==================== design 1
design_1/clocks.png
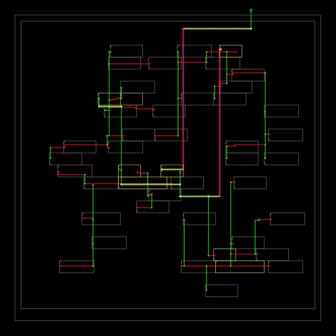

===== config.mk =====
export PLATFORM = sky130hd
export DESIGN_NAME = serial_in_parallel_out_sipo_deserializer
export DESIGN_NICKNAME = d
export VERILOG_FILES = /design/src/rtl/serial_in_parallel_out_sipo_deserializer.sv
export SDC_FILE = /design/constraint.sdc
export NUM_CORES = 1
export LEC_CHECK = 0
export ABC_AREA = 1
export ABC_CLOCK_PERIOD_IN_PS = 1300
export CELL_PAD_IN_SITES_DETAIL_PLACEMENT = 0
export CELL_PAD_IN_SITES_GLOBAL_PLACEMENT = 1
export CORE_UTILIZATION = 32
export DETAILED_ROUTE_END_ITERATION = 10
export PLACE_DENSITY = 0.84
export SLEW_MARGIN = 5
export SYNTH_ARGS = -nofsm -noshare
export SYNTH_HDL_FRONTEND = slang
export SYNTH_SLANG_ARGS = --single-unit

===== constraint.sdc =====
create_clock -name Clk_In -period 1.3 [get_ports Clk_In]
set_input_delay 0.325 -clock Clk_In [delete_from_list [all_inputs] [get_ports Clk_In]]
set_output_delay 0.325 -clock Clk_In [all_outputs]
set_load 0.005 [all_outputs]

===== src/rtl/serial_in_parallel_out_sipo_deserializer.sv =====
// Serial-in / parallel-out deserializer, MSB first, with a double-buffered
// holding register, valid/ack handshake and a sticky overrun flag.
module serial_in_parallel_out_sipo_deserializer #(
   parameter int DATA_WIDTH  = 16,
   parameter int COUNT_WIDTH = $clog2(DATA_WIDTH)
) (
   input  logic                   Clk_In,
   input  logic                   Reset_In,
   input  logic                   Enable_In,
   input  logic                   Clear_In,
   input  logic                   Shift_Data_Signal_In,
   input  logic                   Serial_Data_In,
   input  logic                   Read_Ack_In,
   output logic [DATA_WIDTH-1:0]  Parallel_Data_Out,
   output logic                   Data_Valid_Out,
   output logic                   Overrun_Error_Out,
   output logic                   Busy_Out,
   output logic [COUNT_WIDTH-1:0] Bit_Count_Out
);

   typedef enum logic {IDLE, RECEIVING} state_t;

   localparam logic [COUNT_WIDTH-1:0] LAST_CNT = COUNT_WIDTH'(DATA_WIDTH - 1);

   state_t                 r_State;
   state_t                 w_State_Next;
   logic [DATA_WIDTH-1:0]  r_Shift;
   logic [DATA_WIDTH-1:0]  r_Data;
   logic                   r_Valid;
   logic                   r_Overrun;
   logic [COUNT_WIDTH-1:0] r_Bit_Count;

   logic [DATA_WIDTH-1:0]  w_Shift_Next;
   logic                   w_Shift;
   logic                   w_Last;
   logic                   w_Complete;
   logic                   w_Ack;

   // Next-state and per-edge qualifiers; a clear swallows any shift on the same edge.
   always_comb begin
      w_State_Next = r_State;
      w_Shift_Next = {r_Shift[DATA_WIDTH-2:0], Serial_Data_In};
      w_Shift      = Shift_Data_Signal_In && !Clear_In;
      w_Last       = (r_Bit_Count == LAST_CNT);
      w_Complete   = w_Shift && w_Last;
      w_Ack        = Read_Ack_In && r_Valid;
      if (Clear_In) begin
         w_State_Next = IDLE;
      end else if (w_Shift) begin
         case (r_State)
            IDLE:      w_State_Next = RECEIVING;
            RECEIVING: w_State_Next = w_Last ? IDLE : RECEIVING;
            default:   w_State_Next = IDLE;
         endcase
      end
   end

   // State register; frozen while disabled.
   always_ff @(posedge Clk_In) begin
      if (Reset_In)       r_State <= IDLE;
      else if (Enable_In) r_State <= w_State_Next;
   end

   // Shift register, bit counter, holding register and handshake flags.
   always_ff @(posedge Clk_In) begin
      if (Reset_In) begin
         r_Shift     <= '0;
         r_Data      <= '0;
         r_Valid     <= 1'b0;
         r_Overrun   <= 1'b0;
         r_Bit_Count <= '0;
      end else if (Enable_In) begin
         if (Clear_In) begin
            r_Shift     <= '0;
            r_Bit_Count <= '0;
            r_Overrun   <= 1'b0;
         end else if (w_Shift) begin
            r_Shift     <= w_Shift_Next;
            r_Bit_Count <= w_Last ? '0 : r_Bit_Count + COUNT_WIDTH'(1);
         end
         // Completion wins over the ack; an ack on the same edge only
         // suppresses the overrun because the old word counts as read.
         if (w_Complete) begin
            r_Data  <= w_Shift_Next;
            r_Valid <= 1'b1;
            if (r_Valid && !Read_Ack_In) r_Overrun <= 1'b1;
         end else if (w_Ack) begin
            r_Valid <= 1'b0;
         end
      end
   end

   assign Parallel_Data_Out = r_Data;
   assign Data_Valid_Out    = r_Valid;
   assign Overrun_Error_Out = r_Overrun;
   assign Busy_Out          = (r_State == RECEIVING);
   assign Bit_Count_Out     = r_Bit_Count;

endmodule


==================== design 2
<file path="config.mk">
export PLATFORM = sky130hd
export DESIGN_NAME = dmem_lsu_flat
export DESIGN_NICKNAME = d
export VERILOG_FILES = /design/src/rtl/wishbone_pkg.sv /design/src/rtl/dmem_pkg.sv /design/src/rtl/WISHBONE_IF.sv /design/src/rtl/dmem_store_buffer.sv /design/src/rtl/dmem_lsu.sv /design/src/flat_wrapper.sv
export SDC_FILE = /design/constraint.sdc
export NUM_CORES = 1
export LEC_CHECK = 0
export ABC_AREA = 0
export ABC_CLOCK_PERIOD_IN_PS = 14550
export CAP_MARGIN = 15
export CORE_MARGIN = 5
export CORE_UTILIZATION = 35
export DETAILED_ROUTE_END_ITERATION = 8
export SLEW_MARGIN = 25
export SYNTH_ARGS = -nofsm -noshare
export SYNTH_HDL_FRONTEND = slang
export SYNTH_SLANG_ARGS = --single-unit
</file>
<file path="constraint.sdc">
create_clock -name iClk -period 14.55 [get_ports iClk]
set_input_delay 2.91 -clock iClk [delete_from_list [all_inputs] [get_ports iClk]]
set_output_delay 2.91 -clock iClk [all_outputs]
set_load 0.03 [all_outputs]
</file>
<file path="src/rtl/wishbone_pkg.sv">
// Shared Wishbone data-side types: access width encoding.
package wishbone_pkg;

  typedef enum logic [1:0] {
    eDW_B = 2'd0,
    eDW_H = 2'd1,
    eDW_W = 2'd2
  } data_width_e;

endpackage

</file>
<file path="src/rtl/dmem_pkg.sv">
// Load/store unit types: FSM state, store-buffer entry, lane helpers.
package dmem_pkg;

  typedef enum logic [1:0] {
    ST_IDLE   = 2'd0,
    ST_SDRAIN = 2'd1,
    ST_LOAD   = 2'd2,
    ST_LDONE  = 2'd3
  } lsu_state_e;

  typedef struct packed {
    logic [31:0]               addr;
    logic [31:0]               data;
    wishbone_pkg::data_width_e width;
  } sb_entry_t;

  // funct3[1:0] -> bus access width
  function automatic wishbone_pkg::data_width_e func3_width(input logic [1:0] size);
    wishbone_pkg::data_width_e w;
    case (size)
      2'b00:   w = wishbone_pkg::eDW_B;
      2'b01:   w = wishbone_pkg::eDW_H;
      default: w = wishbone_pkg::eDW_W;
    endcase
    return w;
  endfunction

  // Move right-justified store data onto its byte lane
  function automatic logic [31:0] lane_shift(input logic [31:0] data, input logic [1:0] off);
    return data << {off, 3'b000};
  endfunction

  // Pick the addressed byte/half out of the bus word and extend it
  function automatic logic [31:0] load_extract(input logic [2:0]  func3,
                                               input logic [1:0]  off,
                                               input logic [31:0] word);
    logic [31:0] sh;
    logic [31:0] res;
    sh = word >> {off, 3'b000};
    case (func3[1:0])
      2'b00:   res = func3[2] ? {24'b0, sh[7:0]}  : {{24{sh[7]}}, sh[7:0]};
      2'b01:   res = func3[2] ? {16'b0, sh[15:0]} : {{16{sh[15]}}, sh[15:0]};
      default: res = word;
    endcase
    return res;
  endfunction

endpackage

</file>
<file path="src/rtl/WISHBONE_IF.sv">
// Data-side Wishbone bus bundle.
interface WISHBONE_IF;
  logic [31:0]               addr;
  logic                      we;
  logic                      stb;
  logic                      cyc;
  wishbone_pkg::data_width_e width;
  logic [31:0]               data_write;
  logic [31:0]               data_read;
  logic                      ack;

  modport master (output addr, we, stb, cyc, width, data_write, input data_read, ack);
  modport slave  (input addr, we, stb, cyc, width, data_write, output data_read, ack);
endinterface

</file>
<file path="src/rtl/dmem_store_buffer.sv">
// Posted-store FIFO; head entry is read straight from storage flops.
module dmem_store_buffer
  import dmem_pkg::*;
#(
  parameter int unsigned SB_DEPTH = 2
) (
  input  logic                               clk,
  input  logic                               rst_n,
  input  logic                               push,
  input  sb_entry_t                          push_data,
  input  logic                               pop,
  output sb_entry_t                          head,
  output logic                               full,
  output logic                               empty,
  output logic [$clog2(SB_DEPTH + 1)-1:0]    count
);

  localparam int unsigned PW = (SB_DEPTH > 1) ? $clog2(SB_DEPTH) : 1;
  localparam int unsigned CW = $clog2(SB_DEPTH + 1);

  sb_entry_t     mem [SB_DEPTH];
  logic [PW-1:0] wr_ptr;
  logic [PW-1:0] rd_ptr;
  logic          do_push;
  logic          do_pop;

  function automatic logic [PW-1:0] ptr_inc(input logic [PW-1:0] p);
    return (p == PW'(SB_DEPTH - 1)) ? '0 : p + PW'(1);
  endfunction

  assign full    = (count == CW'(SB_DEPTH));
  assign empty   = (count == '0);
  assign do_pop  = pop && !empty;
  assign do_push = push && (!full || do_pop);
  assign head    = mem[rd_ptr];

  // Pointer and occupancy tracking
  always_ff @(posedge clk or negedge rst_n) begin
    if (!rst_n) begin
      wr_ptr <= '0;
      rd_ptr <= '0;
      count  <= '0;
    end else begin
      if (do_push) wr_ptr <= ptr_inc(wr_ptr);
      if (do_pop)  rd_ptr <= ptr_inc(rd_ptr);
      case ({do_push, do_pop})
        2'b10:   count <= count + CW'(1);
        2'b01:   count <= count - CW'(1);
        default: ;
      endcase
    end
  end

  // Entry storage
  always_ff @(posedge clk) begin
    if (do_push) mem[wr_ptr] <= push_data;
  end

endmodule

</file>
<file path="src/rtl/dmem_lsu.sv">
// Load/store unit: lane steering, posted stores, ordered loads, bus timeout.
module dmem_lsu
  import wishbone_pkg::*;
  import dmem_pkg::*;
#(
  parameter int unsigned SB_DEPTH = 2,
  parameter int unsigned TIMEOUT  = 255
) (
  input  logic        iClk,
  input  logic        nRst,
  input  logic [2:0]  iFunc3,
  input  logic        iEn,
  input  logic        iWrite,
  input  logic [31:0] iAddr,
  input  logic [31:0] iData,
  output logic [31:0] oData,
  output logic        oStall,
  output logic        oMisalign,
  output logic        oBusErr,
  output logic        oSbEmpty,
  WISHBONE_IF.master  mem_wb
);

  localparam int unsigned CW = $clog2(SB_DEPTH + 1);
  localparam int unsigned TW = $clog2(TIMEOUT + 1);

  lsu_state_e    state_q, state_d;
  logic          cyc_q, cyc_d;
  logic [TW-1:0] tmo_q, tmo_d;
  logic [31:0]   ld_addr_q, ld_addr_d;
  logic [2:0]    ld_func3_q, ld_func3_d;
  logic [31:0]   ld_data_q, ld_data_d;
  logic          bus_err_q, bus_err_d;

  data_width_e   req_width;
  logic          misalign_c;
  logic          st_req;
  logic          ld_req;
  logic          ack_c;
  logic          timeout_c;
  logic          sb_push;
  logic          sb_pop;
  logic          sb_full;
  logic          sb_empty;
  logic [CW-1:0] sb_count;
  sb_entry_t     sb_in;
  sb_entry_t     sb_head;

  // Request decode, alignment and buffer handshake
  always_comb begin
    req_width  = func3_width(iFunc3[1:0]);
    misalign_c = ((req_width == eDW_H) && iAddr[0]) ||
                 ((req_width == eDW_W) && (iAddr[1:0] != 2'b00));
    st_req     = iEn && iWrite && !misalign_c;
    ld_req     = iEn && !iWrite && !misalign_c;
    ack_c      = mem_wb.ack && ((state_q == ST_SDRAIN) || (state_q == ST_LOAD));
    timeout_c  = cyc_q && !ack_c && (tmo_q == TW'(TIMEOUT - 1));
    sb_pop     = (state_q == ST_SDRAIN) && (ack_c || timeout_c);
    sb_push    = st_req && (!sb_full || sb_pop);
    sb_in.addr  = iAddr;
    sb_in.data  = lane_shift(iData, iAddr[1:0]);
    sb_in.width = req_width;
  end

  dmem_store_buffer #(
    .SB_DEPTH (SB_DEPTH)
  ) u_sb (
    .clk       (iClk),
    .rst_n     (nRst),
    .push      (sb_push),
    .push_data (sb_in),
    .pop       (sb_pop),
    .head      (sb_head),
    .full      (sb_full),
    .empty     (sb_empty),
    .count     (sb_count)
  );

  // Pipeline-facing outputs
  assign oMisalign = iEn && misalign_c;
  assign oStall    = (st_req && sb_full && !sb_pop) || (ld_req && (state_q != ST_LDONE));
  assign oData     = (state_q == ST_LDONE) ? ld_data_q : '0;
  assign oBusErr   = bus_err_q;
  assign oSbEmpty  = sb_empty && (state_q != ST_SDRAIN);

  // Bus outputs come only from flops: state, head entry, held load request
  assign mem_wb.cyc        = cyc_q;
  assign mem_wb.stb        = cyc_q;
  assign mem_wb.we         = cyc_q && (state_q == ST_SDRAIN);
  assign mem_wb.addr       = (state_q == ST_SDRAIN) ? sb_head.addr : ld_addr_q;
  assign mem_wb.width      = (state_q == ST_SDRAIN) ? sb_head.width : func3_width(ld_func3_q[1:0]);
  assign mem_wb.data_write = (state_q == ST_SDRAIN) ? sb_head.data : '0;

  // Next-state, bus-cycle and timeout logic
  always_comb begin
    state_d    = state_q;
    cyc_d      = cyc_q;
    tmo_d      = tmo_q;
    ld_addr_d  = ld_addr_q;
    ld_func3_d = ld_func3_q;
    ld_data_d  = ld_data_q;
    bus_err_d  = 1'b0;
    case (state_q)
      ST_IDLE: begin
        if (!sb_empty) begin
          state_d = ST_SDRAIN;
          cyc_d   = 1'b1;
          tmo_d   = '0;
        end else if (ld_req) begin
          state_d    = ST_LOAD;
          cyc_d      = 1'b1;
          tmo_d      = '0;
          ld_addr_d  = iAddr;
          ld_func3_d = iFunc3;
        end
      end
      ST_SDRAIN: begin
        if (ack_c) begin
          tmo_d = '0;
          if (!((sb_count > CW'(1)) || sb_push)) begin
            state_d = ST_IDLE;
            cyc_d   = 1'b0;
          end
        end else if (timeout_c) begin
          state_d   = ST_IDLE;
          cyc_d     = 1'b0;
          bus_err_d = 1'b1;
        end else begin
          tmo_d = tmo_q + TW'(1);
        end
      end
      ST_LOAD: begin
        if (ack_c) begin
          state_d   = ST_LDONE;
          cyc_d     = 1'b0;
          tmo_d     = '0;
          ld_data_d = load_extract(ld_func3_q, ld_addr_q[1:0], mem_wb.data_read);
        end else if (timeout_c) begin
          state_d   = ST_LDONE;
          cyc_d     = 1'b0;
          bus_err_d = 1'b1;
          ld_data_d = '0;
        end else begin
          tmo_d = tmo_q + TW'(1);
        end
      end
      ST_LDONE: begin
        state_d = ST_IDLE;
      end
      default: begin
        state_d = ST_IDLE;
        cyc_d   = 1'b0;
      end
    endcase
  end

  // State and datapath registers
  always_ff @(posedge iClk or negedge nRst) begin
    if (!nRst) begin
      state_q    <= ST_IDLE;
      cyc_q      <= 1'b0;
      tmo_q      <= '0;
      ld_addr_q  <= '0;
      ld_func3_q <= '0;
      ld_data_q  <= '0;
      bus_err_q  <= 1'b0;
    end else begin
      state_q    <= state_d;
      cyc_q      <= cyc_d;
      tmo_q      <= tmo_d;
      ld_addr_q  <= ld_addr_d;
      ld_func3_q <= ld_func3_d;
      ld_data_q  <= ld_data_d;
      bus_err_q  <= bus_err_d;
    end
  end

endmodule

</file>
<file path="src/flat_wrapper.sv">
// flat-port wrapper written by rule: the top's interface ports become plain ports
module dmem_lsu_flat import wishbone_pkg::*; import dmem_pkg::*;
#(
  parameter int unsigned SB_DEPTH = 2,
  parameter int unsigned TIMEOUT  = 255
)
  (iClk, nRst, iFunc3, iEn, iWrite, iAddr, iData, oData, oStall, oMisalign, oBusErr, oSbEmpty, mem_wb_addr, mem_wb_we, mem_wb_stb, mem_wb_cyc, mem_wb_width, mem_wb_data_write, mem_wb_data_read, mem_wb_ack);
  WISHBONE_IF mem_wb_i ();
  input  logic iClk;
  input  logic nRst;
  input  logic [2:0] iFunc3;
  input  logic iEn;
  input  logic iWrite;
  input  logic [31:0] iAddr;
  input  logic [31:0] iData;
  output logic [31:0] oData;
  output logic oStall;
  output logic oMisalign;
  output logic oBusErr;
  output logic oSbEmpty;
  output wire logic [$bits(mem_wb_i.addr)-1:0] mem_wb_addr;
  output wire logic [$bits(mem_wb_i.we)-1:0] mem_wb_we;
  output wire logic [$bits(mem_wb_i.stb)-1:0] mem_wb_stb;
  output wire logic [$bits(mem_wb_i.cyc)-1:0] mem_wb_cyc;
  output wire logic [$bits(mem_wb_i.width)-1:0] mem_wb_width;
  output wire logic [$bits(mem_wb_i.data_write)-1:0] mem_wb_data_write;
  input wire logic [$bits(mem_wb_i.data_read)-1:0] mem_wb_data_read;
  input wire logic [$bits(mem_wb_i.ack)-1:0] mem_wb_ack;
  assign mem_wb_addr = mem_wb_i.addr;
  assign mem_wb_we = mem_wb_i.we;
  assign mem_wb_stb = mem_wb_i.stb;
  assign mem_wb_cyc = mem_wb_i.cyc;
  assign mem_wb_width = mem_wb_i.width;
  assign mem_wb_data_write = mem_wb_i.data_write;
  assign mem_wb_i.data_read = mem_wb_data_read;
  assign mem_wb_i.ack = mem_wb_ack;
  dmem_lsu #(.SB_DEPTH(SB_DEPTH), .TIMEOUT(TIMEOUT)) u_core (.iClk(iClk), .nRst(nRst), .iFunc3(iFunc3), .iEn(iEn), .iWrite(iWrite), .iAddr(iAddr), .iData(iData), .oData(oData), .oStall(oStall), .oMisalign(oMisalign), .oBusErr(oBusErr), .oSbEmpty(oSbEmpty), .mem_wb(mem_wb_i));
endmodule
</file>
==================== design 3
<file path="config.mk">
export PLATFORM = sky130hd
export DESIGN_NAME = stripe_frame_ctrl_flat
export DESIGN_NICKNAME = d
export VERILOG_FILES = /design/src/rtl/stripe_frame_ctrl_if.sv /design/src/rtl/stripe_frame_ctrl.sv /design/src/flat_wrapper.sv
export SDC_FILE = /design/constraint.sdc
export NUM_CORES = 1
export LEC_CHECK = 0
export CAP_MARGIN = 15
export CORE_MARGIN = 5
export CORE_UTILIZATION = 55
export DETAILED_ROUTE_END_ITERATION = 16
export GPL_TIMING_DRIVEN = 0
export PLACE_DENSITY = 0.91
export SLEW_MARGIN = 20
export SYNTH_ARGS = -nofsm -noshare
export SYNTH_HDL_FRONTEND = slang
export SYNTH_SLANG_ARGS = --single-unit
</file>
<file path="constraint.sdc">
create_clock -name clk_1G -period 2.46 [get_ports clk_1G]
set_input_delay 0.246 -clock clk_1G [delete_from_list [all_inputs] [get_ports clk_1G]]
set_output_delay 0.246 -clock clk_1G [all_outputs]
set_load 0.01 [all_outputs]
</file>
<file path="src/rtl/stripe_frame_ctrl_if.sv">
// Byte-stream input handshake and lane-word output bundle for stripe_frame_ctrl.
// master: upstream byte source / observer; slave: the frame controller.
interface stripe_frame_ctrl_if #(
  parameter int unsigned numlanes = 4
);
  logic [7:0]            s_data;
  logic                  s_valid;
  logic                  s_last;
  logic                  s_ready;
  logic [numlanes*8-1:0] stripe_data;
  logic [numlanes-1:0]   stripe_k;
  logic                  stripe_dvalid;
  logic                  busy;

  modport master (
    output s_data, s_valid, s_last,
    input  s_ready, stripe_data, stripe_k, stripe_dvalid, busy
  );

  modport slave (
    input  s_data, s_valid, s_last,
    output s_ready, stripe_data, stripe_k, stripe_dvalid, busy
  );
endinterface

</file>
<file path="src/rtl/stripe_frame_ctrl.sv">
// Frame scheduler ahead of the byte-striping stage: gathers numlanes bytes per
// lane word, brackets each packet with SOF/EOF control words, pads a partial
// last word with K23.7 and fills every other cycle with K28.5 idles.
// Optional macro STRIPE_SKIP_EN inserts a K28.0 SKIP word every SKIP_INTERVAL
// output words, only while the link is idle between frames.
module stripe_frame_ctrl #(
  parameter int unsigned numlanes      = 4,
  parameter int unsigned SKIP_INTERVAL = 1024
) (
  input logic              clk_1G,
  input logic              rst_1G,
  stripe_frame_ctrl_if.slave bus
);

  localparam int unsigned W    = numlanes * 8;
  localparam int unsigned CntW = (numlanes > 1) ? $clog2(numlanes) : 1;
  localparam logic [CntW-1:0] LastCnt = CntW'(numlanes - 1);

  localparam logic [W-1:0] IdleWord = {numlanes{8'hBC}};
  localparam logic [W-1:0] SofWord  = {8'hFB, {(numlanes - 1){8'hBC}}};
  localparam logic [W-1:0] EofWord  = {8'hFD, {(numlanes - 1){8'hBC}}};

  typedef enum logic [1:0] {StIdle, StSof, StFill, StEof} state_e;

  state_e          state;
  logic [CntW-1:0] cnt;
  logic            eof_pending;
  logic [7:0]      stage [numlanes];

  logic            xfer;
  logic            complete;
  logic [W-1:0]    merged_data;
  logic [numlanes-1:0] merged_k;
  logic            skip_take;

  assign xfer     = bus.s_valid & bus.s_ready & (state == StFill);
  assign complete = xfer & (bus.s_last | (cnt == LastCnt));

  // Merge staged bytes, the incoming byte and PAD fill into one lane word.
  always_comb begin
    merged_data = '0;
    merged_k    = '0;
    for (int i = 0; i < int'(numlanes); i++) begin
      if (i < int'(cnt)) begin
        merged_data[(numlanes - i) * 8 - 1 -: 8] = stage[i];
        merged_k[numlanes - 1 - i]               = 1'b0;
      end else if (i == int'(cnt)) begin
        merged_data[(numlanes - i) * 8 - 1 -: 8] = bus.s_data;
        merged_k[numlanes - 1 - i]               = 1'b0;
      end else begin
        merged_data[(numlanes - i) * 8 - 1 -: 8] = 8'hF7;
        merged_k[numlanes - 1 - i]               = 1'b1;
      end
    end
  end

`ifdef STRIPE_SKIP_EN
  localparam int unsigned SkipW = (SKIP_INTERVAL > 2) ? $clog2(SKIP_INTERVAL) : 1;
  localparam logic [W-1:0] SkipWord = {numlanes{8'h1C}};

  logic [SkipW-1:0] skip_cnt;
  logic             skip_pending;

  assign skip_take = skip_pending & (state == StIdle);

  // Word counter: pending is raised on the step that reaches SKIP_INTERVAL-1,
  // so an idle link sees exactly one SKIP every SKIP_INTERVAL words.
  always_ff @(posedge clk_1G or negedge rst_1G) begin
    if (!rst_1G) begin
      skip_cnt     <= '0;
      skip_pending <= 1'b0;
    end else if (skip_take) begin
      skip_cnt     <= '0;
      skip_pending <= 1'b0;
    end else if (!skip_pending) begin
      skip_cnt <= skip_cnt + 1'b1;
      if (skip_cnt == SkipW'(SKIP_INTERVAL - 2)) begin
        skip_pending <= 1'b1;
      end
    end
  end
`else
  assign skip_take = 1'b0;
`endif

  // Frame FSM with registered outputs; state names the word currently on the
  // output, except that a data word is shown while still in StFill.
  always_ff @(posedge clk_1G or negedge rst_1G) begin
    if (!rst_1G) begin
      state             <= StIdle;
      cnt               <= '0;
      eof_pending       <= 1'b0;
      bus.s_ready       <= 1'b0;
      bus.busy          <= 1'b0;
      bus.stripe_data   <= IdleWord;
      bus.stripe_k      <= '1;
      bus.stripe_dvalid <= 1'b0;
      for (int i = 0; i < int'(numlanes); i++) begin
        stage[i] <= 8'h00;
      end
    end else begin
      bus.stripe_data   <= IdleWord;
      bus.stripe_k      <= '1;
      bus.stripe_dvalid <= 1'b0;
      unique case (state)
        StIdle: begin
          if (skip_take) begin
`ifdef STRIPE_SKIP_EN
            bus.stripe_data <= SkipWord;
`endif
          end else if (bus.s_valid) begin
            state           <= StSof;
            bus.stripe_data <= SofWord;
            bus.busy        <= 1'b1;
          end
        end
        StSof: begin
          state       <= StFill;
          bus.s_ready <= 1'b1;
        end
        StFill: begin
          if (eof_pending) begin
            // Last data word has been shown; follow it with EOF.
            state           <= StEof;
            eof_pending     <= 1'b0;
            bus.stripe_data <= EofWord;
          end else if (complete) begin
            bus.stripe_data   <= merged_data;
            bus.stripe_k      <= merged_k;
            bus.stripe_dvalid <= 1'b1;
            cnt               <= '0;
            if (bus.s_last) begin
              bus.s_ready <= 1'b0;
              eof_pending <= 1'b1;
            end
          end else if (xfer) begin
            stage[cnt] <= bus.s_data;
            cnt        <= cnt + 1'b1;
          end
        end
        StEof: begin
          state    <= StIdle;
          bus.busy <= 1'b0;
        end
        default: state <= StIdle;
      endcase
    end
  end

endmodule

</file>
<file path="src/flat_wrapper.sv">
// flat-port wrapper written by rule: the top's interface ports become plain ports
module stripe_frame_ctrl_flat 
#(
  parameter int unsigned numlanes      = 4,
  parameter int unsigned SKIP_INTERVAL = 1024
)
  (clk_1G, rst_1G, bus_s_data, bus_s_valid, bus_s_last, bus_s_ready, bus_stripe_data, bus_stripe_k, bus_stripe_dvalid, bus_busy);
  stripe_frame_ctrl_if #(.numlanes(numlanes)) bus_i ();
  input logic clk_1G;
  input logic rst_1G;
  input wire logic [$bits(bus_i.s_data)-1:0] bus_s_data;
  input wire logic [$bits(bus_i.s_valid)-1:0] bus_s_valid;
  input wire logic [$bits(bus_i.s_last)-1:0] bus_s_last;
  output wire logic [$bits(bus_i.s_ready)-1:0] bus_s_ready;
  output wire logic [$bits(bus_i.stripe_data)-1:0] bus_stripe_data;
  output wire logic [$bits(bus_i.stripe_k)-1:0] bus_stripe_k;
  output wire logic [$bits(bus_i.stripe_dvalid)-1:0] bus_stripe_dvalid;
  output wire logic [$bits(bus_i.busy)-1:0] bus_busy;
  assign bus_i.s_data = bus_s_data;
  assign bus_i.s_valid = bus_s_valid;
  assign bus_i.s_last = bus_s_last;
  assign bus_s_ready = bus_i.s_ready;
  assign bus_stripe_data = bus_i.stripe_data;
  assign bus_stripe_k = bus_i.stripe_k;
  assign bus_stripe_dvalid = bus_i.stripe_dvalid;
  assign bus_busy = bus_i.busy;
  stripe_frame_ctrl #(.numlanes(numlanes), .SKIP_INTERVAL(SKIP_INTERVAL)) u_core (.clk_1G(clk_1G), .rst_1G(rst_1G), .bus(bus_i));
endmodule
</file>
==================== design 4
==> config.mk <==
export PLATFORM = sky130hd
export DESIGN_NAME = input_fm_loader
export DESIGN_NICKNAME = d
export VERILOG_FILES = /design/src/rtl/input_fm_loader.sv
export SDC_FILE = /design/constraint.sdc
export NUM_CORES = 1
export LEC_CHECK = 0
export CORE_ASPECT_RATIO = 1.1
export CORE_MARGIN = 2
export CORE_UTILIZATION = 28
export DETAILED_ROUTE_END_ITERATION = 6
export GPL_ROUTABILITY_DRIVEN = 0
export SLEW_MARGIN = 20
export SYNTH_ARGS = -nofsm -noshare
export SYNTH_HDL_FRONTEND = slang
export SYNTH_SLANG_ARGS = --single-unit
==> constraint.sdc <==
create_clock -name clk -period 4.6 [get_ports clk]
set_input_delay 0.46 -clock clk [delete_from_list [all_inputs] [get_ports clk]]
set_output_delay 0.46 -clock clk [all_outputs]
set_load 0.03 [all_outputs]
==> src/rtl/input_fm_loader.sv <==
// Fill engine for the 4-bank input feature-map tile buffer.
// Turns a channel/row/column pixel stream into buffer write-port transactions.
module input_fm_loader #(
    parameter int AW    = 16,
    parameter int DW    = 32,
    parameter int Tm    = 16,
    parameter int Tr    = 64,
    parameter int Tc    = 16,
    parameter int CNT_W = 16
) (
    input  logic             clk,
    input  logic             rst,
    input  logic             start,
    input  logic [CNT_W-1:0] cfg_m,
    input  logic [CNT_W-1:0] cfg_r,
    input  logic [CNT_W-1:0] cfg_c,
    input  logic [DW-1:0]    in_data,
    input  logic             in_valid,
    output logic             in_ready,
    output logic [DW-1:0]    wr_data,
    output logic [AW-1:0]    wr_addr,
    output logic             wr_ena,
    output logic             busy,
    output logic             done
);

    typedef enum logic [1:0] {
        IDLE,
        LOAD,
        FIN
    } state_t;

    localparam logic [AW-1:0]    CHAN_STEP = AW'(Tr * Tc);
    localparam logic [AW-1:0]    ROW_STEP  = AW'(Tc);
    localparam logic [CNT_W-1:0] MAX_M     = CNT_W'(Tm);
    localparam logic [CNT_W-1:0] MAX_R     = CNT_W'(Tr);
    localparam logic [CNT_W-1:0] MAX_C     = CNT_W'(Tc);
    localparam logic [CNT_W-1:0] ONE       = CNT_W'(1);

    state_t           state_q, state_d;
    logic [CNT_W-1:0] cfg_m_q, cfg_m_d;
    logic [CNT_W-1:0] cfg_r_q, cfg_r_d;
    logic [CNT_W-1:0] cfg_c_q, cfg_c_d;
    logic [CNT_W-1:0] m_q, m_d;
    logic [CNT_W-1:0] r_q, r_d;
    logic [CNT_W-1:0] c_q, c_d;
    logic [AW-1:0]    chan_base_q, chan_base_d;
    logic [AW-1:0]    row_base_q, row_base_d;
    logic [DW-1:0]    wr_data_q, wr_data_d;
    logic [AW-1:0]    wr_addr_q, wr_addr_d;
    logic             wr_ena_q, wr_ena_d;

    logic hs;
    logic last_c;
    logic last_r;
    logic last_m;

    assign in_ready = (state_q == LOAD);
    assign busy     = (state_q != IDLE);
    assign done     = (state_q == FIN);
    assign wr_data  = wr_data_q;
    assign wr_addr  = wr_addr_q;
    assign wr_ena   = wr_ena_q;

    assign hs     = in_valid & in_ready;
    assign last_c = (c_q == cfg_c_q - ONE);
    assign last_r = (r_q == cfg_r_q - ONE);
    assign last_m = (m_q == cfg_m_q - ONE);

    always_comb begin
        state_d     = state_q;
        cfg_m_d     = cfg_m_q;
        cfg_r_d     = cfg_r_q;
        cfg_c_d     = cfg_c_q;
        m_d         = m_q;
        r_d         = r_q;
        c_d         = c_q;
        chan_base_d = chan_base_q;
        row_base_d  = row_base_q;
        wr_data_d   = wr_data_q;
        wr_addr_d   = wr_addr_q;
        wr_ena_d    = 1'b0;

        unique case (state_q)
            IDLE: begin
                if (start) begin
                    // Oversized dims are clamped so the walk never leaves the tile.
                    cfg_m_d     = (cfg_m > MAX_M) ? MAX_M : cfg_m;
                    cfg_r_d     = (cfg_r > MAX_R) ? MAX_R : cfg_r;
                    cfg_c_d     = (cfg_c > MAX_C) ? MAX_C : cfg_c;
                    m_d         = '0;
                    r_d         = '0;
                    c_d         = '0;
                    chan_base_d = '0;
                    row_base_d  = '0;
                    if (cfg_m == '0 || cfg_r == '0 || cfg_c == '0) begin
                        state_d = FIN;
                    end else begin
                        state_d = LOAD;
                    end
                end
            end
            LOAD: begin
                if (hs) begin
                    wr_ena_d  = 1'b1;
                    wr_data_d = in_data;
                    wr_addr_d = chan_base_q + row_base_q + AW'(c_q);
                    if (!last_c) begin
                        c_d = c_q + ONE;
                    end else begin
                        c_d = '0;
                        if (!last_r) begin
                            r_d        = r_q + ONE;
                            row_base_d = row_base_q + ROW_STEP;
                        end else begin
                            r_d         = '0;
                            row_base_d  = '0;
                            m_d         = m_q + ONE;
                            chan_base_d = chan_base_q + CHAN_STEP;
                            if (last_m) begin
                                state_d = FIN;
                            end
                        end
                    end
                end
            end
            FIN: begin
                state_d = IDLE;
            end
            default: begin
                state_d = IDLE;
            end
        endcase
    end

    always_ff @(posedge clk or posedge rst) begin
        if (rst) begin
            state_q     <= IDLE;
            cfg_m_q     <= '0;
            cfg_r_q     <= '0;
            cfg_c_q     <= '0;
            m_q         <= '0;
            r_q         <= '0;
            c_q         <= '0;
            chan_base_q <= '0;
            row_base_q  <= '0;
            wr_data_q   <= '0;
            wr_addr_q   <= '0;
            wr_ena_q    <= 1'b0;
        end else begin
            state_q     <= state_d;
            cfg_m_q     <= cfg_m_d;
            cfg_r_q     <= cfg_r_d;
            cfg_c_q     <= cfg_c_d;
            m_q         <= m_d;
            r_q         <= r_d;
            c_q         <= c_d;
            chan_base_q <= chan_base_d;
            row_base_q  <= row_base_d;
            wr_data_q   <= wr_data_d;
            wr_addr_q   <= wr_addr_d;
            wr_ena_q    <= wr_ena_d;
        end
    end

endmodule

design_3/clocks.png
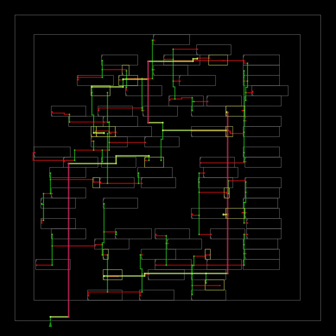
Clk Latency, worst-skew pair: 0.34 ns
P_clk: 747 uW
TritonCTS Buffers: 9
CTS Sinks: 68
skew final: 0.008907 ns

==> impl_metrics.env, design 3 <==
# physical design summary
export IMPL_status="finished clean"
export IMPL_cts_root_buf="clkbuf_8"
export IMPL_synth_warning_count=0
export IMPL_dr_pass1_iters=4
export IMPL_finalMaxSlewViolations=0
export IMPL_hold_depth=2
export IMPL_routabilityCongestion=0.8025
export IMPL_dp_cells=332
export IMPL_hpwlAfterDp_mm=3.742
export IMPL_grtUsageTotal_pct=19.38
export IMPL_hp_start="bus_s_valid"
export IMPL_startpoint="u_core.state[0]"
export IMPL_post_cts_buffers=0
export IMPL_max_freq_mhz=487.0
export IMPL_cts_hold_buf=1
export IMPL_grt_pass1_vias=1878
export IMPL_route_met3_wl_um=351
export IMPL_die_h_um=81.35
export IMPL_num_antenna_cells=0
export IMPL_detail_route_vias_per_cell=5.298
export IMPL_warning_count=34
export IMPL_setup_ws_ns=0.4068
export IMPL_drt_wl_total_mm=5.562
## design 3: cell type report
cell class                 instances  area (um2)
fill                             388        1443
timing repair buffer              51       525.5
buffer                             8       46.29
clock buffer                      13       138.9
inverter                          13       48.80
tap                               70       87.58
multi-input combinational        123       973.4
sequential                        68        1732
clock inverter                     3       15.01
## design 3: state kept, by name, summed over array words and instances, names as in the netlist
| signal | flops |
|---|---|
| u_core.bus.stripe_data | 32 |
| u_core.stage | 24 |
| u_core.bus.stripe_k | 4 |
| u_core.cnt | 2 |
| u_core.state | 2 |
| u_core.bus.busy | 1 |
| u_core.bus.s_ready | 1 |
| u_core.bus.stripe_dvalid | 1 |
| u_core.eof_pending | 1 |
## design 3: final timing paths
check / to / slack [ns]
worst max-delay path: u_core.bus.stripe_data[4] / 0.41
worst min-delay path: u_core.bus.stripe_data[26] / 0.21
worst max register to register: u_core.bus.stripe_data[4] / 0.41
worst min register to register: u_core.stage[18] / 0.51
max in group asynchronous: u_core.bus.stripe_data[4] / 1.62
min in group asynchronous: u_core.state[1] / 0.28
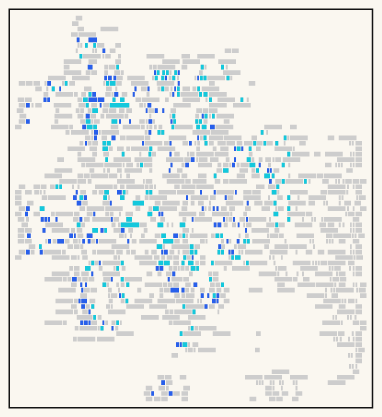
design_4/logic_types.png
Scale: 2 px per um.
color	family	cells
cyan	aoi and oai cells	152
blue	nor cells	155

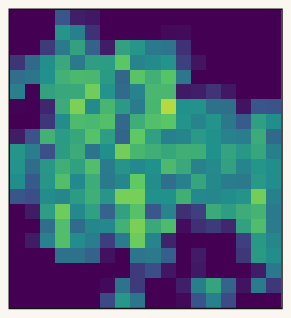
design_4/cell_density.png
Scale: 1.5 px per um. The die is cut into 18 by 20 equal tiles; dark purple is low, yellow is high, 0 to 100% covered.
tiles over 75% full	3.3%
mean over tiles	32%
emptiest ninth of the die	top right
nearly empty tiles	28%
fullest tile	89%

==> impl_metrics.env, design 4 <==
# physical design summary
export IMPL_fin_crit_sh_pct=80.78
export IMPL_syn_inst=1074
export IMPL_nNonClkBuffers=151
export IMPL_numSynthFlops=165
export IMPL_synth_cell_types=77
export IMPL_min_period_ns=3.716
export IMPL_h_tree_depth=4
export IMPL_cts_sinks=165
export IMPL_slowest_delay_ns=0.54
export IMPL_dr_first_iter_drc_count=453
export IMPL_detail_route_vias_per_cell=4.874
export IMPL_maxSlewHeadroom_pct=41.83
export IMPL_status="finished clean"
export IMPL_place_area_um2=11460
export IMPL_cellPowerDensity_nw_per_um2=342.5
export IMPL_final_area_um2=12030
export IMPL_core_area_um2=34020
export IMPL_post_cts_buffers=0
export IMPL_finalSetupTns_ns=0
export IMPL_setup_ws_ns=0.8840
export IMPL_leakage_nw=5.175
export IMPL_rsz0062_at_grt="false"
## design 4: worst reg2reg max path: cells and delay by family, from the launching register on
kind,cells,cell delay (ns)
adder cells (fa/ha/maj),1,0.20
buffers and inverters,2,0.33
AND/OR/NAND/NOR,3,1.17
AND-OR/OR-AND,6,1.49
flip-flops,1,0.44
## design 4: report_power, final
| group | internal, mW | switching, mW |
|---|---|---|
| clock network | 0.715 | 0.680 |
| registers | 1.58 | 0.160 |
| logic | 0.456 | 0.531 |
| total | 2.75 | 1.37 |
## design 4: synthesized netlist by cell type (8+ instances only)
master,n
and3_1,13
nor2_1,77
a21oi_1,29
nand2_1,189
o21ai_0,74
xnor2_1,63
a31oi_1,13
dfrtp_1,165
nand4_1,16
a22o_1,8
xor2_1,40
clkbuf_1,38
ha_1,28
and2_1,45
or3_1,14
inv_1,23
nand3_1,31
nor3_1,37
nand2b_1,13
nor4_1,26
## design 4: cell families after synthesis
group,count (synthesis),synth area share (%)
buffers and inverters,76,3.389
muxes,9,1.078
AOI/OAI and AO/OA,185,12.86
other,1,0.03892
xor gates and xnor gates,103,9.362
adders and majority gates,34,4.883
and+or+nand+nor,501,25.54
DFF,165,42.85
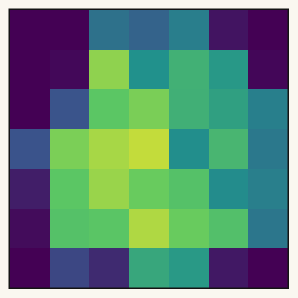
design_1/cell_density.png
Scale: 4 px per um. The die is cut into 7 by 7 equal tiles; dark purple is low, yellow is high, 0 to 100% covered.
emptiest ninth of the die	top left
fullest tile	91%
tiles over 75% full	18%
nearly empty tiles	16%
mean over tiles	44%
densest ninth of the die	middle

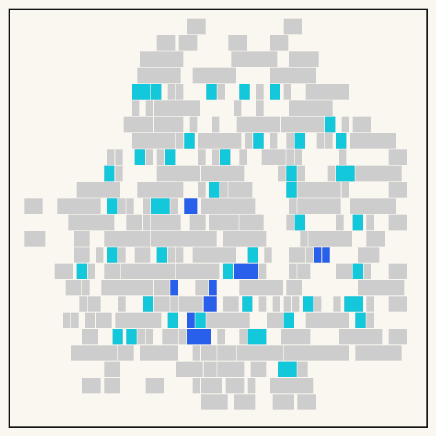
design_1/logic_types.png
Scale: 6 px per um.
color	family	cells
cyan	aoi and oai cells	40
blue	nor cells	9

## Picture notes: design_1/clocks.png
flop count: 38
TritonCTS Buffers: 5
CTS Sinks: 38

==> impl_metrics.env, design 1 <==
# physical design summary
export IMPL_largest_area_cell="dfxtp_1"
export IMPL_top_area_share_pct=52.32
export IMPL_status="finished clean"
export IMPL_switching_share_pct=19.13
export IMPL_syn_area_per_cell_um2=7.945
export IMPL_fin_nets=244
export IMPL_fp_util_pct=33.39
export IMPL_synthToLayoutAreaGrowth_pct=48.54
export IMPL_p_seq_mw=1.17
export IMPL_syn_inst=183
export IMPL_pwr_share_clk_pct=48.2
export IMPL_cts_max_path_buffers=2
export IMPL_total_power_mw=2.540
export IMPL_setup_viol=0
export IMPL_dp_cells=275
export IMPL_hp_start="Enable_In"
export IMPL_pre_cts_slack_ns=-0.3258
export IMPL_drc=0
export IMPL_dr_pass1_iters=4
export IMPL_layout_top_cell="nand2_1"
export IMPL_r2r_start="Bit_Count_Out[0]"
export IMPL_min_path_type="input port to flop"
-- design 1: final cells by class --
cell class              instances  area [um2]
fillers                       412        2195
multi-input cells             131       658.1
flip-flops and latches         38       782.0
repair buffers                 52       479.2
clock buffers                   6       82.58
well taps                      52       65.06
clock inverters                 2       60.06
inverters                       8       32.53
-- design 1: metal layers --
metal	track usage [%]	part of all wire (%)	vias to the layer above
li1	-	-	694
met1	18.05	47	597
met2	22.44	47	29
met3	3.198	4.0	4
met4	8.844	2.0	0
met5	0	0	-
-- design 1: cells by family (layout without fill, tap and decap cells) --
group	count (synthesis)	after routing	synth area share, %
AND-OR/OR-AND	41	41	15.32
adder cells (fa/ha/maj)	1	1	0.8604
buffers and inverters	16	68	6.024
flip-flops	38	38	52.32
AND/OR/NAND/NOR	87	89	25.47
-- design 1: what timing repair did --
| action | in CTS | in global routing |
|---|---|---|
| resized | 48 | 12 |
| gates cloned | 1 | 2 |
| setup endpoints to repair | 29 | 37 |
| pin swaps | 0 | 4 |
| hold buffers | 0 | 0 |
| buffers inserted | 3 | 0 |
-- design 1: worst max-delay path, cell delays in order, from the launching register on --
cell	delay, ns
dfxtp_2	0.32
buf_4	0.12
clkdlybuf4s15_1	0.19
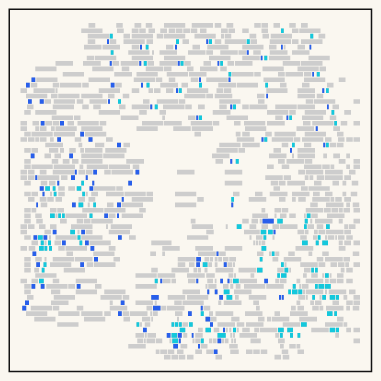
design_2/logic_types.png
Scale: 2 px per um.
color	family	cells	where
blue	nor cells	113	widely spread
cyan	aoi and oai cells	118	widely spread

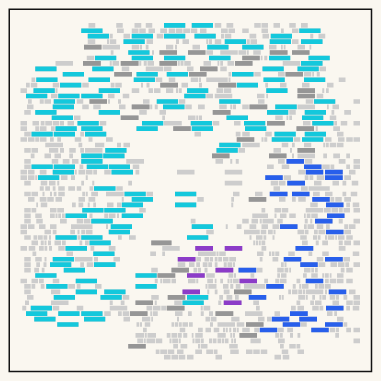
design_2/flops_by_reg.png
Scale: 2 px per um. Other sequential cells in the stronger gray, the rest of the logic in the fainter gray.
color	netlist name	sequential cells
cyan	u_core.u_sb.mem	132
blue	u_core.ld_data_q	32
purple	u_core.tmo_q	8

==> impl_metrics.env, design 2 <==
# physical design summary
export IMPL_status="finished clean"
export IMPL_p_comb_share_pct=42.4
export IMPL_synth_async_reset_ratio_pct=38.60
export IMPL_switching_share_pct=36.95
export IMPL_crit_type="input port to output pin"
export IMPL_rsz0062_at_grt="false"
export IMPL_logic_family="multiplexers"
export IMPL_rrSetupSlack_ns=11.42
export IMPL_hold_depth=1
export IMPL_buf_share_pct=15.99
export IMPL_antenna_found_initial=0
export IMPL_largest_registers="u_core.u_sb.mem (132), u_core.ld_addr_q (32), u_core.ld_data_q (32)"
export IMPL_die_width_um=180.4
export IMPL_grt_pass1_vias=7107
export IMPL_highest_layer="met4"
export IMPL_grt_pass1_wl_mm=41.22
export IMPL_drc=0
export IMPL_top_area_share_pct=39.01
==> design 2: metrics by stage <==
stage                     worst slack (ns)  instance area [um2]  instances  power (mW)  util [%]
after floorplan                      7.569                10160        809       1.615         -
after global placement               6.761                12580       1354       2.030     43.81
after detailed placement             6.747                12580       1354       2.038     43.81
after CTS                            6.749                13420       1398       2.686     46.75
after global routing                 6.623                13430       1398       2.798     46.77
final                                6.733                13430       1398       2.652     46.77
==> design 2: how the worst max path moves through the flow <==
stage / startpoint / end / slack, ns / depth (start not counted)
floorplan: iAddr[0] / u_core.u_sb.mem[0][0] / 7.57 / 6
global placement: iAddr[0] / oStall / 6.76 / 6
detailed placement: iAddr[0] / oStall / 6.75 / 6
CTS: iAddr[0] / oStall / 6.75 / 6
global route: iAddr[0] / oStall / 6.62 / 6
finish: iAddr[1] / oStall / 6.73 / 6
==> design 2: cell usage after synthesis, types with 9 or more instances <==
master,n
a211oi_1,10
a21oi_1,50
a221o_1,14
a221o_2,10
and2_1,42
and3_1,10
buf_1,9
buf_2,13
clkbuf_1,31
dfrtp_1,83
edfxtp_1,132
ha_1,11
inv_1,24
mux2_2,39
mux2i_1,93
nand2_1,27
nor2_1,55
nor2b_1,48
o21ai_0,24

==================== design 5
design_5/sizes.png
Scale: 12 px per um.
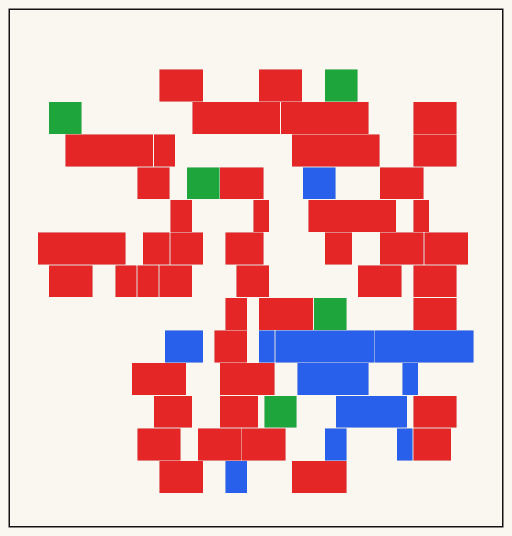

File: src/rtl/comb2_adder_reg.sv
// Registered WIDTH-bit adder/subtractor with carry-out and a valid flag.
// Define COMB2_FLAGS_EN to add registered zero and signed-overflow flags.
module comb2_adder_reg #(
    parameter int WIDTH = 4
) (
    input  logic             clk,
    input  logic             rst_n,
    input  logic             in_valid,
    input  logic             sub,
    input  logic             cin,
    input  logic [WIDTH-1:0] A,
    input  logic [WIDTH-1:0] B,
    output logic [WIDTH-1:0] O,
    output logic             Carry,
`ifdef COMB2_FLAGS_EN
    output logic             zero,
    output logic             ovf,
`endif
    output logic             out_valid
);

    logic [WIDTH-1:0] b_op;
    logic [WIDTH:0]   sum_d;
    logic [WIDTH-1:0] o_q;
    logic             carry_q;
    logic             valid_q;

    // Subtraction is A + ~B + cin, so cin doubles as the inverted borrow-in.
    always_comb begin
        // NOTE: every always_comb output gets a default first so no latch is inferred.
        b_op  = B;
        sum_d = '0;
        if (sub) begin
            b_op = ~B;
        end
        sum_d = {1'b0, A} + {1'b0, b_op} + {{WIDTH{1'b0}}, cin};
    end

    always_ff @(posedge clk) begin
        // NOTE: sequential state uses <= so every register updates from pre-edge values.
        if (!rst_n) begin
            o_q     <= '0;
            carry_q <= 1'b0;
            valid_q <= 1'b0;
        end else begin
            valid_q <= in_valid;
            if (in_valid) begin
                o_q     <= sum_d[WIDTH-1:0];
                carry_q <= sum_d[WIDTH];
            end
        end
    end

    assign O         = o_q;
    assign Carry     = carry_q;
    assign out_valid = valid_q;

`ifdef COMB2_FLAGS_EN
    logic zero_d;
    logic ovf_d;
    logic zero_q;
    logic ovf_q;

    // Operands of equal sign (B already inverted for subtract) whose sum flips sign overflow.
    always_comb begin
        zero_d = (sum_d[WIDTH-1:0] == '0);
        ovf_d  = (A[WIDTH-1] == b_op[WIDTH-1]) && (sum_d[WIDTH-1] != A[WIDTH-1]);
    end

    always_ff @(posedge clk) begin
        if (!rst_n) begin
            zero_q <= 1'b0;
            ovf_q  <= 1'b0;
        end else if (in_valid) begin
            zero_q <= zero_d;
            ovf_q  <= ovf_d;
        end
    end

    assign zero = zero_q;
    assign ovf  = ovf_q;
`endif

endmodule

File: config.mk
export PLATFORM = sky130hd
export DESIGN_NAME = comb2_adder_reg
export DESIGN_NICKNAME = d
export VERILOG_FILES = /design/src/rtl/comb2_adder_reg.sv
export SDC_FILE = /design/constraint.sdc
export NUM_CORES = 1
export LEC_CHECK = 0
export CORE_AREA = 2 2 39 41
export CTS_CLUSTER_SIZE = 40
export DETAILED_ROUTE_END_ITERATION = 7
export DIE_AREA = 0 0 41 43
export PLACE_DENSITY = 0.62
export SLEW_MARGIN = 0
export SYNTH_ARGS = -nofsm -noshare
export SYNTH_HDL_FRONTEND = slang
export SYNTH_SLANG_ARGS = --single-unit
File: constraint.sdc
create_clock -name clk -period 1.6 [get_ports clk]
set_input_delay 0.32 -clock clk [delete_from_list [all_inputs] [get_ports clk]]
set_output_delay 0.32 -clock clk [all_outputs]
set_load 0.02 [all_outputs]
==================== design 6
`config.mk`:
```
export PLATFORM = sky130hd
export DESIGN_NAME = slot_spin_controller_flat
export DESIGN_NICKNAME = d
export VERILOG_FILES = /design/src/rtl/slot_pkg.sv /design/src/rtl/slot_spin_controller_if.sv /design/src/rtl/slot_spin_controller_key_debounce.sv /design/src/rtl/slot_spin_controller.sv /design/src/flat_wrapper.sv
export SDC_FILE = /design/constraint.sdc
export NUM_CORES = 1
export LEC_CHECK = 0
export CELL_PAD_IN_SITES_DETAIL_PLACEMENT = 0
export CELL_PAD_IN_SITES_GLOBAL_PLACEMENT = 1
export CORE_MARGIN = 2
export CORE_UTILIZATION = 30
export DETAILED_ROUTE_END_ITERATION = 10
export MAX_ROUTING_LAYER = met4
export PLACE_DENSITY = 0.59
export SYNTH_ARGS = -nofsm -noshare
export SYNTH_HDL_FRONTEND = slang
export SYNTH_SLANG_ARGS = --single-unit
```
`constraint.sdc`:
```
create_clock -name CLOCK_50 -period 3.1 [get_ports CLOCK_50]
set_input_delay 0.465 -clock CLOCK_50 [delete_from_list [all_inputs] [get_ports CLOCK_50]]
set_output_delay 0.465 -clock CLOCK_50 [all_outputs]
set_load 0.005 [all_outputs]
```
`src/rtl/slot_pkg.sv`:
```
// Shared types and constants for the slot spin controller.
package slot_pkg;

  localparam int REEL_W_DEF = 4;

  typedef enum logic [2:0] {
    IDLE,
    SPIN0,
    SPIN1,
    SPIN2,
    EVAL
  } state_t;

  typedef logic [1:0] match_t;

  localparam match_t MATCH_NONE   = 2'b00;
  localparam match_t MATCH_PAIR   = 2'b01;
  localparam match_t MATCH_TRIPLE = 2'b10;

endpackage

```
`src/rtl/slot_spin_controller_if.sv`:
```
// Bet / result bus between the spin controller and the credit bank / display path.
interface slot_spin_controller_if #(
  parameter int REEL_W = 4
);

  logic                  bet_ok;
  logic                  bet_take;
  logic [REEL_W-1:0]     spin_value;
  logic [2:0]            reel_live;
  logic [3*REEL_W-1:0]   reel_value;
  logic                  result_valid;
  logic [1:0]            match;
  logic                  busy;

  modport master (
    input  bet_ok,
    output bet_take, spin_value, reel_live, reel_value, result_valid, match, busy
  );

  modport slave (
    output bet_ok,
    input  bet_take, spin_value, reel_live, reel_value, result_valid, match, busy
  );

endinterface

```
`src/rtl/slot_spin_controller_key_debounce.sv`:
```
// Raw active-low key -> 2-FF synchronizer -> debounced level -> one-cycle press pulse.
module key_debounce #(
  parameter int DEBOUNCE_CYCLES = 500000
) (
  input  logic CLOCK_50,
  input  logic reset,
  input  logic i_key_n,
  output logic o_press
);

  localparam int CNT_W = (DEBOUNCE_CYCLES > 1) ? $clog2(DEBOUNCE_CYCLES) : 1;
  localparam logic [CNT_W-1:0] CNT_LAST = CNT_W'(DEBOUNCE_CYCLES - 1);

  logic             r_sync1;
  logic             r_sync2;
  logic             r_level;
  logic             r_press;
  logic [CNT_W-1:0] r_cnt;

  // Synchronize, then accept a new level only after it has differed for DEBOUNCE_CYCLES cycles.
  always_ff @(posedge CLOCK_50) begin
    if (reset) begin
      r_sync1 <= 1'b1;
      r_sync2 <= 1'b1;
      r_level <= 1'b1;
      r_press <= 1'b0;
      r_cnt   <= '0;
    end else begin
      r_sync1 <= i_key_n;
      r_sync2 <= r_sync1;
      r_press <= 1'b0;
      if (r_sync2 != r_level) begin
        if (r_cnt == CNT_LAST) begin
          r_level <= r_sync2;
          r_cnt   <= '0;
          r_press <= ~r_sync2;
        end else begin
          r_cnt <= r_cnt + 1'b1;
        end
      end else begin
        r_cnt <= '0;
      end
    end
  end

  assign o_press = r_press;

endmodule

```
`src/rtl/slot_spin_controller.sv`:
```
// Three-reel spin sequencer: bet charge, free-running reel counter, per-reel capture, match evaluation.
// Optional feature: define SLOT_AUTOSTOP_EN to force-stop a reel after AUTOSTOP_CYCLES cycles.
module slot_spin_controller
  import slot_pkg::*;
#(
  parameter int DEBOUNCE_CYCLES = 500000,
  parameter int AUTOSTOP_CYCLES = 250000000,
  parameter int REEL_W          = REEL_W_DEF
) (
  input  logic                    CLOCK_50,
  input  logic                    reset,
  input  logic                    start_key_n,
  input  logic                    stop_key_n,
  slot_spin_controller_if.master  bus
);

  state_t                r_state;
  logic                  r_bet_take;
  logic [REEL_W-1:0]     r_spin_value;
  logic [2:0]            r_reel_live;
  logic [3*REEL_W-1:0]   r_reel_value;
  logic                  r_result_valid;
  match_t                r_match;
  logic                  r_busy;

  logic                  w_start_evt;
  logic                  w_stop_evt;
  logic                  w_timeout;
  logic                  w_spinning;
  logic                  w_stop_any;
  logic [REEL_W-1:0]     w_r0;
  logic [REEL_W-1:0]     w_r1;
  logic [REEL_W-1:0]     w_r2;
  match_t                w_match;

  key_debounce #(.DEBOUNCE_CYCLES(DEBOUNCE_CYCLES)) u_start_key (
    .CLOCK_50 (CLOCK_50),
    .reset    (reset),
    .i_key_n  (start_key_n),
    .o_press  (w_start_evt)
  );

  key_debounce #(.DEBOUNCE_CYCLES(DEBOUNCE_CYCLES)) u_stop_key (
    .CLOCK_50 (CLOCK_50),
    .reset    (reset),
    .i_key_n  (stop_key_n),
    .o_press  (w_stop_evt)
  );

  assign w_spinning = (r_state == SPIN0) || (r_state == SPIN1) || (r_state == SPIN2);
  assign w_stop_any = w_stop_evt || w_timeout;

`ifdef SLOT_AUTOSTOP_EN
  localparam int TIMER_W = (AUTOSTOP_CYCLES > 1) ? $clog2(AUTOSTOP_CYCLES) : 1;
  localparam logic [TIMER_W-1:0] TIMER_LAST = TIMER_W'(AUTOSTOP_CYCLES - 1);

  logic [TIMER_W-1:0] r_timer;

  // Per-reel spin timer: cleared outside SPIN and on every capture, saturates at all-ones.
  always_ff @(posedge CLOCK_50) begin
    if (reset) begin
      r_timer <= '0;
    end else if (!w_spinning || w_stop_any) begin
      r_timer <= '0;
    end else if (r_timer != '1) begin
      r_timer <= r_timer + 1'b1;
    end
  end

  assign w_timeout = w_spinning && (r_timer == TIMER_LAST);
`else
  // AUTOSTOP_CYCLES has no effect in this build.
  logic w_unused_autostop;
  assign w_unused_autostop = (AUTOSTOP_CYCLES == 0);
  assign w_timeout         = 1'b0;
`endif

  // Free-running down counter that animates live reels and supplies captured symbols.
  always_ff @(posedge CLOCK_50) begin
    if (reset) begin
      r_spin_value <= '1;
    end else begin
      r_spin_value <= r_spin_value - 1'b1;
    end
  end

  assign w_r0 = r_reel_value[2*REEL_W +: REEL_W];
  assign w_r1 = r_reel_value[REEL_W   +: REEL_W];
  assign w_r2 = r_reel_value[0        +: REEL_W];

  // Match class of the three captured reels.
  always_comb begin
    w_match = MATCH_NONE;
    if ((w_r0 == w_r1) && (w_r1 == w_r2)) begin
      w_match = MATCH_TRIPLE;
    end else if ((w_r0 == w_r1) || (w_r1 == w_r2) || (w_r0 == w_r2)) begin
      w_match = MATCH_PAIR;
    end
  end

  // Spin sequencer with registered outputs; start wins in IDLE, stop wins while spinning.
  always_ff @(posedge CLOCK_50) begin
    if (reset) begin
      r_state        <= IDLE;
      r_bet_take     <= 1'b0;
      r_reel_live    <= '0;
      r_reel_value   <= '0;
      r_result_valid <= 1'b0;
      r_match        <= MATCH_NONE;
      r_busy         <= 1'b0;
    end else begin
      r_bet_take     <= 1'b0;
      r_result_valid <= 1'b0;
      case (r_state)
        IDLE: begin
          if (w_start_evt && bus.bet_ok) begin
            r_bet_take   <= 1'b1;
            r_reel_live  <= 3'b111;
            r_reel_value <= '0;
            r_match      <= MATCH_NONE;
            r_busy       <= 1'b1;
            r_state      <= SPIN0;
          end
        end
        SPIN0: begin
          if (w_stop_any) begin
            r_reel_value[2*REEL_W +: REEL_W] <= r_spin_value;
            r_reel_live[0]                   <= 1'b0;
            r_state                          <= SPIN1;
          end
        end
        SPIN1: begin
          if (w_stop_any) begin
            r_reel_value[REEL_W +: REEL_W] <= r_spin_value;
            r_reel_live[1]                 <= 1'b0;
            r_state                        <= SPIN2;
          end
        end
        SPIN2: begin
          if (w_stop_any) begin
            r_reel_value[0 +: REEL_W] <= r_spin_value;
            r_reel_live[2]            <= 1'b0;
            r_state                   <= EVAL;
          end
        end
        EVAL: begin
          r_match        <= w_match;
          r_result_valid <= 1'b1;
          r_busy         <= 1'b0;
          r_state        <= IDLE;
        end
        default: r_state <= IDLE;
      endcase
    end
  end

  assign bus.bet_take     = r_bet_take;
  assign bus.spin_value   = r_spin_value;
  assign bus.reel_live    = r_reel_live;
  assign bus.reel_value   = r_reel_value;
  assign bus.result_valid = r_result_valid;
  assign bus.match        = r_match;
  assign bus.busy         = r_busy;

endmodule

```
`src/flat_wrapper.sv`:
```
// flat-port wrapper written by rule: the top's interface ports become plain ports
module slot_spin_controller_flat import slot_pkg::*;
#(
  parameter int DEBOUNCE_CYCLES = 500000,
  parameter int AUTOSTOP_CYCLES = 250000000,
  parameter int REEL_W          = REEL_W_DEF
)
  (CLOCK_50, reset, start_key_n, stop_key_n, bus_bet_ok, bus_bet_take, bus_spin_value, bus_reel_live, bus_reel_value, bus_result_valid, bus_match, bus_busy);
  slot_spin_controller_if #(.REEL_W(REEL_W)) bus_i ();
  input  logic CLOCK_50;
  input  logic reset;
  input  logic start_key_n;
  input  logic stop_key_n;
  input wire logic [$bits(bus_i.bet_ok)-1:0] bus_bet_ok;
  output wire logic [$bits(bus_i.bet_take)-1:0] bus_bet_take;
  output wire logic [$bits(bus_i.spin_value)-1:0] bus_spin_value;
  output wire logic [$bits(bus_i.reel_live)-1:0] bus_reel_live;
  output wire logic [$bits(bus_i.reel_value)-1:0] bus_reel_value;
  output wire logic [$bits(bus_i.result_valid)-1:0] bus_result_valid;
  output wire logic [$bits(bus_i.match)-1:0] bus_match;
  output wire logic [$bits(bus_i.busy)-1:0] bus_busy;
  assign bus_i.bet_ok = bus_bet_ok;
  assign bus_bet_take = bus_i.bet_take;
  assign bus_spin_value = bus_i.spin_value;
  assign bus_reel_live = bus_i.reel_live;
  assign bus_reel_value = bus_i.reel_value;
  assign bus_result_valid = bus_i.result_valid;
  assign bus_match = bus_i.match;
  assign bus_busy = bus_i.busy;
  slot_spin_controller #(.DEBOUNCE_CYCLES(DEBOUNCE_CYCLES), .AUTOSTOP_CYCLES(AUTOSTOP_CYCLES), .REEL_W(REEL_W)) u_core (.CLOCK_50(CLOCK_50), .reset(reset), .start_key_n(start_key_n), .stop_key_n(stop_key_n), .bus(bus_i));
endmodule
```
==================== design 7
==> src/rtl/rtc_time_keeper.sv <==
// 24-hour real-time clock with programmable tick divider, validated load, sticky alarm and carry pulses.
// Optional macro RTC_BCD_OUT_EN: s_out/m_out/h_out are packed BCD; otherwise they are plain binary.
module rtc_time_keeper #(
    parameter int unsigned TICK_DIV = 50_000_000,
    parameter int unsigned DIV_W    = 26
) (
    input  logic       clk,
    input  logic       rst_n,
    input  logic       run,
    input  logic       set_vld,
    input  logic [7:0] set_h,
    input  logic [7:0] set_m,
    input  logic [7:0] set_s,
    output logic       set_err,
    input  logic       alm_en,
    input  logic [7:0] alm_h,
    input  logic [7:0] alm_m,
    input  logic [7:0] alm_s,
    input  logic       alm_clr,
    output logic       alm_flag,
    output logic       sec_tick,
    output logic       min_tick,
    output logic       day_wrap,
    output logic [7:0] s_out,
    output logic [7:0] m_out,
    output logic [7:0] h_out
);

    localparam logic [DIV_W-1:0] DIV_LAST = DIV_W'(TICK_DIV - 1);

    logic [DIV_W-1:0] div_cnt;
    logic [7:0]       sec_q, min_q, hr_q;
    logic [7:0]       sec_d, min_d, hr_d;
    logic             set_ok, due, adv;
    logic             sec_wrap, min_wrap, hr_wrap;
    logic             alm_hit;

    always_comb begin
        set_ok   = set_vld && (set_h <= 8'd23) && (set_m <= 8'd59) && (set_s <= 8'd59);
        due      = run && (div_cnt == DIV_LAST);
        // A valid load on the wrap cycle swallows that second's advance.
        adv      = due && !set_ok;
        sec_wrap = (sec_q == 8'd59);
        min_wrap = sec_wrap && (min_q == 8'd59);
        hr_wrap  = min_wrap && (hr_q == 8'd23);
        sec_d    = sec_q;
        min_d    = min_q;
        hr_d     = hr_q;
        if (set_ok) begin
            sec_d = set_s;
            min_d = set_m;
            hr_d  = set_h;
        end else if (adv) begin
            sec_d = sec_wrap ? '0 : sec_q + 8'd1;
            if (sec_wrap) min_d = (min_q == 8'd59) ? '0 : min_q + 8'd1;
            if (min_wrap) hr_d = hr_wrap ? '0 : hr_q + 8'd1;
        end
        // Time is always in range, so out-of-range alarm fields can never compare equal.
        alm_hit  = adv && alm_en && (hr_d == alm_h) && (min_d == alm_m) && (sec_d == alm_s);
    end

    always_ff @(posedge clk or negedge rst_n) begin
        if (!rst_n) begin
            div_cnt  <= '0;
            sec_q    <= '0;
            min_q    <= '0;
            hr_q     <= '0;
            sec_tick <= 1'b0;
            min_tick <= 1'b0;
            day_wrap <= 1'b0;
            set_err  <= 1'b0;
            alm_flag <= 1'b0;
        end else begin
            sec_q    <= sec_d;
            min_q    <= min_d;
            hr_q     <= hr_d;
            sec_tick <= adv;
            min_tick <= adv && sec_wrap;
            day_wrap <= adv && hr_wrap;
            set_err  <= set_vld && !set_ok;
            if (set_ok)
                div_cnt <= '0;
            else if (run)
                div_cnt <= due ? '0 : div_cnt + DIV_W'(1);
            if (alm_hit)
                alm_flag <= 1'b1;
            else if (alm_clr)
                alm_flag <= 1'b0;
        end
    end

`ifdef RTC_BCD_OUT_EN
    function automatic logic [7:0] to_bcd(input logic [7:0] v);
        return {4'(v / 8'd10), 4'(v % 8'd10)};
    endfunction

    // Converted from the next-state values so BCD outputs share the binary latency.
    always_ff @(posedge clk or negedge rst_n) begin
        if (!rst_n) begin
            s_out <= '0;
            m_out <= '0;
            h_out <= '0;
        end else begin
            s_out <= to_bcd(sec_d);
            m_out <= to_bcd(min_d);
            h_out <= to_bcd(hr_d);
        end
    end
`else
    assign s_out = sec_q;
    assign m_out = min_q;
    assign h_out = hr_q;
`endif

endmodule

==> config.mk <==
export PLATFORM = sky130hd
export DESIGN_NAME = rtc_time_keeper
export DESIGN_NICKNAME = d
export VERILOG_FILES = /design/src/rtl/rtc_time_keeper.sv
export SDC_FILE = /design/constraint.sdc
export NUM_CORES = 1
export LEC_CHECK = 0
export ABC_CLOCK_PERIOD_IN_PS = 3430
export CAP_MARGIN = 20
export CORE_MARGIN = 2
export CORE_UTILIZATION = 47
export DETAILED_ROUTE_END_ITERATION = 12
export GPL_TIMING_DRIVEN = 0
export PLACE_DENSITY_LB_ADDON = 0.3
export SYNTH_ARGS = -nofsm -noshare
export SYNTH_HDL_FRONTEND = slang
export SYNTH_SLANG_ARGS = --single-unit
==> constraint.sdc <==
create_clock -name clk -period 3.43 [get_ports clk]
set_input_delay 1.029 -clock clk [delete_from_list [all_inputs] [get_ports clk]]
set_output_delay 1.029 -clock clk [all_outputs]
set_load 0.005 [all_outputs]

==> layout pictures side by side <==
Clock routing.
(a)
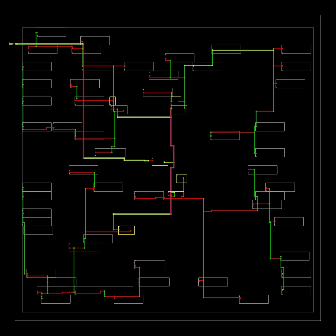
(b)
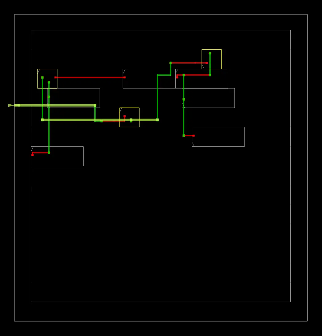
(c)
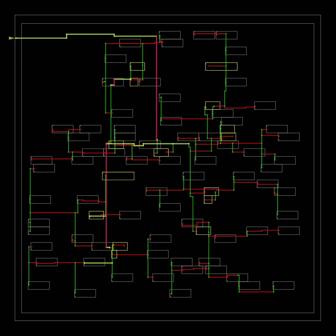
(a) is design 7.
(c) is design 6.
(b) is design 5.

design_5/io_fan.png
Scale: 8 px per um.
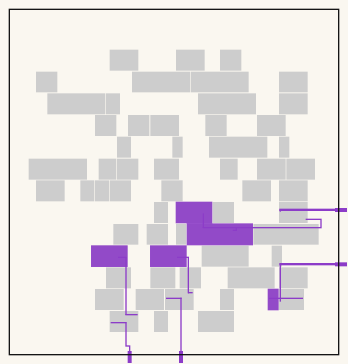
color	port	bits	direction	edge	end cells	buffers	wire
purple	A	4	input	2 right, 2 bottom	5	4	72.5 um

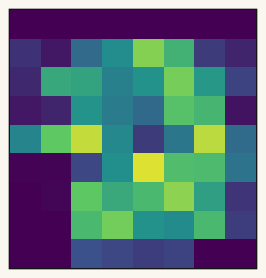
design_5/cell_density.png
Scale: 6 px per um. The die is cut into 8 by 9 equal tiles; dark purple is low, yellow is high, 0 to 100% covered.
mean over tiles	35%
fullest tile	95%
emptiest ninth of the die	bottom left

Notes on design_5/sizes.png above:
color	size	cells	share	most used
red	_0 and _1 cells	45	74%	clkdlybuf4s50_1
blue	_2 cells	11	18%	inv_2
green	_3 and _4 cells	5	8.2%	clkbuf_4

==> impl_metrics.env, design 5 <==
# physical design summary
export IMPL_final_layout_top_logic_cells="clkdlybuf4s50_1, dfxtp_1"
export IMPL_seq_power_share_pct=35.0
export IMPL_numPortBuffers=18
export IMPL_power_top_group="combinational logic"
export IMPL_drt_wl_total_um=758
export IMPL_fa_ha_area_share_pct=19.94
export IMPL_total_power_uw=493.6
export IMPL_crit_type="input port to flop"
export IMPL_worstMarginPinSlew_ns=0.3419
export IMPL_min_path_type="flop to flop"
export IMPL_status="finished clean"
export IMPL_netlist_area_um2=389.1
export IMPL_numCtsBuffers=3
export IMPL_synthToLayoutAreaGrowth_pct=62.06
export IMPL_setup_ws_ns=0.09560
export IMPL_crit_family="adder cells"
export IMPL_dominant_cells="combinational gates"
export IMPL_arrival_ns=1.64
export IMPL_min_period_ns=1.504
export IMPL_ys_seq_share_pct=30.87
export IMPL_dr_first_iter_drc_count=5
export IMPL_max_cap_viol_count=0
export IMPL_aoi_share_pct=14.15
export IMPL_syn_area_per_cell_um2=9.978
export IMPL_core_area_um2=1384
export IMPL_startpoint_type="input port"
export IMPL_p_switching_uw=140.1
export IMPL_rows=14
-- design 5: worst max-delay path by stage --
stage,start,to,cells after the start
finish,sub,O[1],7
global route,sub,O[1],7
CTS,B[1],O[1],5
detailed placement,sub,Carry,8
global placement,sub,Carry,8
floorplan,sub,Carry,7
-- design 5: registers in the layout (all words and copies together), names as in the netlist --
| signal | flops |
|---|---|
| O | 4 |
| Carry | 1 |
| out_valid | 1 |
-- design 5: cell usage after synthesis, drive strengths merged, types with 2 or more instances --
cell	count	share of area, %
fa	2	10
a21oi	3	3.9
inv	3	2.9
nand2	2	1.9
nand3	2	2.6
nand3b	3	5.8
xnor2	2	4.5
a21o	2	3.9
dfxtp	6	31
o211a	2	5.1
xor2	3	6.8
ha	3	9.6
-- design 5: layer usage --
metal | GRT usage [%] | share of wire (%) | up-vias
li1 | - | - | 178
met1 | 12.66 | 44 | 159
met2 | 15.94 | 47 | 13
met3 | 7.853 | 9.2 | 0
met4 | 2.000 | 0 | 0
met5 | 0 | 0 | -
-- design 5: per-stage QoR --
stage,std cells,util (%)
global placement,74,42.86
finish,77,45.57
floorplan,39,-
global route,77,45.57
detailed placement,74,42.86
CTS,77,44.76
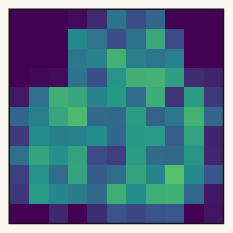
design_6/cell_density.png
Scale: 2 px per um. The die is cut into 11 by 11 equal tiles; dark purple is low, yellow is high, 0 to 100% covered.
densest ninth of the die	middle
nearly empty tiles	17%
emptiest ninth of the die	top left

==> impl_metrics.env, design 6 <==
# physical design summary
export IMPL_setup_viol=0
export IMPL_chipArea_um2=11300
export IMPL_cp_slowest_cell="a211o_1"
export IMPL_ys_sh_mux_pct=0
export IMPL_met2_length_mm=3.027
export IMPL_worst_path_max_fanout=19
export IMPL_maxSlewHeadroom_pct=56.41
export IMPL_dominant_cells="combinational gates"
export IMPL_final_cells=516
export IMPL_die_width_um=106.3
export IMPL_hp_start="u_core.u_stop_key.r_sync1"
export IMPL_dp_cells=501
export IMPL_grt_pass1_vias=2308
export IMPL_status="finished clean"
export IMPL_netlist_area_um2=3141
export IMPL_detail_route_vias_per_cell=4.791
export IMPL_rrSetupSlack_ns=1.01
[design 6: metal layers]
layer	global-route usage (%)	vias to the layer above
met2	19.23	44
met1	16.14	1133
met5	-	-
met4	6.203	0
met3	2.820	10
li1	-	1285
[design 6: cell usage after synthesis]
cell	instances
nor4b_1	2
clkbuf_1	7
or2_2	6
o21ai_0	9
xnor2_1	13
nand4_1	16
nand4b_1	2
a21o_1	2
and3b_1	2
xor2_1	28
inv_1	9
nand3_1	18
nand2b_1	6
nand4_4	1
or4_4	1
or3_1	6
and4_1	4
buf_4	3
ha_1	3
a22oi_1	4
nand2_1	27
nor4_2	1
buf_2	2
dfxtp_1	73
nor3_1	7
o31ai_1	3
nor4_1	7
and2_1	2
a31o_2	1
nor2_1	39
and3_1	5
a211o_1	4
buf_6	1
o21a_1	1
a21oi_1	22
or4b_1	2
nand3b_1	1
and2_0	1
a21oi_2	2
or3b_2	2
or4_1	4
[design 6: registers in the layout (all words and copies together) (netlist names), 2 cells and up]
signal,cells
u_core.u_start_key.r_cnt,19
u_core.u_stop_key.r_cnt,19
u_core.bus.reel_value,12
u_core.bus.spin_value,4
u_core.bus.reel_live,3
u_core.r_state,3
u_core.bus.match,2
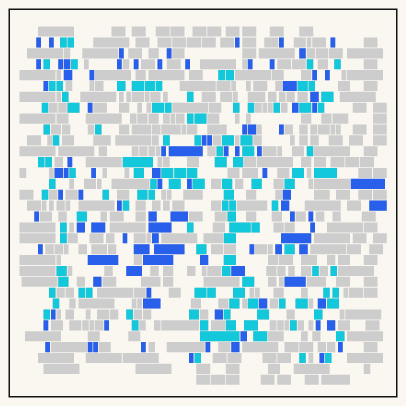
design_7/logic_types.png
Scale: 4 px per um.
color	family	cells
blue	nor cells	97
cyan	aoi and oai cells	116

==> impl_metrics.env, design 7 <==
# physical design summary
export IMPL_status="finished clean"
export IMPL_comb_cell_share_pct=49.35
export IMPL_numSynthFlops=55
export IMPL_min_path_type="flop to flop"
export IMPL_layout_top_cell="clkdlybuf4s50_1"
export IMPL_grt_pass1_vias=4112
export IMPL_drt_wl_total_mm=14.09
export IMPL_worstMarginPinSlew_ns=0.7613
export IMPL_die_h_um=96.52
export IMPL_whs_ns=0.5649
export IMPL_finalMaxSlewViolations=0
export IMPL_setup_viol=0
export IMPL_final_cells=707
export IMPL_final_layout_size_suffix_gt1_share_pct=14.62
export IMPL_core_area_um2=8258
export IMPL_netlist_area_um2=4023
export IMPL_grtUsageTotal_pct=30.40
export IMPL_cts_root_buf="clkbuf_8"
export IMPL_buf_share_pct=20.21
export IMPL_tritoncts="done"
export IMPL_seq_share_pct=25.33
export IMPL_critPathCaptureType="flop"
-- design 7: worst max path at each step --
stage,from,endpoint,slack (ns),cells after the start
5_1_grt,set_h[7],alm_flag,-0.05,10
3_5_place_dp,set_s[5],s_out[1],-0.72,9
3_3_place_gp,set_s[4],s_out[1],-0.69,9
4_1_cts,s_out[0],alm_flag,-0.14,9
6_report,set_s[7],alm_flag,0.06,10
2_1_floorplan,m_out[0],alm_flag,0.02,9
-- design 7: what timing repair did --
item / CTS / global route
setup endpoints to repair: 21 / 11
gates resized: 16 / 37
hold buffers: 0 / 0
buffers inserted: 4 / 19
pin swaps: 2 / 14
-- design 7: registers in the layout, indices dropped and copies added, names as in the netlist --
signal	flops
div_cnt	26
h_out	8
m_out	8
s_out	8
alm_flag	1
day_wrap	1
min_tick	1
sec_tick	1
set_err	1
-- design 7: per-layer routing --
metal  part of all wire (%)  GRT usage [%]  up-vias
met5                      0              0        -
met3                    7.5          3.801       34
li1                       -              -     2063
met1                     42          40.53     2099
met4                    2.5          9.390        0
met2                     49          51.56      223
-- design 7: power by group --
group,leakage (nW),total [mW],switching (mW),internal [mW]
logic,1.31,0.413,0.197,0.215
clock network,0.0489,0.398,0.249,0.149
registers,0.731,0.795,0.0828,0.712

==================== design 8
design_8/logic_types.png
Scale: 3 px per um.
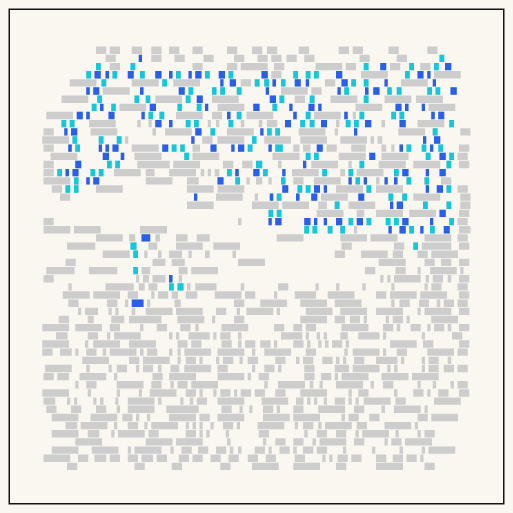

==> config.mk <==
export PLATFORM = sky130hd
export DESIGN_NAME = spislave
export DESIGN_NICKNAME = d
export VERILOG_FILES = /design/src/rtl/spi_sync.sv /design/src/rtl/spislave.sv
export SDC_FILE = /design/constraint.sdc
export NUM_CORES = 1
export LEC_CHECK = 0
export CELL_PAD_IN_SITES_DETAIL_PLACEMENT = 1
export CELL_PAD_IN_SITES_GLOBAL_PLACEMENT = 1
export CORE_MARGIN = 10
export CORE_UTILIZATION = 35
export DETAILED_ROUTE_END_ITERATION = 7
export GPL_TIMING_DRIVEN = 0
export PLACE_DENSITY = 0.7
export SLEW_MARGIN = 10
export SYNTH_ARGS = -nofsm -noshare
export SYNTH_HDL_FRONTEND = slang
export SYNTH_SLANG_ARGS = --single-unit
==> constraint.sdc <==
create_clock -name clk -period 7.05 [get_ports clk]
set_input_delay 1.0575 -clock clk [delete_from_list [all_inputs] [get_ports clk]]
set_output_delay 1.0575 -clock clk [all_outputs]
set_load 0.005 [all_outputs]
==> src/rtl/spi_sync.sv <==
// N-stage flop synchroniser for one asynchronous input pin.
// The reset value lets each pin start at its idle level.
module spi_sync #(
    parameter int   STAGES    = 3,
    parameter logic RESET_VAL = 1'b0
) (
    input  logic clk,
    input  logic reset,
    input  logic d,
    output logic q
);

    logic [STAGES-1:0] sync_r;

    // Shift the pin level through the synchroniser chain.
    always_ff @(posedge clk or posedge reset) begin
        if (reset) begin
            sync_r <= {STAGES{RESET_VAL}};
        end else begin
            sync_r <= {sync_r[STAGES-2:0], d};
        end
    end

    assign q = sync_r[STAGES-1];

endmodule

==> src/rtl/spislave.sv <==
// Oversampled SPI mode-0 slave: command byte, up to 8 retained payload bytes,
// and a 64-bit response shifted out on MISO after the command byte.
module spislave #(
    parameter int SYNC_STAGES = 3
) (
    input  logic        clk,
    input  logic        reset,
    input  logic        spi_ssel_n,
    input  logic        spi_sclk,
    input  logic        spi_mosi,
    output logic        spi_miso,
    output logic        spi_msg_end,
    output logic [7:0]  spi_cmd,
    output logic [63:0] spi_rxdata,
    input  logic [63:0] spi_txdata,
    input  logic        spi_txdata_valid
);

    typedef enum logic [1:0] {
        IDLE = 2'd0,
        CMD  = 2'd1,
        DATA = 2'd2
    } state_t;

    // Byte 0 of the response goes first, so it is moved to the top of the shifter.
    function automatic logic [63:0] byte_reverse(input logic [63:0] d);
        logic [63:0] r;
        r = 64'h0;
        for (int i = 0; i < 8; i++) begin
            r[8*i +: 8] = d[8*(7-i) +: 8];
        end
        return r;
    endfunction

    logic        sclk_s;
    logic        ssel_n_s;
    logic        mosi_s;
    logic        sclk_prev_r;
    logic        ssel_n_prev_r;
    logic        sclk_rise_s;
    logic        sclk_fall_s;
    logic        ssel_rise_s;
    logic        ssel_fall_s;
    logic [7:0]  next_byte_s;
    logic        bit_last_s;
    state_t      state_r;
    logic [2:0]  bit_cnt_r;
    logic [7:0]  shift_r;
    logic [63:0] tx_shift_r;
    logic        tx_load_r;

    spi_sync #(.STAGES(SYNC_STAGES), .RESET_VAL(1'b0)) u_sync_sclk (
        .clk(clk), .reset(reset), .d(spi_sclk), .q(sclk_s)
    );
    spi_sync #(.STAGES(SYNC_STAGES), .RESET_VAL(1'b1)) u_sync_ssel (
        .clk(clk), .reset(reset), .d(spi_ssel_n), .q(ssel_n_s)
    );
    spi_sync #(.STAGES(SYNC_STAGES), .RESET_VAL(1'b0)) u_sync_mosi (
        .clk(clk), .reset(reset), .d(spi_mosi), .q(mosi_s)
    );

    assign sclk_rise_s = sclk_s & ~sclk_prev_r;
    assign sclk_fall_s = ~sclk_s & sclk_prev_r;
    assign ssel_rise_s = ssel_n_s & ~ssel_n_prev_r;
    assign ssel_fall_s = ~ssel_n_s & ssel_n_prev_r;
    assign next_byte_s = {shift_r[6:0], mosi_s};
    assign bit_last_s  = (bit_cnt_r == 3'd7);

    // Message FSM with edge history, byte assembly and MISO shifter.
    always_ff @(posedge clk or posedge reset) begin
        if (reset) begin
            sclk_prev_r   <= 1'b0;
            ssel_n_prev_r <= 1'b1;
            state_r       <= IDLE;
            bit_cnt_r     <= 3'd0;
            shift_r       <= 8'h00;
            tx_shift_r    <= 64'h0;
            tx_load_r     <= 1'b0;
            spi_cmd       <= 8'h00;
            spi_rxdata    <= 64'h0;
            spi_msg_end   <= 1'b0;
            spi_miso      <= 1'b0;
        end else begin
            sclk_prev_r   <= sclk_s;
            ssel_n_prev_r <= ssel_n_s;
            spi_msg_end   <= 1'b0;
            tx_load_r     <= 1'b0;
            // Loaded a cycle after spi_cmd updates so the decoder can respond.
            if (tx_load_r) begin
                tx_shift_r <= spi_txdata_valid ? byte_reverse(spi_txdata) : 64'h0;
            end
            case (state_r)
                IDLE: begin
                    spi_miso <= 1'b0;
                    if (ssel_fall_s) begin
                        state_r    <= CMD;
                        bit_cnt_r  <= 3'd0;
                        shift_r    <= 8'h00;
                        spi_rxdata <= 64'h0;
                    end
                end
                CMD: begin
                    spi_miso <= 1'b0;
                    if (ssel_rise_s) begin
                        state_r <= IDLE;
                    end else if (sclk_rise_s) begin
                        shift_r   <= next_byte_s;
                        bit_cnt_r <= bit_cnt_r + 3'd1;
                        if (bit_last_s) begin
                            spi_cmd   <= next_byte_s;
                            state_r   <= DATA;
                            tx_load_r <= 1'b1;
                        end
                    end
                end
                DATA: begin
                    if (ssel_rise_s) begin
                        state_r     <= IDLE;
                        spi_msg_end <= 1'b1;
                        spi_miso    <= 1'b0;
                    end else begin
                        if (sclk_rise_s) begin
                            shift_r   <= next_byte_s;
                            bit_cnt_r <= bit_cnt_r + 3'd1;
                            if (bit_last_s) begin
                                spi_rxdata <= {next_byte_s, spi_rxdata[63:8]};
                            end
                        end
                        if (sclk_fall_s) begin
                            spi_miso   <= tx_shift_r[63];
                            tx_shift_r <= {tx_shift_r[62:0], 1'b0};
                        end
                    end
                end
                default: begin
                    state_r  <= IDLE;
                    spi_miso <= 1'b0;
                end
            endcase
        end
    end

endmodule

==================== design 9
[src/rtl/cpu_pkg.sv]
// Shared encodings for the write-back datapath and syscall control.
// Pure declarations; no logic.
package cpu_pkg;

  localparam logic [1:0] EXTR_WORD = 2'b00;
  localparam logic [1:0] EXTR_BYTE = 2'b01;
  localparam logic [1:0] EXTR_HALF = 2'b10;

  localparam logic [1:0] LH_LO = 2'b01;
  localparam logic [1:0] LH_HI = 2'b10;

  localparam logic [31:0] HALT_CODE = 32'd10;

  typedef enum logic {
    RUN  = 1'b0,
    HALT = 1'b1
  } wb_state_t;

endpackage

[src/rtl/wb_stage_mem_extract.sv]
// Load-data lane select and sign/zero extension for lb/lbu/lh/lhu/lw.
// Combinational, zero latency; no flow control.
module mem_extract
  import cpu_pkg::*;
#(
  parameter int DATA_BITS = 32
) (
  input  logic [DATA_BITS-1:0] mem_data,
  input  logic [1:0]           addr_lo,
  input  logic [1:0]           extr_word,
  input  logic                 extr_signed,
  output logic [DATA_BITS-1:0] data
);

  logic [7:0]  byte_lane;
  logic [15:0] half_lane;

  always_comb begin
    byte_lane = mem_data[{addr_lo, 3'b000} +: 8];
    half_lane = mem_data[{addr_lo[1], 4'b0000} +: 16];
    data      = mem_data;
    case (extr_word)
      EXTR_BYTE: data = {{(DATA_BITS-8){extr_signed & byte_lane[7]}}, byte_lane};
      EXTR_HALF: data = {{(DATA_BITS-16){extr_signed & half_lane[15]}}, half_lane};
      default:   data = mem_data;
    endcase
  end

endmodule

[src/rtl/wb_stage.sv]
// Write-back stage: GPR write port, HI/LO, syscall halt/display FSM, retire counter.
// Write data is combinational from MEM/WB; state updates at the edge; halt stalls via pipe_en.
module wb_stage #(
  parameter int                   DATA_BITS = 32,
  parameter int                   PC_BITS   = 32,
  parameter logic [DATA_BITS-1:0] HALT_CODE = DATA_BITS'(cpu_pkg::HALT_CODE),
  parameter int                   CNT_BITS  = 32
) (
  input  logic                 clk,
  input  logic                 rst,
  input  logic [PC_BITS-1:0]   pc_in,
  input  logic [31:0]          ir_in,
  input  logic [5:0]           write_in,
  input  logic                 reg_write_in,
  input  logic                 mem_to_reg_in,
  input  logic                 jal_in,
  input  logic [1:0]           extr_word_in,
  input  logic                 extr_signed_in,
  input  logic                 to_lh_in,
  input  logic [1:0]           lh_to_reg_in,
  input  logic                 cp0_to_reg_in,
  input  logic [DATA_BITS-1:0] alu_in,
  input  logic [DATA_BITS-1:0] alu2_in,
  input  logic [DATA_BITS-1:0] mem_in,
  input  logic [DATA_BITS-1:0] cp0_in,
  input  logic                 syscall_in,
  input  logic [DATA_BITS-1:0] v0_in,
  input  logic [DATA_BITS-1:0] a0_in,
  input  logic                 go,
  output logic                 rf_we,
  output logic [4:0]           rf_waddr,
  output logic [DATA_BITS-1:0] rf_wdata,
  output logic [DATA_BITS-1:0] hi,
  output logic [DATA_BITS-1:0] lo,
  output logic [DATA_BITS-1:0] disp_data,
  output logic                 halted,
  output logic                 pipe_en,
  output logic [CNT_BITS-1:0]  retired
);

  import cpu_pkg::*;

  wb_state_t            state_q, state_d;
  logic                 valid;
  logic                 run;
  logic                 commit;
  logic                 syscall_fire;
  logic                 halt_req;
  logic [DATA_BITS-1:0] mem_ext;
  logic                 unused_write_msb;

  assign unused_write_msb = write_in[5];

  assign valid        = |ir_in;
  assign run          = (state_q == RUN);
  assign commit       = valid & run;
  assign syscall_fire = syscall_in & commit;
  assign halt_req     = syscall_fire & (v0_in == HALT_CODE);

  mem_extract #(.DATA_BITS(DATA_BITS)) u_mem_extract (
    .mem_data    (mem_in),
    .addr_lo     (alu_in[1:0]),
    .extr_word   (extr_word_in),
    .extr_signed (extr_signed_in),
    .data        (mem_ext)
  );

  // HI/LO reads see the registered value; a same-cycle write is not bypassed.
  always_comb begin
    rf_wdata = alu_in;
    if (jal_in)                  rf_wdata = DATA_BITS'(pc_in + PC_BITS'(4));
    else if (cp0_to_reg_in)      rf_wdata = cp0_in;
    else if (lh_to_reg_in == LH_LO) rf_wdata = lo;
    else if (lh_to_reg_in == LH_HI) rf_wdata = hi;
    else if (mem_to_reg_in)      rf_wdata = mem_ext;
  end

  assign rf_waddr = write_in[4:0];
  assign rf_we    = reg_write_in & commit & (write_in[4:0] != 5'd0);
  assign halted   = (state_q == HALT);
  assign pipe_en  = run;

  always_comb begin
    state_d = state_q;
    case (state_q)
      RUN:     if (halt_req) state_d = HALT;
      HALT:    if (go)       state_d = RUN;
      default: state_d = RUN;
    endcase
  end

  always_ff @(posedge clk or posedge rst) begin
    if (rst) state_q <= RUN;
    else     state_q <= state_d;
  end

  always_ff @(posedge clk or posedge rst) begin
    if (rst) begin
      hi        <= '0;
      lo        <= '0;
      disp_data <= '0;
      retired   <= '0;
    end else if (commit) begin
      retired <= retired + CNT_BITS'(1);
      if (to_lh_in) begin
        lo <= alu_in;
        hi <= alu2_in;
      end
      if (syscall_fire && !halt_req) disp_data <= a0_in;
    end
  end

endmodule

[config.mk]
export PLATFORM = sky130hd
export DESIGN_NAME = wb_stage
export DESIGN_NICKNAME = d
export VERILOG_FILES = /design/src/rtl/cpu_pkg.sv /design/src/rtl/wb_stage_mem_extract.sv /design/src/rtl/wb_stage.sv
export SDC_FILE = /design/constraint.sdc
export NUM_CORES = 1
export LEC_CHECK = 0
export CORE_AREA = 2 2 170 172
export DETAILED_ROUTE_END_ITERATION = 10
export DIE_AREA = 0 0 172 174
export SYNTH_ARGS = -nofsm -noshare
export SYNTH_HDL_FRONTEND = slang
export SYNTH_HIERARCHICAL = 1
export SYNTH_SLANG_ARGS = --single-unit
[constraint.sdc]
create_clock -name clk -period 5.2 [get_ports clk]
set_input_delay 0.52 -clock clk [delete_from_list [all_inputs] [get_ports clk]]
set_output_delay 0.52 -clock clk [all_outputs]
set_load 0.05 [all_outputs]
==================== design 10
**src/rtl/mem_dump_pkg.sv**
```systemverilog
// Shared constants, state encoding and halt decode for the post-halt memory dump unit.
package mem_dump_pkg;

   // Default word and address widths of the 16-bit core
   localparam int DATA_W = 16;
   localparam int ADDR_W = 16;

   // The two instruction encodings the core uses to halt
   localparam logic [DATA_W-1:0] HALT_A = 16'hE000;
   localparam logic [DATA_W-1:0] HALT_B = 16'hE7FF;

   typedef enum logic [2:0] {
      ST_IDLE  = 3'd0,
      ST_DRAIN = 3'd1,
      ST_READ  = 3'd2,
      ST_WAIT  = 3'd3,
      ST_EMIT  = 3'd4,
      ST_DONE  = 3'd5
   } dump_state_t;

   // True when the instruction is either halt encoding
   function automatic logic is_halt(input logic [DATA_W-1:0] instr);
      return (instr == HALT_A) || (instr == HALT_B);
   endfunction

endpackage

```
**src/rtl/mem_dump_unit_halt_detector.sv**
```systemverilog
// Halt detector: recognises either halt encoding and fires exactly once per reset.
// The armed flag stops a halt instruction that sits in decode for several cycles
// from producing more than one pulse.
module halt_detector #(
   parameter int DATA_W = mem_dump_pkg::DATA_W
) (
   input  logic              clk,
   input  logic              reset_n,
   input  logic [DATA_W-1:0] instr_i,
   output logic              halt_o
);
   import mem_dump_pkg::*;

   logic w_hit;
   logic r_armed;

   assign w_hit  = is_halt(instr_i);
   assign halt_o = w_hit & r_armed;

   // Disarm after the first recognised halt; only reset re-arms
   always_ff @(posedge clk or negedge reset_n) begin
      if (!reset_n) begin
         r_armed <= 1'b1;
      end else if (w_hit) begin
         r_armed <= 1'b0;
      end else begin
         r_armed <= r_armed;
      end
   end

endmodule

```
**src/rtl/mem_dump_unit.sv**
```systemverilog
// Post-halt memory dump: waits for the pipeline to drain after a halt, scans the
// data-memory window through a one-cycle-latency read port and streams each
// (nonzero) word with its address over a valid/ready interface.
module mem_dump_unit #(
   parameter int DATA_W       = mem_dump_pkg::DATA_W,
   parameter int ADDR_W       = mem_dump_pkg::ADDR_W,
   parameter int BASE_ADDR    = 0,
   parameter int DEPTH        = 65536,
   parameter int DRAIN_CYCLES = 10,
   parameter int SKIP_ZERO    = 1
) (
   input  logic              clk,
   input  logic              reset_n,
   input  logic [DATA_W-1:0] instr_i,
   output logic              mem_rd_en_o,
   output logic [ADDR_W-1:0] mem_addr_o,
   input  logic [DATA_W-1:0] mem_rd_data_i,
   output logic              out_valid_o,
   input  logic              out_ready_i,
   output logic [ADDR_W-1:0] out_addr_o,
   output logic [DATA_W-1:0] out_data_o,
   output logic              busy_o,
   output logic              done_o,
   output logic [ADDR_W:0]   word_count_o
);
   import mem_dump_pkg::*;

   // Drain counter only needs to hold DRAIN_CYCLES
   localparam int CNT_W = (DRAIN_CYCLES < 2) ? 1 : $clog2(DRAIN_CYCLES + 1);
   localparam logic [CNT_W-1:0] L_DRAIN_INIT = CNT_W'(DRAIN_CYCLES);
   localparam logic [CNT_W-1:0] L_CNT_ONE    = CNT_W'(1);
   localparam logic [CNT_W-1:0] L_CNT_ZERO   = CNT_W'(0);

   // Pointer is one bit wider than the address so a full 2^ADDR_W scan ends on
   // the last word instead of wrapping back to zero.
   localparam int               L_LAST_I   = BASE_ADDR + DEPTH - 1;
   localparam logic [ADDR_W:0]  L_BASE_PTR = (ADDR_W+1)'(BASE_ADDR);
   localparam logic [ADDR_W:0]  L_LAST_PTR = (ADDR_W+1)'(L_LAST_I);
   localparam logic [ADDR_W:0]  L_PTR_ONE  = (ADDR_W+1)'(1);
   localparam logic             L_KEEP_ALL = (SKIP_ZERO == 0);

   logic                w_halt;
   dump_state_t         r_state;
   dump_state_t         w_state_nxt;
   logic [CNT_W-1:0]    r_drain;
   logic [CNT_W-1:0]    w_drain_nxt;
   logic [ADDR_W:0]     r_ptr;
   logic [ADDR_W:0]     w_ptr_nxt;
   logic                w_adv;
   logic                w_capture;
   logic                w_accept;

   logic                r_rd_en;
   logic [ADDR_W-1:0]   r_addr;
   logic                r_valid;
   logic [ADDR_W-1:0]   r_oaddr;
   logic [DATA_W-1:0]   r_odata;
   logic                r_busy;
   logic                r_done;
   logic [ADDR_W:0]     r_count;

   halt_detector #(
      .DATA_W (DATA_W)
   ) u_halt_detector (
      .clk     (clk),
      .reset_n (reset_n),
      .instr_i (instr_i),
      .halt_o  (w_halt)
   );

   assign w_capture = (r_state == ST_WAIT) && (w_state_nxt == ST_EMIT);
   assign w_accept  = (r_state == ST_EMIT) && out_ready_i;

   // Next-state, drain counter and scan pointer decisions
   always_comb begin
      w_state_nxt = r_state;
      w_drain_nxt = r_drain;
      w_ptr_nxt   = r_ptr;
      w_adv       = 1'b0;
      case (r_state)
         ST_IDLE: begin
            if (w_halt) begin
               w_drain_nxt = L_DRAIN_INIT;
               w_ptr_nxt   = L_BASE_PTR;
               w_state_nxt = (DRAIN_CYCLES == 0) ? ST_READ : ST_DRAIN;
            end else begin
               w_state_nxt = ST_IDLE;
            end
         end
         ST_DRAIN: begin
            // Leaving on the count of one gives exactly DRAIN_CYCLES drain cycles
            if (r_drain <= L_CNT_ONE) begin
               w_drain_nxt = L_CNT_ZERO;
               w_state_nxt = ST_READ;
            end else begin
               w_drain_nxt = r_drain - L_CNT_ONE;
            end
         end
         ST_READ: begin
            w_state_nxt = ST_WAIT;
         end
         ST_WAIT: begin
            if ((mem_rd_data_i != '0) || L_KEEP_ALL) begin
               w_state_nxt = ST_EMIT;
            end else begin
               w_adv = 1'b1;
            end
         end
         ST_EMIT: begin
            if (out_ready_i) begin
               w_adv = 1'b1;
            end else begin
               w_state_nxt = ST_EMIT;
            end
         end
         ST_DONE: begin
            w_state_nxt = ST_DONE;
         end
         default: begin
            w_state_nxt = ST_IDLE;
         end
      endcase

      if (w_adv) begin
         if (r_ptr == L_LAST_PTR) begin
            w_state_nxt = ST_DONE;
         end else begin
            w_ptr_nxt   = r_ptr + L_PTR_ONE;
            w_state_nxt = ST_READ;
         end
      end else begin
         w_ptr_nxt = w_ptr_nxt;
      end
   end

   // FSM state, drain counter and scan pointer
   always_ff @(posedge clk or negedge reset_n) begin
      if (!reset_n) begin
         r_state <= ST_IDLE;
         r_drain <= L_CNT_ZERO;
         r_ptr   <= '0;
      end else begin
         r_state <= w_state_nxt;
         r_drain <= w_drain_nxt;
         r_ptr   <= w_ptr_nxt;
      end
   end

   // Memory read strobe and address, registered from the state being entered
   always_ff @(posedge clk or negedge reset_n) begin
      if (!reset_n) begin
         r_rd_en <= 1'b0;
         r_addr  <= '0;
      end else begin
         r_rd_en <= (w_state_nxt == ST_READ);
         if (w_state_nxt == ST_READ) begin
            r_addr <= w_ptr_nxt[ADDR_W-1:0];
         end else begin
            r_addr <= r_addr;
         end
      end
   end

   // Output word: captured at the end of WAIT and held until the handshake
   always_ff @(posedge clk or negedge reset_n) begin
      if (!reset_n) begin
         r_valid <= 1'b0;
         r_oaddr <= '0;
         r_odata <= '0;
      end else begin
         r_valid <= (w_state_nxt == ST_EMIT);
         if (w_capture) begin
            r_oaddr <= r_ptr[ADDR_W-1:0];
            r_odata <= mem_rd_data_i;
         end else begin
            r_oaddr <= r_oaddr;
            r_odata <= r_odata;
         end
      end
   end

   // Status flags and accepted-word counter
   always_ff @(posedge clk or negedge reset_n) begin
      if (!reset_n) begin
         r_busy  <= 1'b0;
         r_done  <= 1'b0;
         r_count <= '0;
      end else begin
         r_busy <= (w_state_nxt != ST_IDLE) && (w_state_nxt != ST_DONE);
         r_done <= (w_state_nxt == ST_DONE);
         if (w_accept) begin
            r_count <= r_count + L_PTR_ONE;
         end else begin
            r_count <= r_count;
         end
      end
   end

   assign mem_rd_en_o  = r_rd_en;
   assign mem_addr_o   = r_addr;
   assign out_valid_o  = r_valid;
   assign out_addr_o   = r_oaddr;
   assign out_data_o   = r_odata;
   assign busy_o       = r_busy;
   assign done_o       = r_done;
   assign word_count_o = r_count;

endmodule

```
**config.mk**
```make
export PLATFORM = sky130hd
export DESIGN_NAME = mem_dump_unit
export DESIGN_NICKNAME = d
export VERILOG_FILES = /design/src/rtl/mem_dump_pkg.sv /design/src/rtl/mem_dump_unit_halt_detector.sv /design/src/rtl/mem_dump_unit.sv
export SDC_FILE = /design/constraint.sdc
export NUM_CORES = 1
export LEC_CHECK = 0
export CORE_ASPECT_RATIO = 2
export CORE_MARGIN = 2
export CORE_UTILIZATION = 44
export DETAILED_ROUTE_END_ITERATION = 8
export PLACE_DENSITY = 0.85
export SYNTH_ARGS = -nofsm -noshare
export SYNTH_HDL_FRONTEND = slang
export SYNTH_SLANG_ARGS = --single-unit
```
**constraint.sdc**
```tcl
create_clock -name clk -period 2.1 [get_ports clk]
set_input_delay 0.42 -clock clk [delete_from_list [all_inputs] [get_ports clk]]
set_output_delay 0.42 -clock clk [all_outputs]
set_load 0.005 [all_outputs]
```
design_9/cell_density.png
Scale: 1.5 px per um. The die is cut into 17 by 17 equal tiles; dark purple is low, yellow is high, 0 to 100% covered.
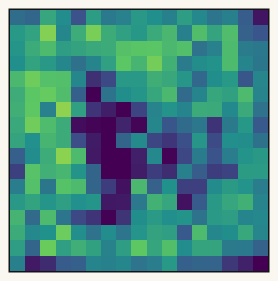
nearly empty tiles	4.5%
tiles over 75% full	3.5%
mean over tiles	45%

==> impl_metrics.env, design 9 <==
# physical design summary
export IMPL_clk_pin_slew_worst_paths_ns=0.06
export IMPL_ys_seq_share_pct=38.12
export IMPL_crit_required_ns=4.68
export IMPL_startpoint="alu_in[1]"
export IMPL_top_area_share_pct=38.12
export IMPL_critPathCaptureType="output pin"
export IMPL_routabilityCongestion=0.8598
export IMPL_netlist_area_um2=8468
export IMPL_final_layout_top_logic_cells="clkdlybuf4s50_1, dfrtp_1, mux2_2, nor2_1, nand2_1"
export IMPL_grtUsageTotal_pct=23.91
export IMPL_status="finished clean"
export IMPL_place_area_um2=13310
export IMPL_chipArea_um2=29930
export IMPL_slowest_delay_ns=0.49
export IMPL_grt_overflow=0
export IMPL_cts_max_path_buffers=2
export IMPL_synth_async_reset_ratio_pct=100.0
export IMPL_numSynthFlops=129
export IMPL_min_path_type="flop to flop"
design 9: logic make-up (layout without fill, tap and decap cells):
kind of cell	count (synthesis)	after routing	synth area share [%]
adder cells (fa/ha/maj)	4	4	0.5910
buffers and inverters	74	499	4.654
multiplexers	154	154	21.31
flip-flops	129	129	38.12
other	0	5	0
XOR/XNOR	58	58	5.999
AND/OR/NAND/NOR	227	227	14.04
AND-OR/OR-AND	178	178	15.29
design 9: power by group through the flow:
stage,registers (mW),logic [mW],clock network [mW]
after global placement,1.23,1.52,0
after CTS,1.22,1.53,1.24
after floorplan,1.58,0.494,0
after detailed placement,1.23,1.53,0
final,1.22,1.52,1.21
after global routing,1.24,1.60,1.29
design 9: critical path: cells and delay by family:
family / cells / cell delay [ns]
compound gates: 5 / 1.30
buf+inv: 3 / 0.96
mux: 2 / 0.55
simple gates: 1 / 0.38
design 9: cell type report:
class	instances	area [um2]
Clock inverter	13	137.6
Inverter	13	53.80
Antenna cell	5	12.51
Sequential cell	129	3228
Tap cell	384	480.5
Timing Repair Buffer	455	4695
Clock buffer	18	439.2
Fill cell	2670	14340
Multi-Input combinational cell	621	4852
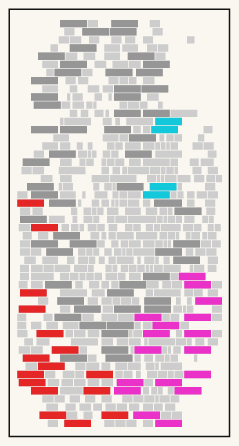
design_10/flops_by_reg.png
Scale: 3 px per um. Other sequential cells in the stronger gray, the rest of the logic in the fainter gray.
color	netlist name	sequential cells
magenta	word_count_o	17
red	out_data_o	16
cyan	r_drain	4

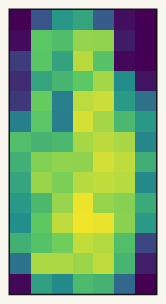
design_10/cell_density.png
Scale: 2 px per um. The die is cut into 7 by 14 equal tiles; dark purple is low, yellow is high, 0 to 100% covered.
tiles over 75% full	38%
nearly empty tiles	6.1%
emptiest ninth of the die	top right
fullest tile	98%
mean over tiles	60%

==> impl_metrics.env, design 10 <==
# physical design summary
export IMPL_setup_ws_ns=-0.1353
export IMPL_top_usage_layer="met2"
export IMPL_hpwlAfterDp_mm=8.178
export IMPL_most_common_cell="dfrtp_1"
export IMPL_clk_latency_ns=0.34
export IMPL_worstMarginPinSlew_ns=0.5521
export IMPL_slowest_delay_ns=0.44
export IMPL_setup_viol=18
export IMPL_startpoint="r_drain[0]"
export IMPL_cp_depth=9
export IMPL_h_tree_depth=3
export IMPL_violations="negative setup slack"
export IMPL_status="finished with violations"
export IMPL_dp_cells=585
export IMPL_ff_count=94
==> design 10: kinds of logic (layout without fill, tap and decap cells) <==
| group | count (synthesis) | in the layout | share of synthesized area (%) |
|---|---|---|---|
| compound gates | 40 | 40 | 7.269 |
| flops | 94 | 94 | 56.27 |
| buf+inv | 15 | 194 | 1.795 |
| fa+ha+maj | 4 | 4 | 1.197 |
| mux | 54 | 54 | 15.08 |
| xor+xnor | 17 | 17 | 3.560 |
| simple gates | 109 | 109 | 14.84 |
==> design 10: stage by stage <==
stage / util, % / hold WS [ns]
global route: 68.46 / 0.1079
detailed placement: 61.69 / 0.4420
CTS: 67.58 / 0.08122
floorplan: - / 0.1244
finish: 68.46 / 0.06402
global placement: 61.69 / 0.4385
==> design 10: power groups by stage <==
stage	sequential [mW]	combinational [mW]	clock (mW)
6_report	2.69	3.36	1.58
5_1_grt	2.76	3.56	1.67
4_1_cts	2.68	3.23	1.61
3_5_place_dp	2.70	2.76	0
3_3_place_gp	2.67	2.69	0
2_1_floorplan	2.68	1.19	0
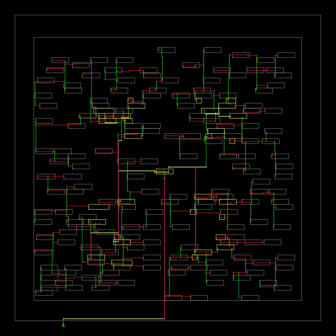
design_8/clocks.png
flop count: 162
P_clk: 981 uW

Notes on design_8/logic_types.png above:
color	family	cells
cyan	aoi and oai cells	132
blue	nor cells	129

==> impl_metrics.env, design 8 <==
# physical design summary
export IMPL_status="finished clean"
export IMPL_edf_count=0
export IMPL_numSynthFlops=162
export IMPL_total_power_mw=2.333
export IMPL_critPathCaptureType="output pin"
export IMPL_comb_power_uw=394
export IMPL_buf_share_pct=17.89
export IMPL_utilization_pct=47.76
export IMPL_drc=0
export IMPL_finalMaxSlewViolations=0
export IMPL_cp_slowest_cell="clkdlybuf4s50_1"
export IMPL_grt_overflow=0
export IMPL_syn_inst=730
export IMPL_clk_pin_slew_worst_paths_ns=0.06
export IMPL_core_area_um2=20360
export IMPL_chipArea_um2=27020
export IMPL_fin_crit_sh_pct=34.56
export IMPL_grtUsageTotal_pct=14.71
export IMPL_critical_path_buf_inv_count=1
export IMPL_hold_violations=0
[design 8: placed cells by master (no fill, tap or decap), types with 2 or more instances in the layout]
| cell | netlist | routed |
|---|---|---|
| a21oi_1 | 128 | 128 |
| a31oi_1 | 2 | 2 |
| and2_1 | 2 | 2 |
| buf_1 | 4 | 4 |
| buf_12 | 6 | 6 |
| buf_2 | 6 | 6 |
| bufinv_16 | 0 | 3 |
| clkbuf_1 | 28 | 28 |
| clkbuf_16 | 0 | 17 |
| clkbuf_8 | 0 | 2 |
| clkdlybuf4s50_1 | 0 | 143 |
| clkinv_4 | 0 | 2 |
| clkinvlp_4 | 0 | 5 |
| dfrtp_1 | 158 | 158 |
| dfstp_2 | 4 | 4 |
| ha_1 | 7 | 7 |
| inv_1 | 69 | 68 |
| inv_6 | 0 | 2 |
| inv_8 | 0 | 2 |
| mux2_2 | 9 | 9 |
| mux2i_1 | 75 | 75 |
| nand2_1 | 88 | 88 |
| nand2b_1 | 4 | 4 |
| nor2_1 | 64 | 64 |
| nor2b_1 | 63 | 63 |

==================== design 11
design_11/flops_by_reg.png
Scale: 2 px per um. Other sequential cells in the stronger gray, the rest of the logic in the fainter gray.
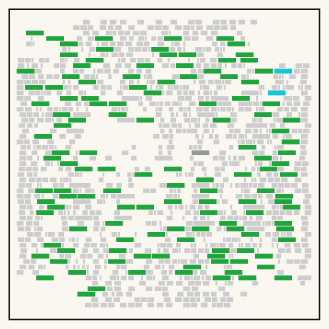

--- src/rtl/vtag_pkg.sv ---
// vtag_pkg: constants and types for the 32-bit Vandermonde MAC tag checker.
//   CONST_ALPHA_32 : reduction constant for GF(2^32), x^32 = x^22 + x^2 + x + 1
//   LANE_W, LANE_N : accumulator lane width and lane count (4 x 32 = 128 bits)
//   state_t        : checker FSM encoding
package vtag_pkg;

  localparam logic [31:0] CONST_ALPHA_32 = 32'h00400007;
  localparam int LANE_W = 32;
  localparam int LANE_N = 4;
  localparam int ACC_W  = LANE_W * LANE_N;

  typedef enum logic [1:0] {
    IDLE   = 2'd0,
    ABSORB = 2'd1,
    CHECK  = 2'd2,
    DONE   = 2'd3
  } state_t;

endpackage

--- src/rtl/gf32_xalpha.sv ---
// gf32_xalpha: combinational multiply-by-x in GF(2^32).
//   a : input field element
//   y : a * x, reduced by CONST_ALPHA_32 when bit 31 shifts out
module gf32_xalpha
  import vtag_pkg::*;
(
  input  logic [LANE_W-1:0] a,
  output logic [LANE_W-1:0] y
);

  logic [LANE_W-1:0] shifted;

  assign shifted = {a[LANE_W-2:0], 1'b0};
  assign y       = a[LANE_W-1] ? (shifted ^ CONST_ALPHA_32) : shifted;

endmodule

--- src/rtl/v_tag_verify_32.sv ---
// v_tag_verify_32: receiver-side tag checker for the 32-bit Vandermonde MAC.
// Absorbs 32-bit PDP words, updates a 4-lane Horner accumulator (lane i is
// multiplied by alpha^i per beat, then the word is XORed in), and after the
// last word compares the accumulator against the received tag.
//
// Ports:
//   clk, rst         : clock (rising edge), asynchronous active-high reset
//   start            : one-cycle pulse, clears state and (re)enters ABSORB
//   in_valid/in_ready: input handshake; in_data/in_last qualify the beat
//   tag_exp          : received tag, sampled in CHECK
//   busy             : high in ABSORB or CHECK
//   done             : one-cycle verdict strobe
//   tag_ok           : verdict, held until the next start
//   tag_acc          : live accumulator, lane i = bits [32i+31:32i]
//
// Handshake: a beat transfers on a rising edge where in_valid && in_ready;
// in_ready depends only on the FSM state, never on in_valid, and in_data /
// in_last are only looked at on a transferring edge.
//
// Build option: define VTAG_ZEROIZE_EN to clear the accumulator in the DONE
// cycle whenever the verdict is a failure.
module v_tag_verify_32
  import vtag_pkg::*;
(
  input  logic               clk,
  input  logic               rst,
  input  logic               start,
  input  logic               in_valid,
  output logic               in_ready,
  input  logic [LANE_W-1:0]  in_data,
  input  logic               in_last,
  input  logic [ACC_W-1:0]   tag_exp,
  output logic               busy,
  output logic               done,
  output logic               tag_ok,
  output logic [ACC_W-1:0]   tag_acc
);

  state_t state, state_nx;

  logic [ACC_W-1:0]  acc;
  logic [ACC_W-1:0]  acc_upd;
  logic [LANE_W-1:0] l1_x1;
  logic [LANE_W-1:0] l2_x1, l2_x2;
  logic [LANE_W-1:0] l3_x1, l3_x2, l3_x3;
  logic              beat;

  // Lane multipliers: lane i needs alpha^i, built from chained x-alpha stages.
  gf32_xalpha u_l1_a (.a(acc[2*LANE_W-1:LANE_W]),   .y(l1_x1));

  gf32_xalpha u_l2_a (.a(acc[3*LANE_W-1:2*LANE_W]), .y(l2_x1));
  gf32_xalpha u_l2_b (.a(l2_x1),                    .y(l2_x2));

  gf32_xalpha u_l3_a (.a(acc[4*LANE_W-1:3*LANE_W]), .y(l3_x1));
  gf32_xalpha u_l3_b (.a(l3_x1),                    .y(l3_x2));
  gf32_xalpha u_l3_c (.a(l3_x2),                    .y(l3_x3));

  assign acc_upd = {l3_x3 ^ in_data,
                    l2_x2 ^ in_data,
                    l1_x1 ^ in_data,
                    acc[LANE_W-1:0] ^ in_data};

  assign beat = in_valid && in_ready;

  // State register
  always_ff @(posedge clk or posedge rst) begin
    if (rst) state <= IDLE;
    else     state <= state_nx;
  end

  // Next-state logic; start overrides everything, including an abort of a
  // stream in flight (the beat presented with start is dropped).
  always_comb begin
    state_nx = state;
    if (start) begin
      state_nx = ABSORB;
    end else begin
      case (state)
        IDLE:    state_nx = IDLE;
        ABSORB:  if (beat && in_last) state_nx = CHECK;
        CHECK:   state_nx = DONE;
        DONE:    state_nx = IDLE;
        default: state_nx = IDLE;
      endcase
    end
  end

  // Output decode
  always_comb begin
    in_ready = 1'b0;
    busy     = 1'b0;
    done     = 1'b0;
    case (state)
      ABSORB: begin
        in_ready = 1'b1;
        busy     = 1'b1;
      end
      CHECK:   busy = 1'b1;
      DONE:    done = 1'b1;
      default: ;
    endcase
  end

  // Accumulator
  always_ff @(posedge clk or posedge rst) begin
    if (rst) begin
      acc <= '0;
    end else if (start) begin
      acc <= '0;
    end else if (beat) begin
      acc <= acc_upd;
`ifdef VTAG_ZEROIZE_EN
    end else if (state == DONE && !tag_ok) begin
      // Never leave the computed tag of a failed check visible.
      acc <= '0;
`endif
    end
  end

  // Verdict: full-width equality in one cycle, held until the next start.
  always_ff @(posedge clk or posedge rst) begin
    if (rst) begin
      tag_ok <= 1'b0;
    end else if (start) begin
      tag_ok <= 1'b0;
    end else if (state == CHECK) begin
      tag_ok <= (acc == tag_exp);
    end
  end

  assign tag_acc = acc;

endmodule

--- config.mk ---
export PLATFORM = sky130hd
export DESIGN_NAME = v_tag_verify_32
export DESIGN_NICKNAME = d
export VERILOG_FILES = /design/src/rtl/vtag_pkg.sv /design/src/rtl/gf32_xalpha.sv /design/src/rtl/v_tag_verify_32.sv
export SDC_FILE = /design/constraint.sdc
export NUM_CORES = 1
export LEC_CHECK = 0
export ABC_CLOCK_PERIOD_IN_PS = 4500
export CORE_MARGIN = 3
export CORE_UTILIZATION = 35
export CTS_CLUSTER_DIAMETER = 40
export DETAILED_ROUTE_END_ITERATION = 7
export HOLD_SLACK_MARGIN = 0.1
export PLACE_DENSITY = 0.69
export SETUP_SLACK_MARGIN = 0.02
export SYNTH_ARGS = -nofsm -noshare
export SYNTH_HDL_FRONTEND = slang
export SYNTH_SLANG_ARGS = --single-unit
export TNS_END_PERCENT = 100
--- constraint.sdc ---
create_clock -name clk -period 4.5 [get_ports clk]
set_clock_uncertainty 0.1 [all_clocks]
set_input_delay 1.125 -clock clk [delete_from_list [all_inputs] [get_ports clk]]
set_output_delay 1.125 -clock clk [all_outputs]
set_load 0.02 [all_outputs]
==================== design 12
File: src/rtl/cnn_pkg.sv
// Shared CNN datapath constants and helper functions.
// Used by the pool-2 stage (maxpool_relu_2 / pool2_lane).
package cnn_pkg;

    localparam int DATA_BIT     = 12;
    localparam int CONV2_WIDTH  = 8;
    localparam int CONV2_HEIGHT = 8;
    localparam int POOL2_WIDTH  = CONV2_WIDTH / 2;
    localparam int POOL2_HEIGHT = CONV2_HEIGHT / 2;

    function automatic logic [DATA_BIT-1:0] smax(
        input logic [DATA_BIT-1:0] a,
        input logic [DATA_BIT-1:0] b
    );
        return ($signed(a) >= $signed(b)) ? a : b;
    endfunction

    function automatic logic [DATA_BIT-1:0] relu(
        input logic [DATA_BIT-1:0] a
    );
        return a[DATA_BIT-1] ? '0 : a;
    endfunction

endpackage

File: src/rtl/pool2_lane.sv
// One channel of the 2x2 max-pool: pair hold, half-width line buffer, output reg.
// Build option MAXPOOL2_RELU_EN clamps negative pooled results to zero.
module pool2_lane
    import cnn_pkg::*;
#(
    parameter int CONV_WIDTH = CONV2_WIDTH,
    parameter int IDX_W      = $clog2(CONV_WIDTH) - 1
) (
    input  logic                clk,
    input  logic                rst,
    input  logic                valid_in,
    input  logic                col_odd,
    input  logic                row_odd,
    input  logic [IDX_W-1:0]    idx,
    input  logic [DATA_BIT-1:0] x,
    output logic [DATA_BIT-1:0] max_value
);

    logic [DATA_BIT-1:0] hold;
    logic [DATA_BIT-1:0] lbuf [CONV_WIDTH/2];
    logic [DATA_BIT-1:0] pair_max;
    logic [DATA_BIT-1:0] win_max;
    logic [DATA_BIT-1:0] pooled;

    assign pair_max = smax(hold, x);
    assign win_max  = smax(pair_max, lbuf[idx]);

`ifdef MAXPOOL2_RELU_EN
    assign pooled = relu(win_max);
`else
    assign pooled = win_max;
`endif

    // even col latches left pixel; odd col stores top pair or emits the window
    always_ff @(posedge clk) begin
        if (rst) begin
            hold      <= '0;
            max_value <= '0;
            for (int i = 0; i < CONV_WIDTH/2; i++) begin
                lbuf[i] <= '0;
            end
        end else if (valid_in) begin
            if (!col_odd) begin
                hold <= x;
            end else if (!row_odd) begin
                lbuf[idx] <= pair_max;
            end else begin
                max_value <= pooled;
            end
        end
    end

endmodule

File: src/rtl/maxpool_relu_2.sv
// Pool-2 stage: ReLU + 2x2/2 max-pool over three lock-step conv-2 channels.
// Build option MAXPOOL2_RELU_EN selects ReLU output; otherwise raw signed max.
module maxpool_relu_2
    import cnn_pkg::*;
#(
    parameter int CONV_WIDTH  = CONV2_WIDTH,
    parameter int CONV_HEIGHT = CONV2_HEIGHT,
    parameter int DATA_BIT    = cnn_pkg::DATA_BIT
) (
    input  logic                clk,
    input  logic                rst,
    input  logic                valid_in,
    input  logic [DATA_BIT-1:0] conv2_out_1,
    input  logic [DATA_BIT-1:0] conv2_out_2,
    input  logic [DATA_BIT-1:0] conv2_out_3,
    output logic [DATA_BIT-1:0] max_value_1,
    output logic [DATA_BIT-1:0] max_value_2,
    output logic [DATA_BIT-1:0] max_value_3,
    output logic                valid_out
);

    localparam int COL_W = $clog2(CONV_WIDTH);
    localparam int ROW_W = $clog2(CONV_HEIGHT);

    logic [COL_W-1:0] col;
    logic [ROW_W-1:0] row;
    logic             col_last;
    logic             row_last;
    logic             win_done;

    assign col_last = (col == COL_W'(CONV_WIDTH - 1));
    assign row_last = (row == ROW_W'(CONV_HEIGHT - 1));
    assign win_done = valid_in & col[0] & row[0];

    // raster position; frozen on bubbles, wraps at end of frame
    always_ff @(posedge clk) begin
        if (rst) begin
            col <= '0;
            row <= '0;
        end else if (valid_in) begin
            if (col_last) begin
                col <= '0;
                row <= row_last ? '0 : row + 1'b1;
            end else begin
                col <= col + 1'b1;
            end
        end
    end

    // one-cycle strobe after the bottom-right pixel of each window
    always_ff @(posedge clk) begin
        if (rst) begin
            valid_out <= 1'b0;
        end else begin
            valid_out <= win_done;
        end
    end

    pool2_lane #(.CONV_WIDTH(CONV_WIDTH)) u_lane_1 (
        .clk       (clk),
        .rst       (rst),
        .valid_in  (valid_in),
        .col_odd   (col[0]),
        .row_odd   (row[0]),
        .idx       (col[COL_W-1:1]),
        .x         (conv2_out_1),
        .max_value (max_value_1)
    );

    pool2_lane #(.CONV_WIDTH(CONV_WIDTH)) u_lane_2 (
        .clk       (clk),
        .rst       (rst),
        .valid_in  (valid_in),
        .col_odd   (col[0]),
        .row_odd   (row[0]),
        .idx       (col[COL_W-1:1]),
        .x         (conv2_out_2),
        .max_value (max_value_2)
    );

    pool2_lane #(.CONV_WIDTH(CONV_WIDTH)) u_lane_3 (
        .clk       (clk),
        .rst       (rst),
        .valid_in  (valid_in),
        .col_odd   (col[0]),
        .row_odd   (row[0]),
        .idx       (col[COL_W-1:1]),
        .x         (conv2_out_3),
        .max_value (max_value_3)
    );

endmodule

File: config.mk
export PLATFORM = sky130hd
export DESIGN_NAME = maxpool_relu_2
export DESIGN_NICKNAME = d
export VERILOG_FILES = /design/src/rtl/cnn_pkg.sv /design/src/rtl/pool2_lane.sv /design/src/rtl/maxpool_relu_2.sv
export SDC_FILE = /design/constraint.sdc
export NUM_CORES = 1
export LEC_CHECK = 0
export ABC_AREA = 1
export ABC_CLOCK_PERIOD_IN_PS = 7400
export CORE_MARGIN = 10
export CORE_UTILIZATION = 52
export DETAILED_ROUTE_END_ITERATION = 10
export PLACE_DENSITY_LB_ADDON = 0.2
export SETUP_SLACK_MARGIN = 0.05
export SYNTH_ARGS = -nofsm -noshare
export SYNTH_HDL_FRONTEND = slang
export SYNTH_SLANG_ARGS = --single-unit
export TNS_END_PERCENT = 100
File: constraint.sdc
create_clock -name clk -period 7.4 [get_ports clk]
set_input_delay 1.85 -clock clk [delete_from_list [all_inputs] [get_ports clk]]
set_output_delay 1.85 -clock clk [all_outputs]
set_load 0.01 [all_outputs]

==> notes/layouts.md <==
Pictures saved along the way, in no particular order.

Gate-type map.
Scale: 3 px per um.
picture 1
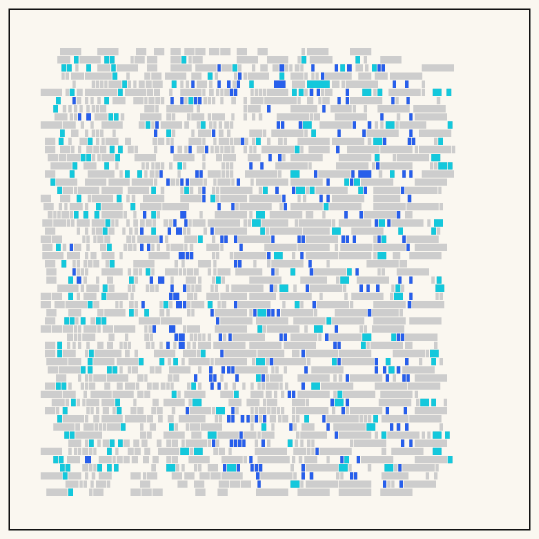
picture 2
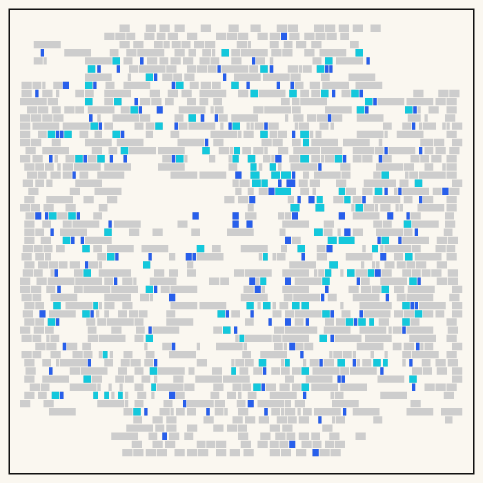
- most cells: picture 1
Picture 2 is design 11.
Picture 1 is design 12.

Key to picture 1:
color	family	cells
blue	nor cells	250
cyan	aoi and oai cells	209

design_12/flops_by_reg.png
Scale: 2 px per um. Other sequential cells in the stronger gray, the rest of the logic in the fainter gray.
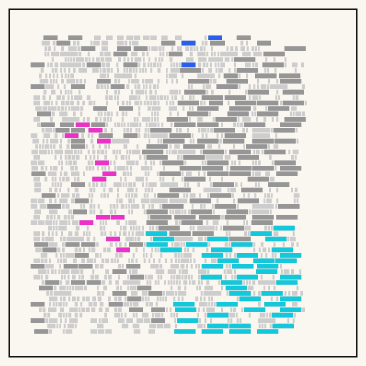
color	netlist name	sequential cells
blue	col	3
magenta	u_lane_1.max_value	12
cyan	u_lane_2.lbuf	48
not colored	162

==> impl_metrics.env, design 12 <==
# physical design summary
export IMPL_status="finished clean"
export IMPL_internal_power_mw=2.310
export IMPL_critPathCaptureType="flop"
export IMPL_dominant_cells="registers"
export IMPL_syn_inst=1475
export IMPL_edf_count=144
export IMPL_fp_util_pct=53.27
export IMPL_pwr_share_clk_pct=35.2
export IMPL_yosys_area_share_simple_pct=24.92
export IMPL_gr_usage_met2_pct=30.29
export IMPL_io_pins=76
export IMPL_core_area_um2=22850
export IMPL_peakVddDrop_mv=0.1381
export IMPL_h_tree_depth=1
export IMPL_highest_layer="met4"
export IMPL_fa_ha_area_share_pct=7.813
export IMPL_numCtsBuffers=24
export IMPL_seq_power_share_pct=42.7
export IMPL_min_path_type="flop to flop"
export IMPL_logic_area_um2=5240
export IMPL_wl_per_cell_um=16.64
export IMPL_cts_root_buf="clkbuf_16"
export IMPL_cts_max_path_buffers=3
==> design 12: power groups by stage <==
stage          clock [mW]  combinational [mW]  sequential (mW)
2_1_floorplan           0               0.573             1.44
3_3_place_gp            0               0.710             1.44
3_5_place_dp            0               0.723             1.44
4_1_cts              1.18               0.728             1.42
5_1_grt              1.23               0.837             1.42
6_report             1.17               0.734             1.42
==> design 12: how the worst max path moves through the flow <==
stage,start,end,slack [ns]
finish,conv2_out_1[11],u_lane_1.max_value[1],1.84
detailed placement,conv2_out_1[11],u_lane_1.max_value[1],1.36
CTS,conv2_out_1[11],u_lane_1.max_value[1],1.87
global placement,conv2_out_1[11],u_lane_1.max_value[1],1.35
floorplan,valid_in,u_lane_1.lbuf[3][0],2.17
global route,conv2_out_2[11],u_lane_2.max_value[5],1.36
==> design 12: registers in the layout, indices dropped and copies added, names as in the netlist, named ones only <==
register / count
u_lane_2.max_value: 12
col: 3
u_lane_1.max_value: 12
u_lane_1.hold: 12
u_lane_1.lbuf: 48
u_lane_3.lbuf: 48
u_lane_2.hold: 12
u_lane_3.max_value: 12
row: 3
u_lane_3.hold: 12
u_lane_2.lbuf: 48
valid_out: 1
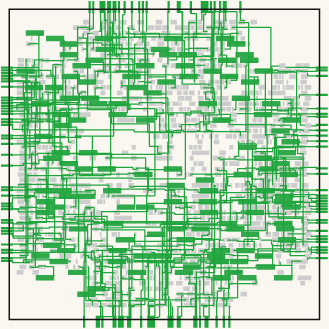
design_11/io_fan.png
Scale: 2 px per um.
color	port	bits	direction	edge	end cells	buffers	wire
green	tag_acc	128	output	38 left, 32 right, 29 bottom, 29 top	128	128	10300 um

Notes on design_11/flops_by_reg.png above:
color	netlist name	sequential cells
green	tag_acc	128
cyan	state	2
not colored	1

==> impl_metrics.env, design 11 <==
# physical design summary
export IMPL_status="finished clean"
export IMPL_seq_power_share_pct=33.5
export IMPL_clk_pin_slew_worst_paths_ns=0.06
export IMPL_grt_use_met1_pct=34.18
export IMPL_die_width_um=154.3
export IMPL_tritoncts="done"
export IMPL_dr_first_iter_drc_count=454
export IMPL_rows=53
export IMPL_fin_crit_sh_pct=67.48
export IMPL_n_tap_cell=275
export IMPL_die_h_um=154.3
export IMPL_numPortBuffers=296
export IMPL_largest_area_cell="dfrtp_1"
export IMPL_crit_type="flop to output pin"
export IMPL_h_tree_depth=4
export IMPL_setup_viol=0
export IMPL_largest_reg_flops=128
export IMPL_inverters=40
export IMPL_arrival_ns=1.81
export IMPL_cts_root_buf="clkbuf_16"
export IMPL_cellPowerDensity_nw_per_um2=443.6
export IMPL_total_power_mw=5.135
export IMPL_m1WireLength_mm=13.23
export IMPL_nClkBuffers=18
export IMPL_min_path_type="flop to flop"
export IMPL_dominant_cells="combinational gates"
export IMPL_worst_path_max_fanout=3
design 11: cells by family (layout without fill, tap and decap cells):
| group | Yosys count | count (layout) | synth area share (%) |
|---|---|---|---|
| fa+ha+maj | 3 | 3 | 0.4875 |
| simple gates | 236 | 236 | 13.37 |
| flops | 131 | 131 | 42.57 |
| compound gates | 134 | 134 | 13.08 |
| xor+xnor | 232 | 232 | 26.39 |
| buf+inv | 84 | 376 | 4.095 |
| other cells | 0 | 1 | 0 |
design 11: cells in the mapped netlist (all sizes together), types with 4 or more instances:
cell type / count
nand2b: 7
clkbuf: 40
nand2: 59
nor2: 120
buf: 4
dfrtp: 131
a2111oi: 4
nand4: 13
a21oi: 12
a22o: 7
o22ai: 13
inv: 37
nor2b: 11
nor4: 23
a211oi: 85
xor2: 99
xnor2: 133
o2bb2ai: 5
design 11: worst paths after layout:
kind                               from           to  slack, ns  cells after the start
max                            state[0]         busy       1.46                      4
min reg2reg                      tag_ok       tag_ok       0.45                      1
max reg2reg                tag_acc[121]       tag_ok       2.24                      5
max in group asynchronous           rst  tag_acc[10]       2.56                      3
min                              tag_ok       tag_ok       0.45                      1
min in group asynchronous           rst  tag_acc[53]       1.16                      3


==> layout pictures side by side <==
Local utilization.
image #1
Scale: 1.5 px per um. The die is cut into 18 by 18 equal tiles; dark purple is low, yellow is high, 0 to 100% covered.
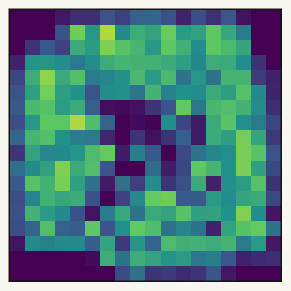
image #2
Scale: 3 px per um. The die is cut into 8 by 8 equal tiles; dark purple is low, yellow is high, 0 to 100% covered.
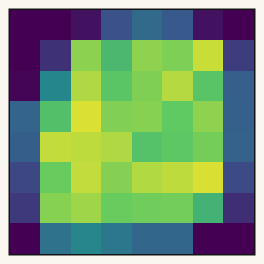
image #3
Scale: 1.5 px per um. The die is cut into 17 by 17 equal tiles; dark purple is low, yellow is high, 0 to 100% covered.
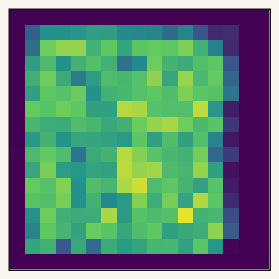
image #4
Scale: 1.5 px per um. The die is cut into 16 by 16 equal tiles; dark purple is low, yellow is high, 0 to 100% covered.
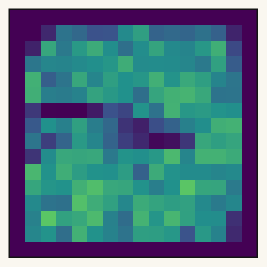
image #5
Scale: 3 px per um. The die is cut into 10 by 10 equal tiles; dark purple is low, yellow is high, 0 to 100% covered.
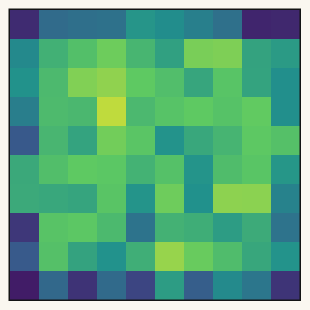
image #6
Scale: 2 px per um. The die is cut into 15 by 15 equal tiles; dark purple is low, yellow is high, 0 to 100% covered.
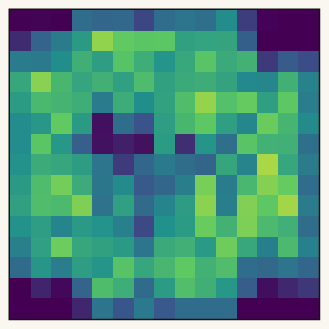
design 8 -> image #4
design 7 -> image #5
design 3 -> image #2
design 12 -> image #3
design 2 -> image #1
design 11 -> image #6
The one with the smallest die is image #2.

Key to image #6:
tiles over 75% full	9.3%
mean over tiles	47%
fullest tile	87%
nearly empty tiles	7.6%


==> screenshots <==
Wires at chosen ports, followed through buffers.
panel A
Scale: 6 px per um.
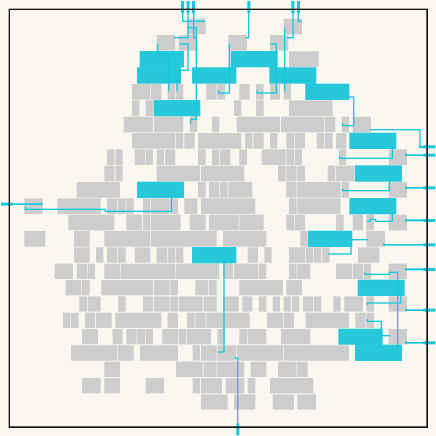
panel B
Scale: 2 px per um.
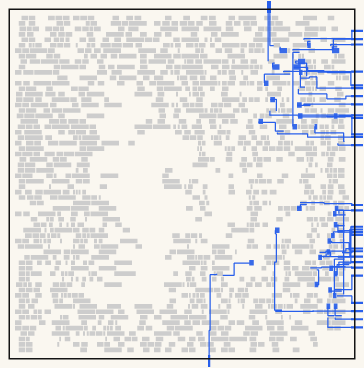
panel C
Scale: 2 px per um.
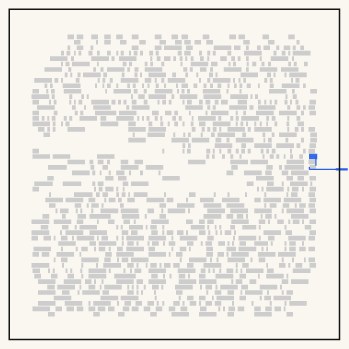
panel D
Scale: 4 px per um.
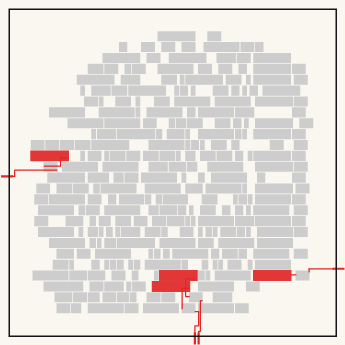
panel E
Scale: 4 px per um.
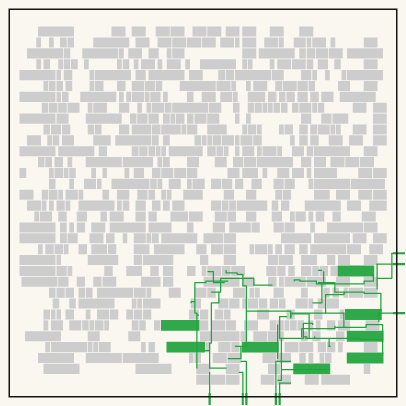
panel F
Scale: 2 px per um.
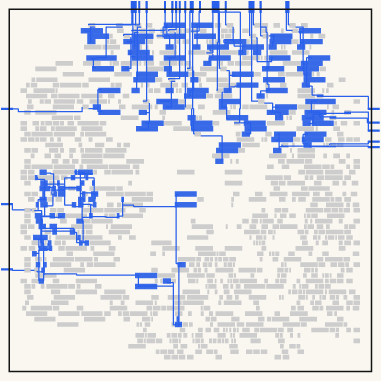
- panel C = design 8
- panel E = design 7
- panel D = design 3
- panel A = design 1
- panel B = design 9
- panel F = design 2
The one with the fewest cells is panel A.

Power and IR drop assume default switching activity.
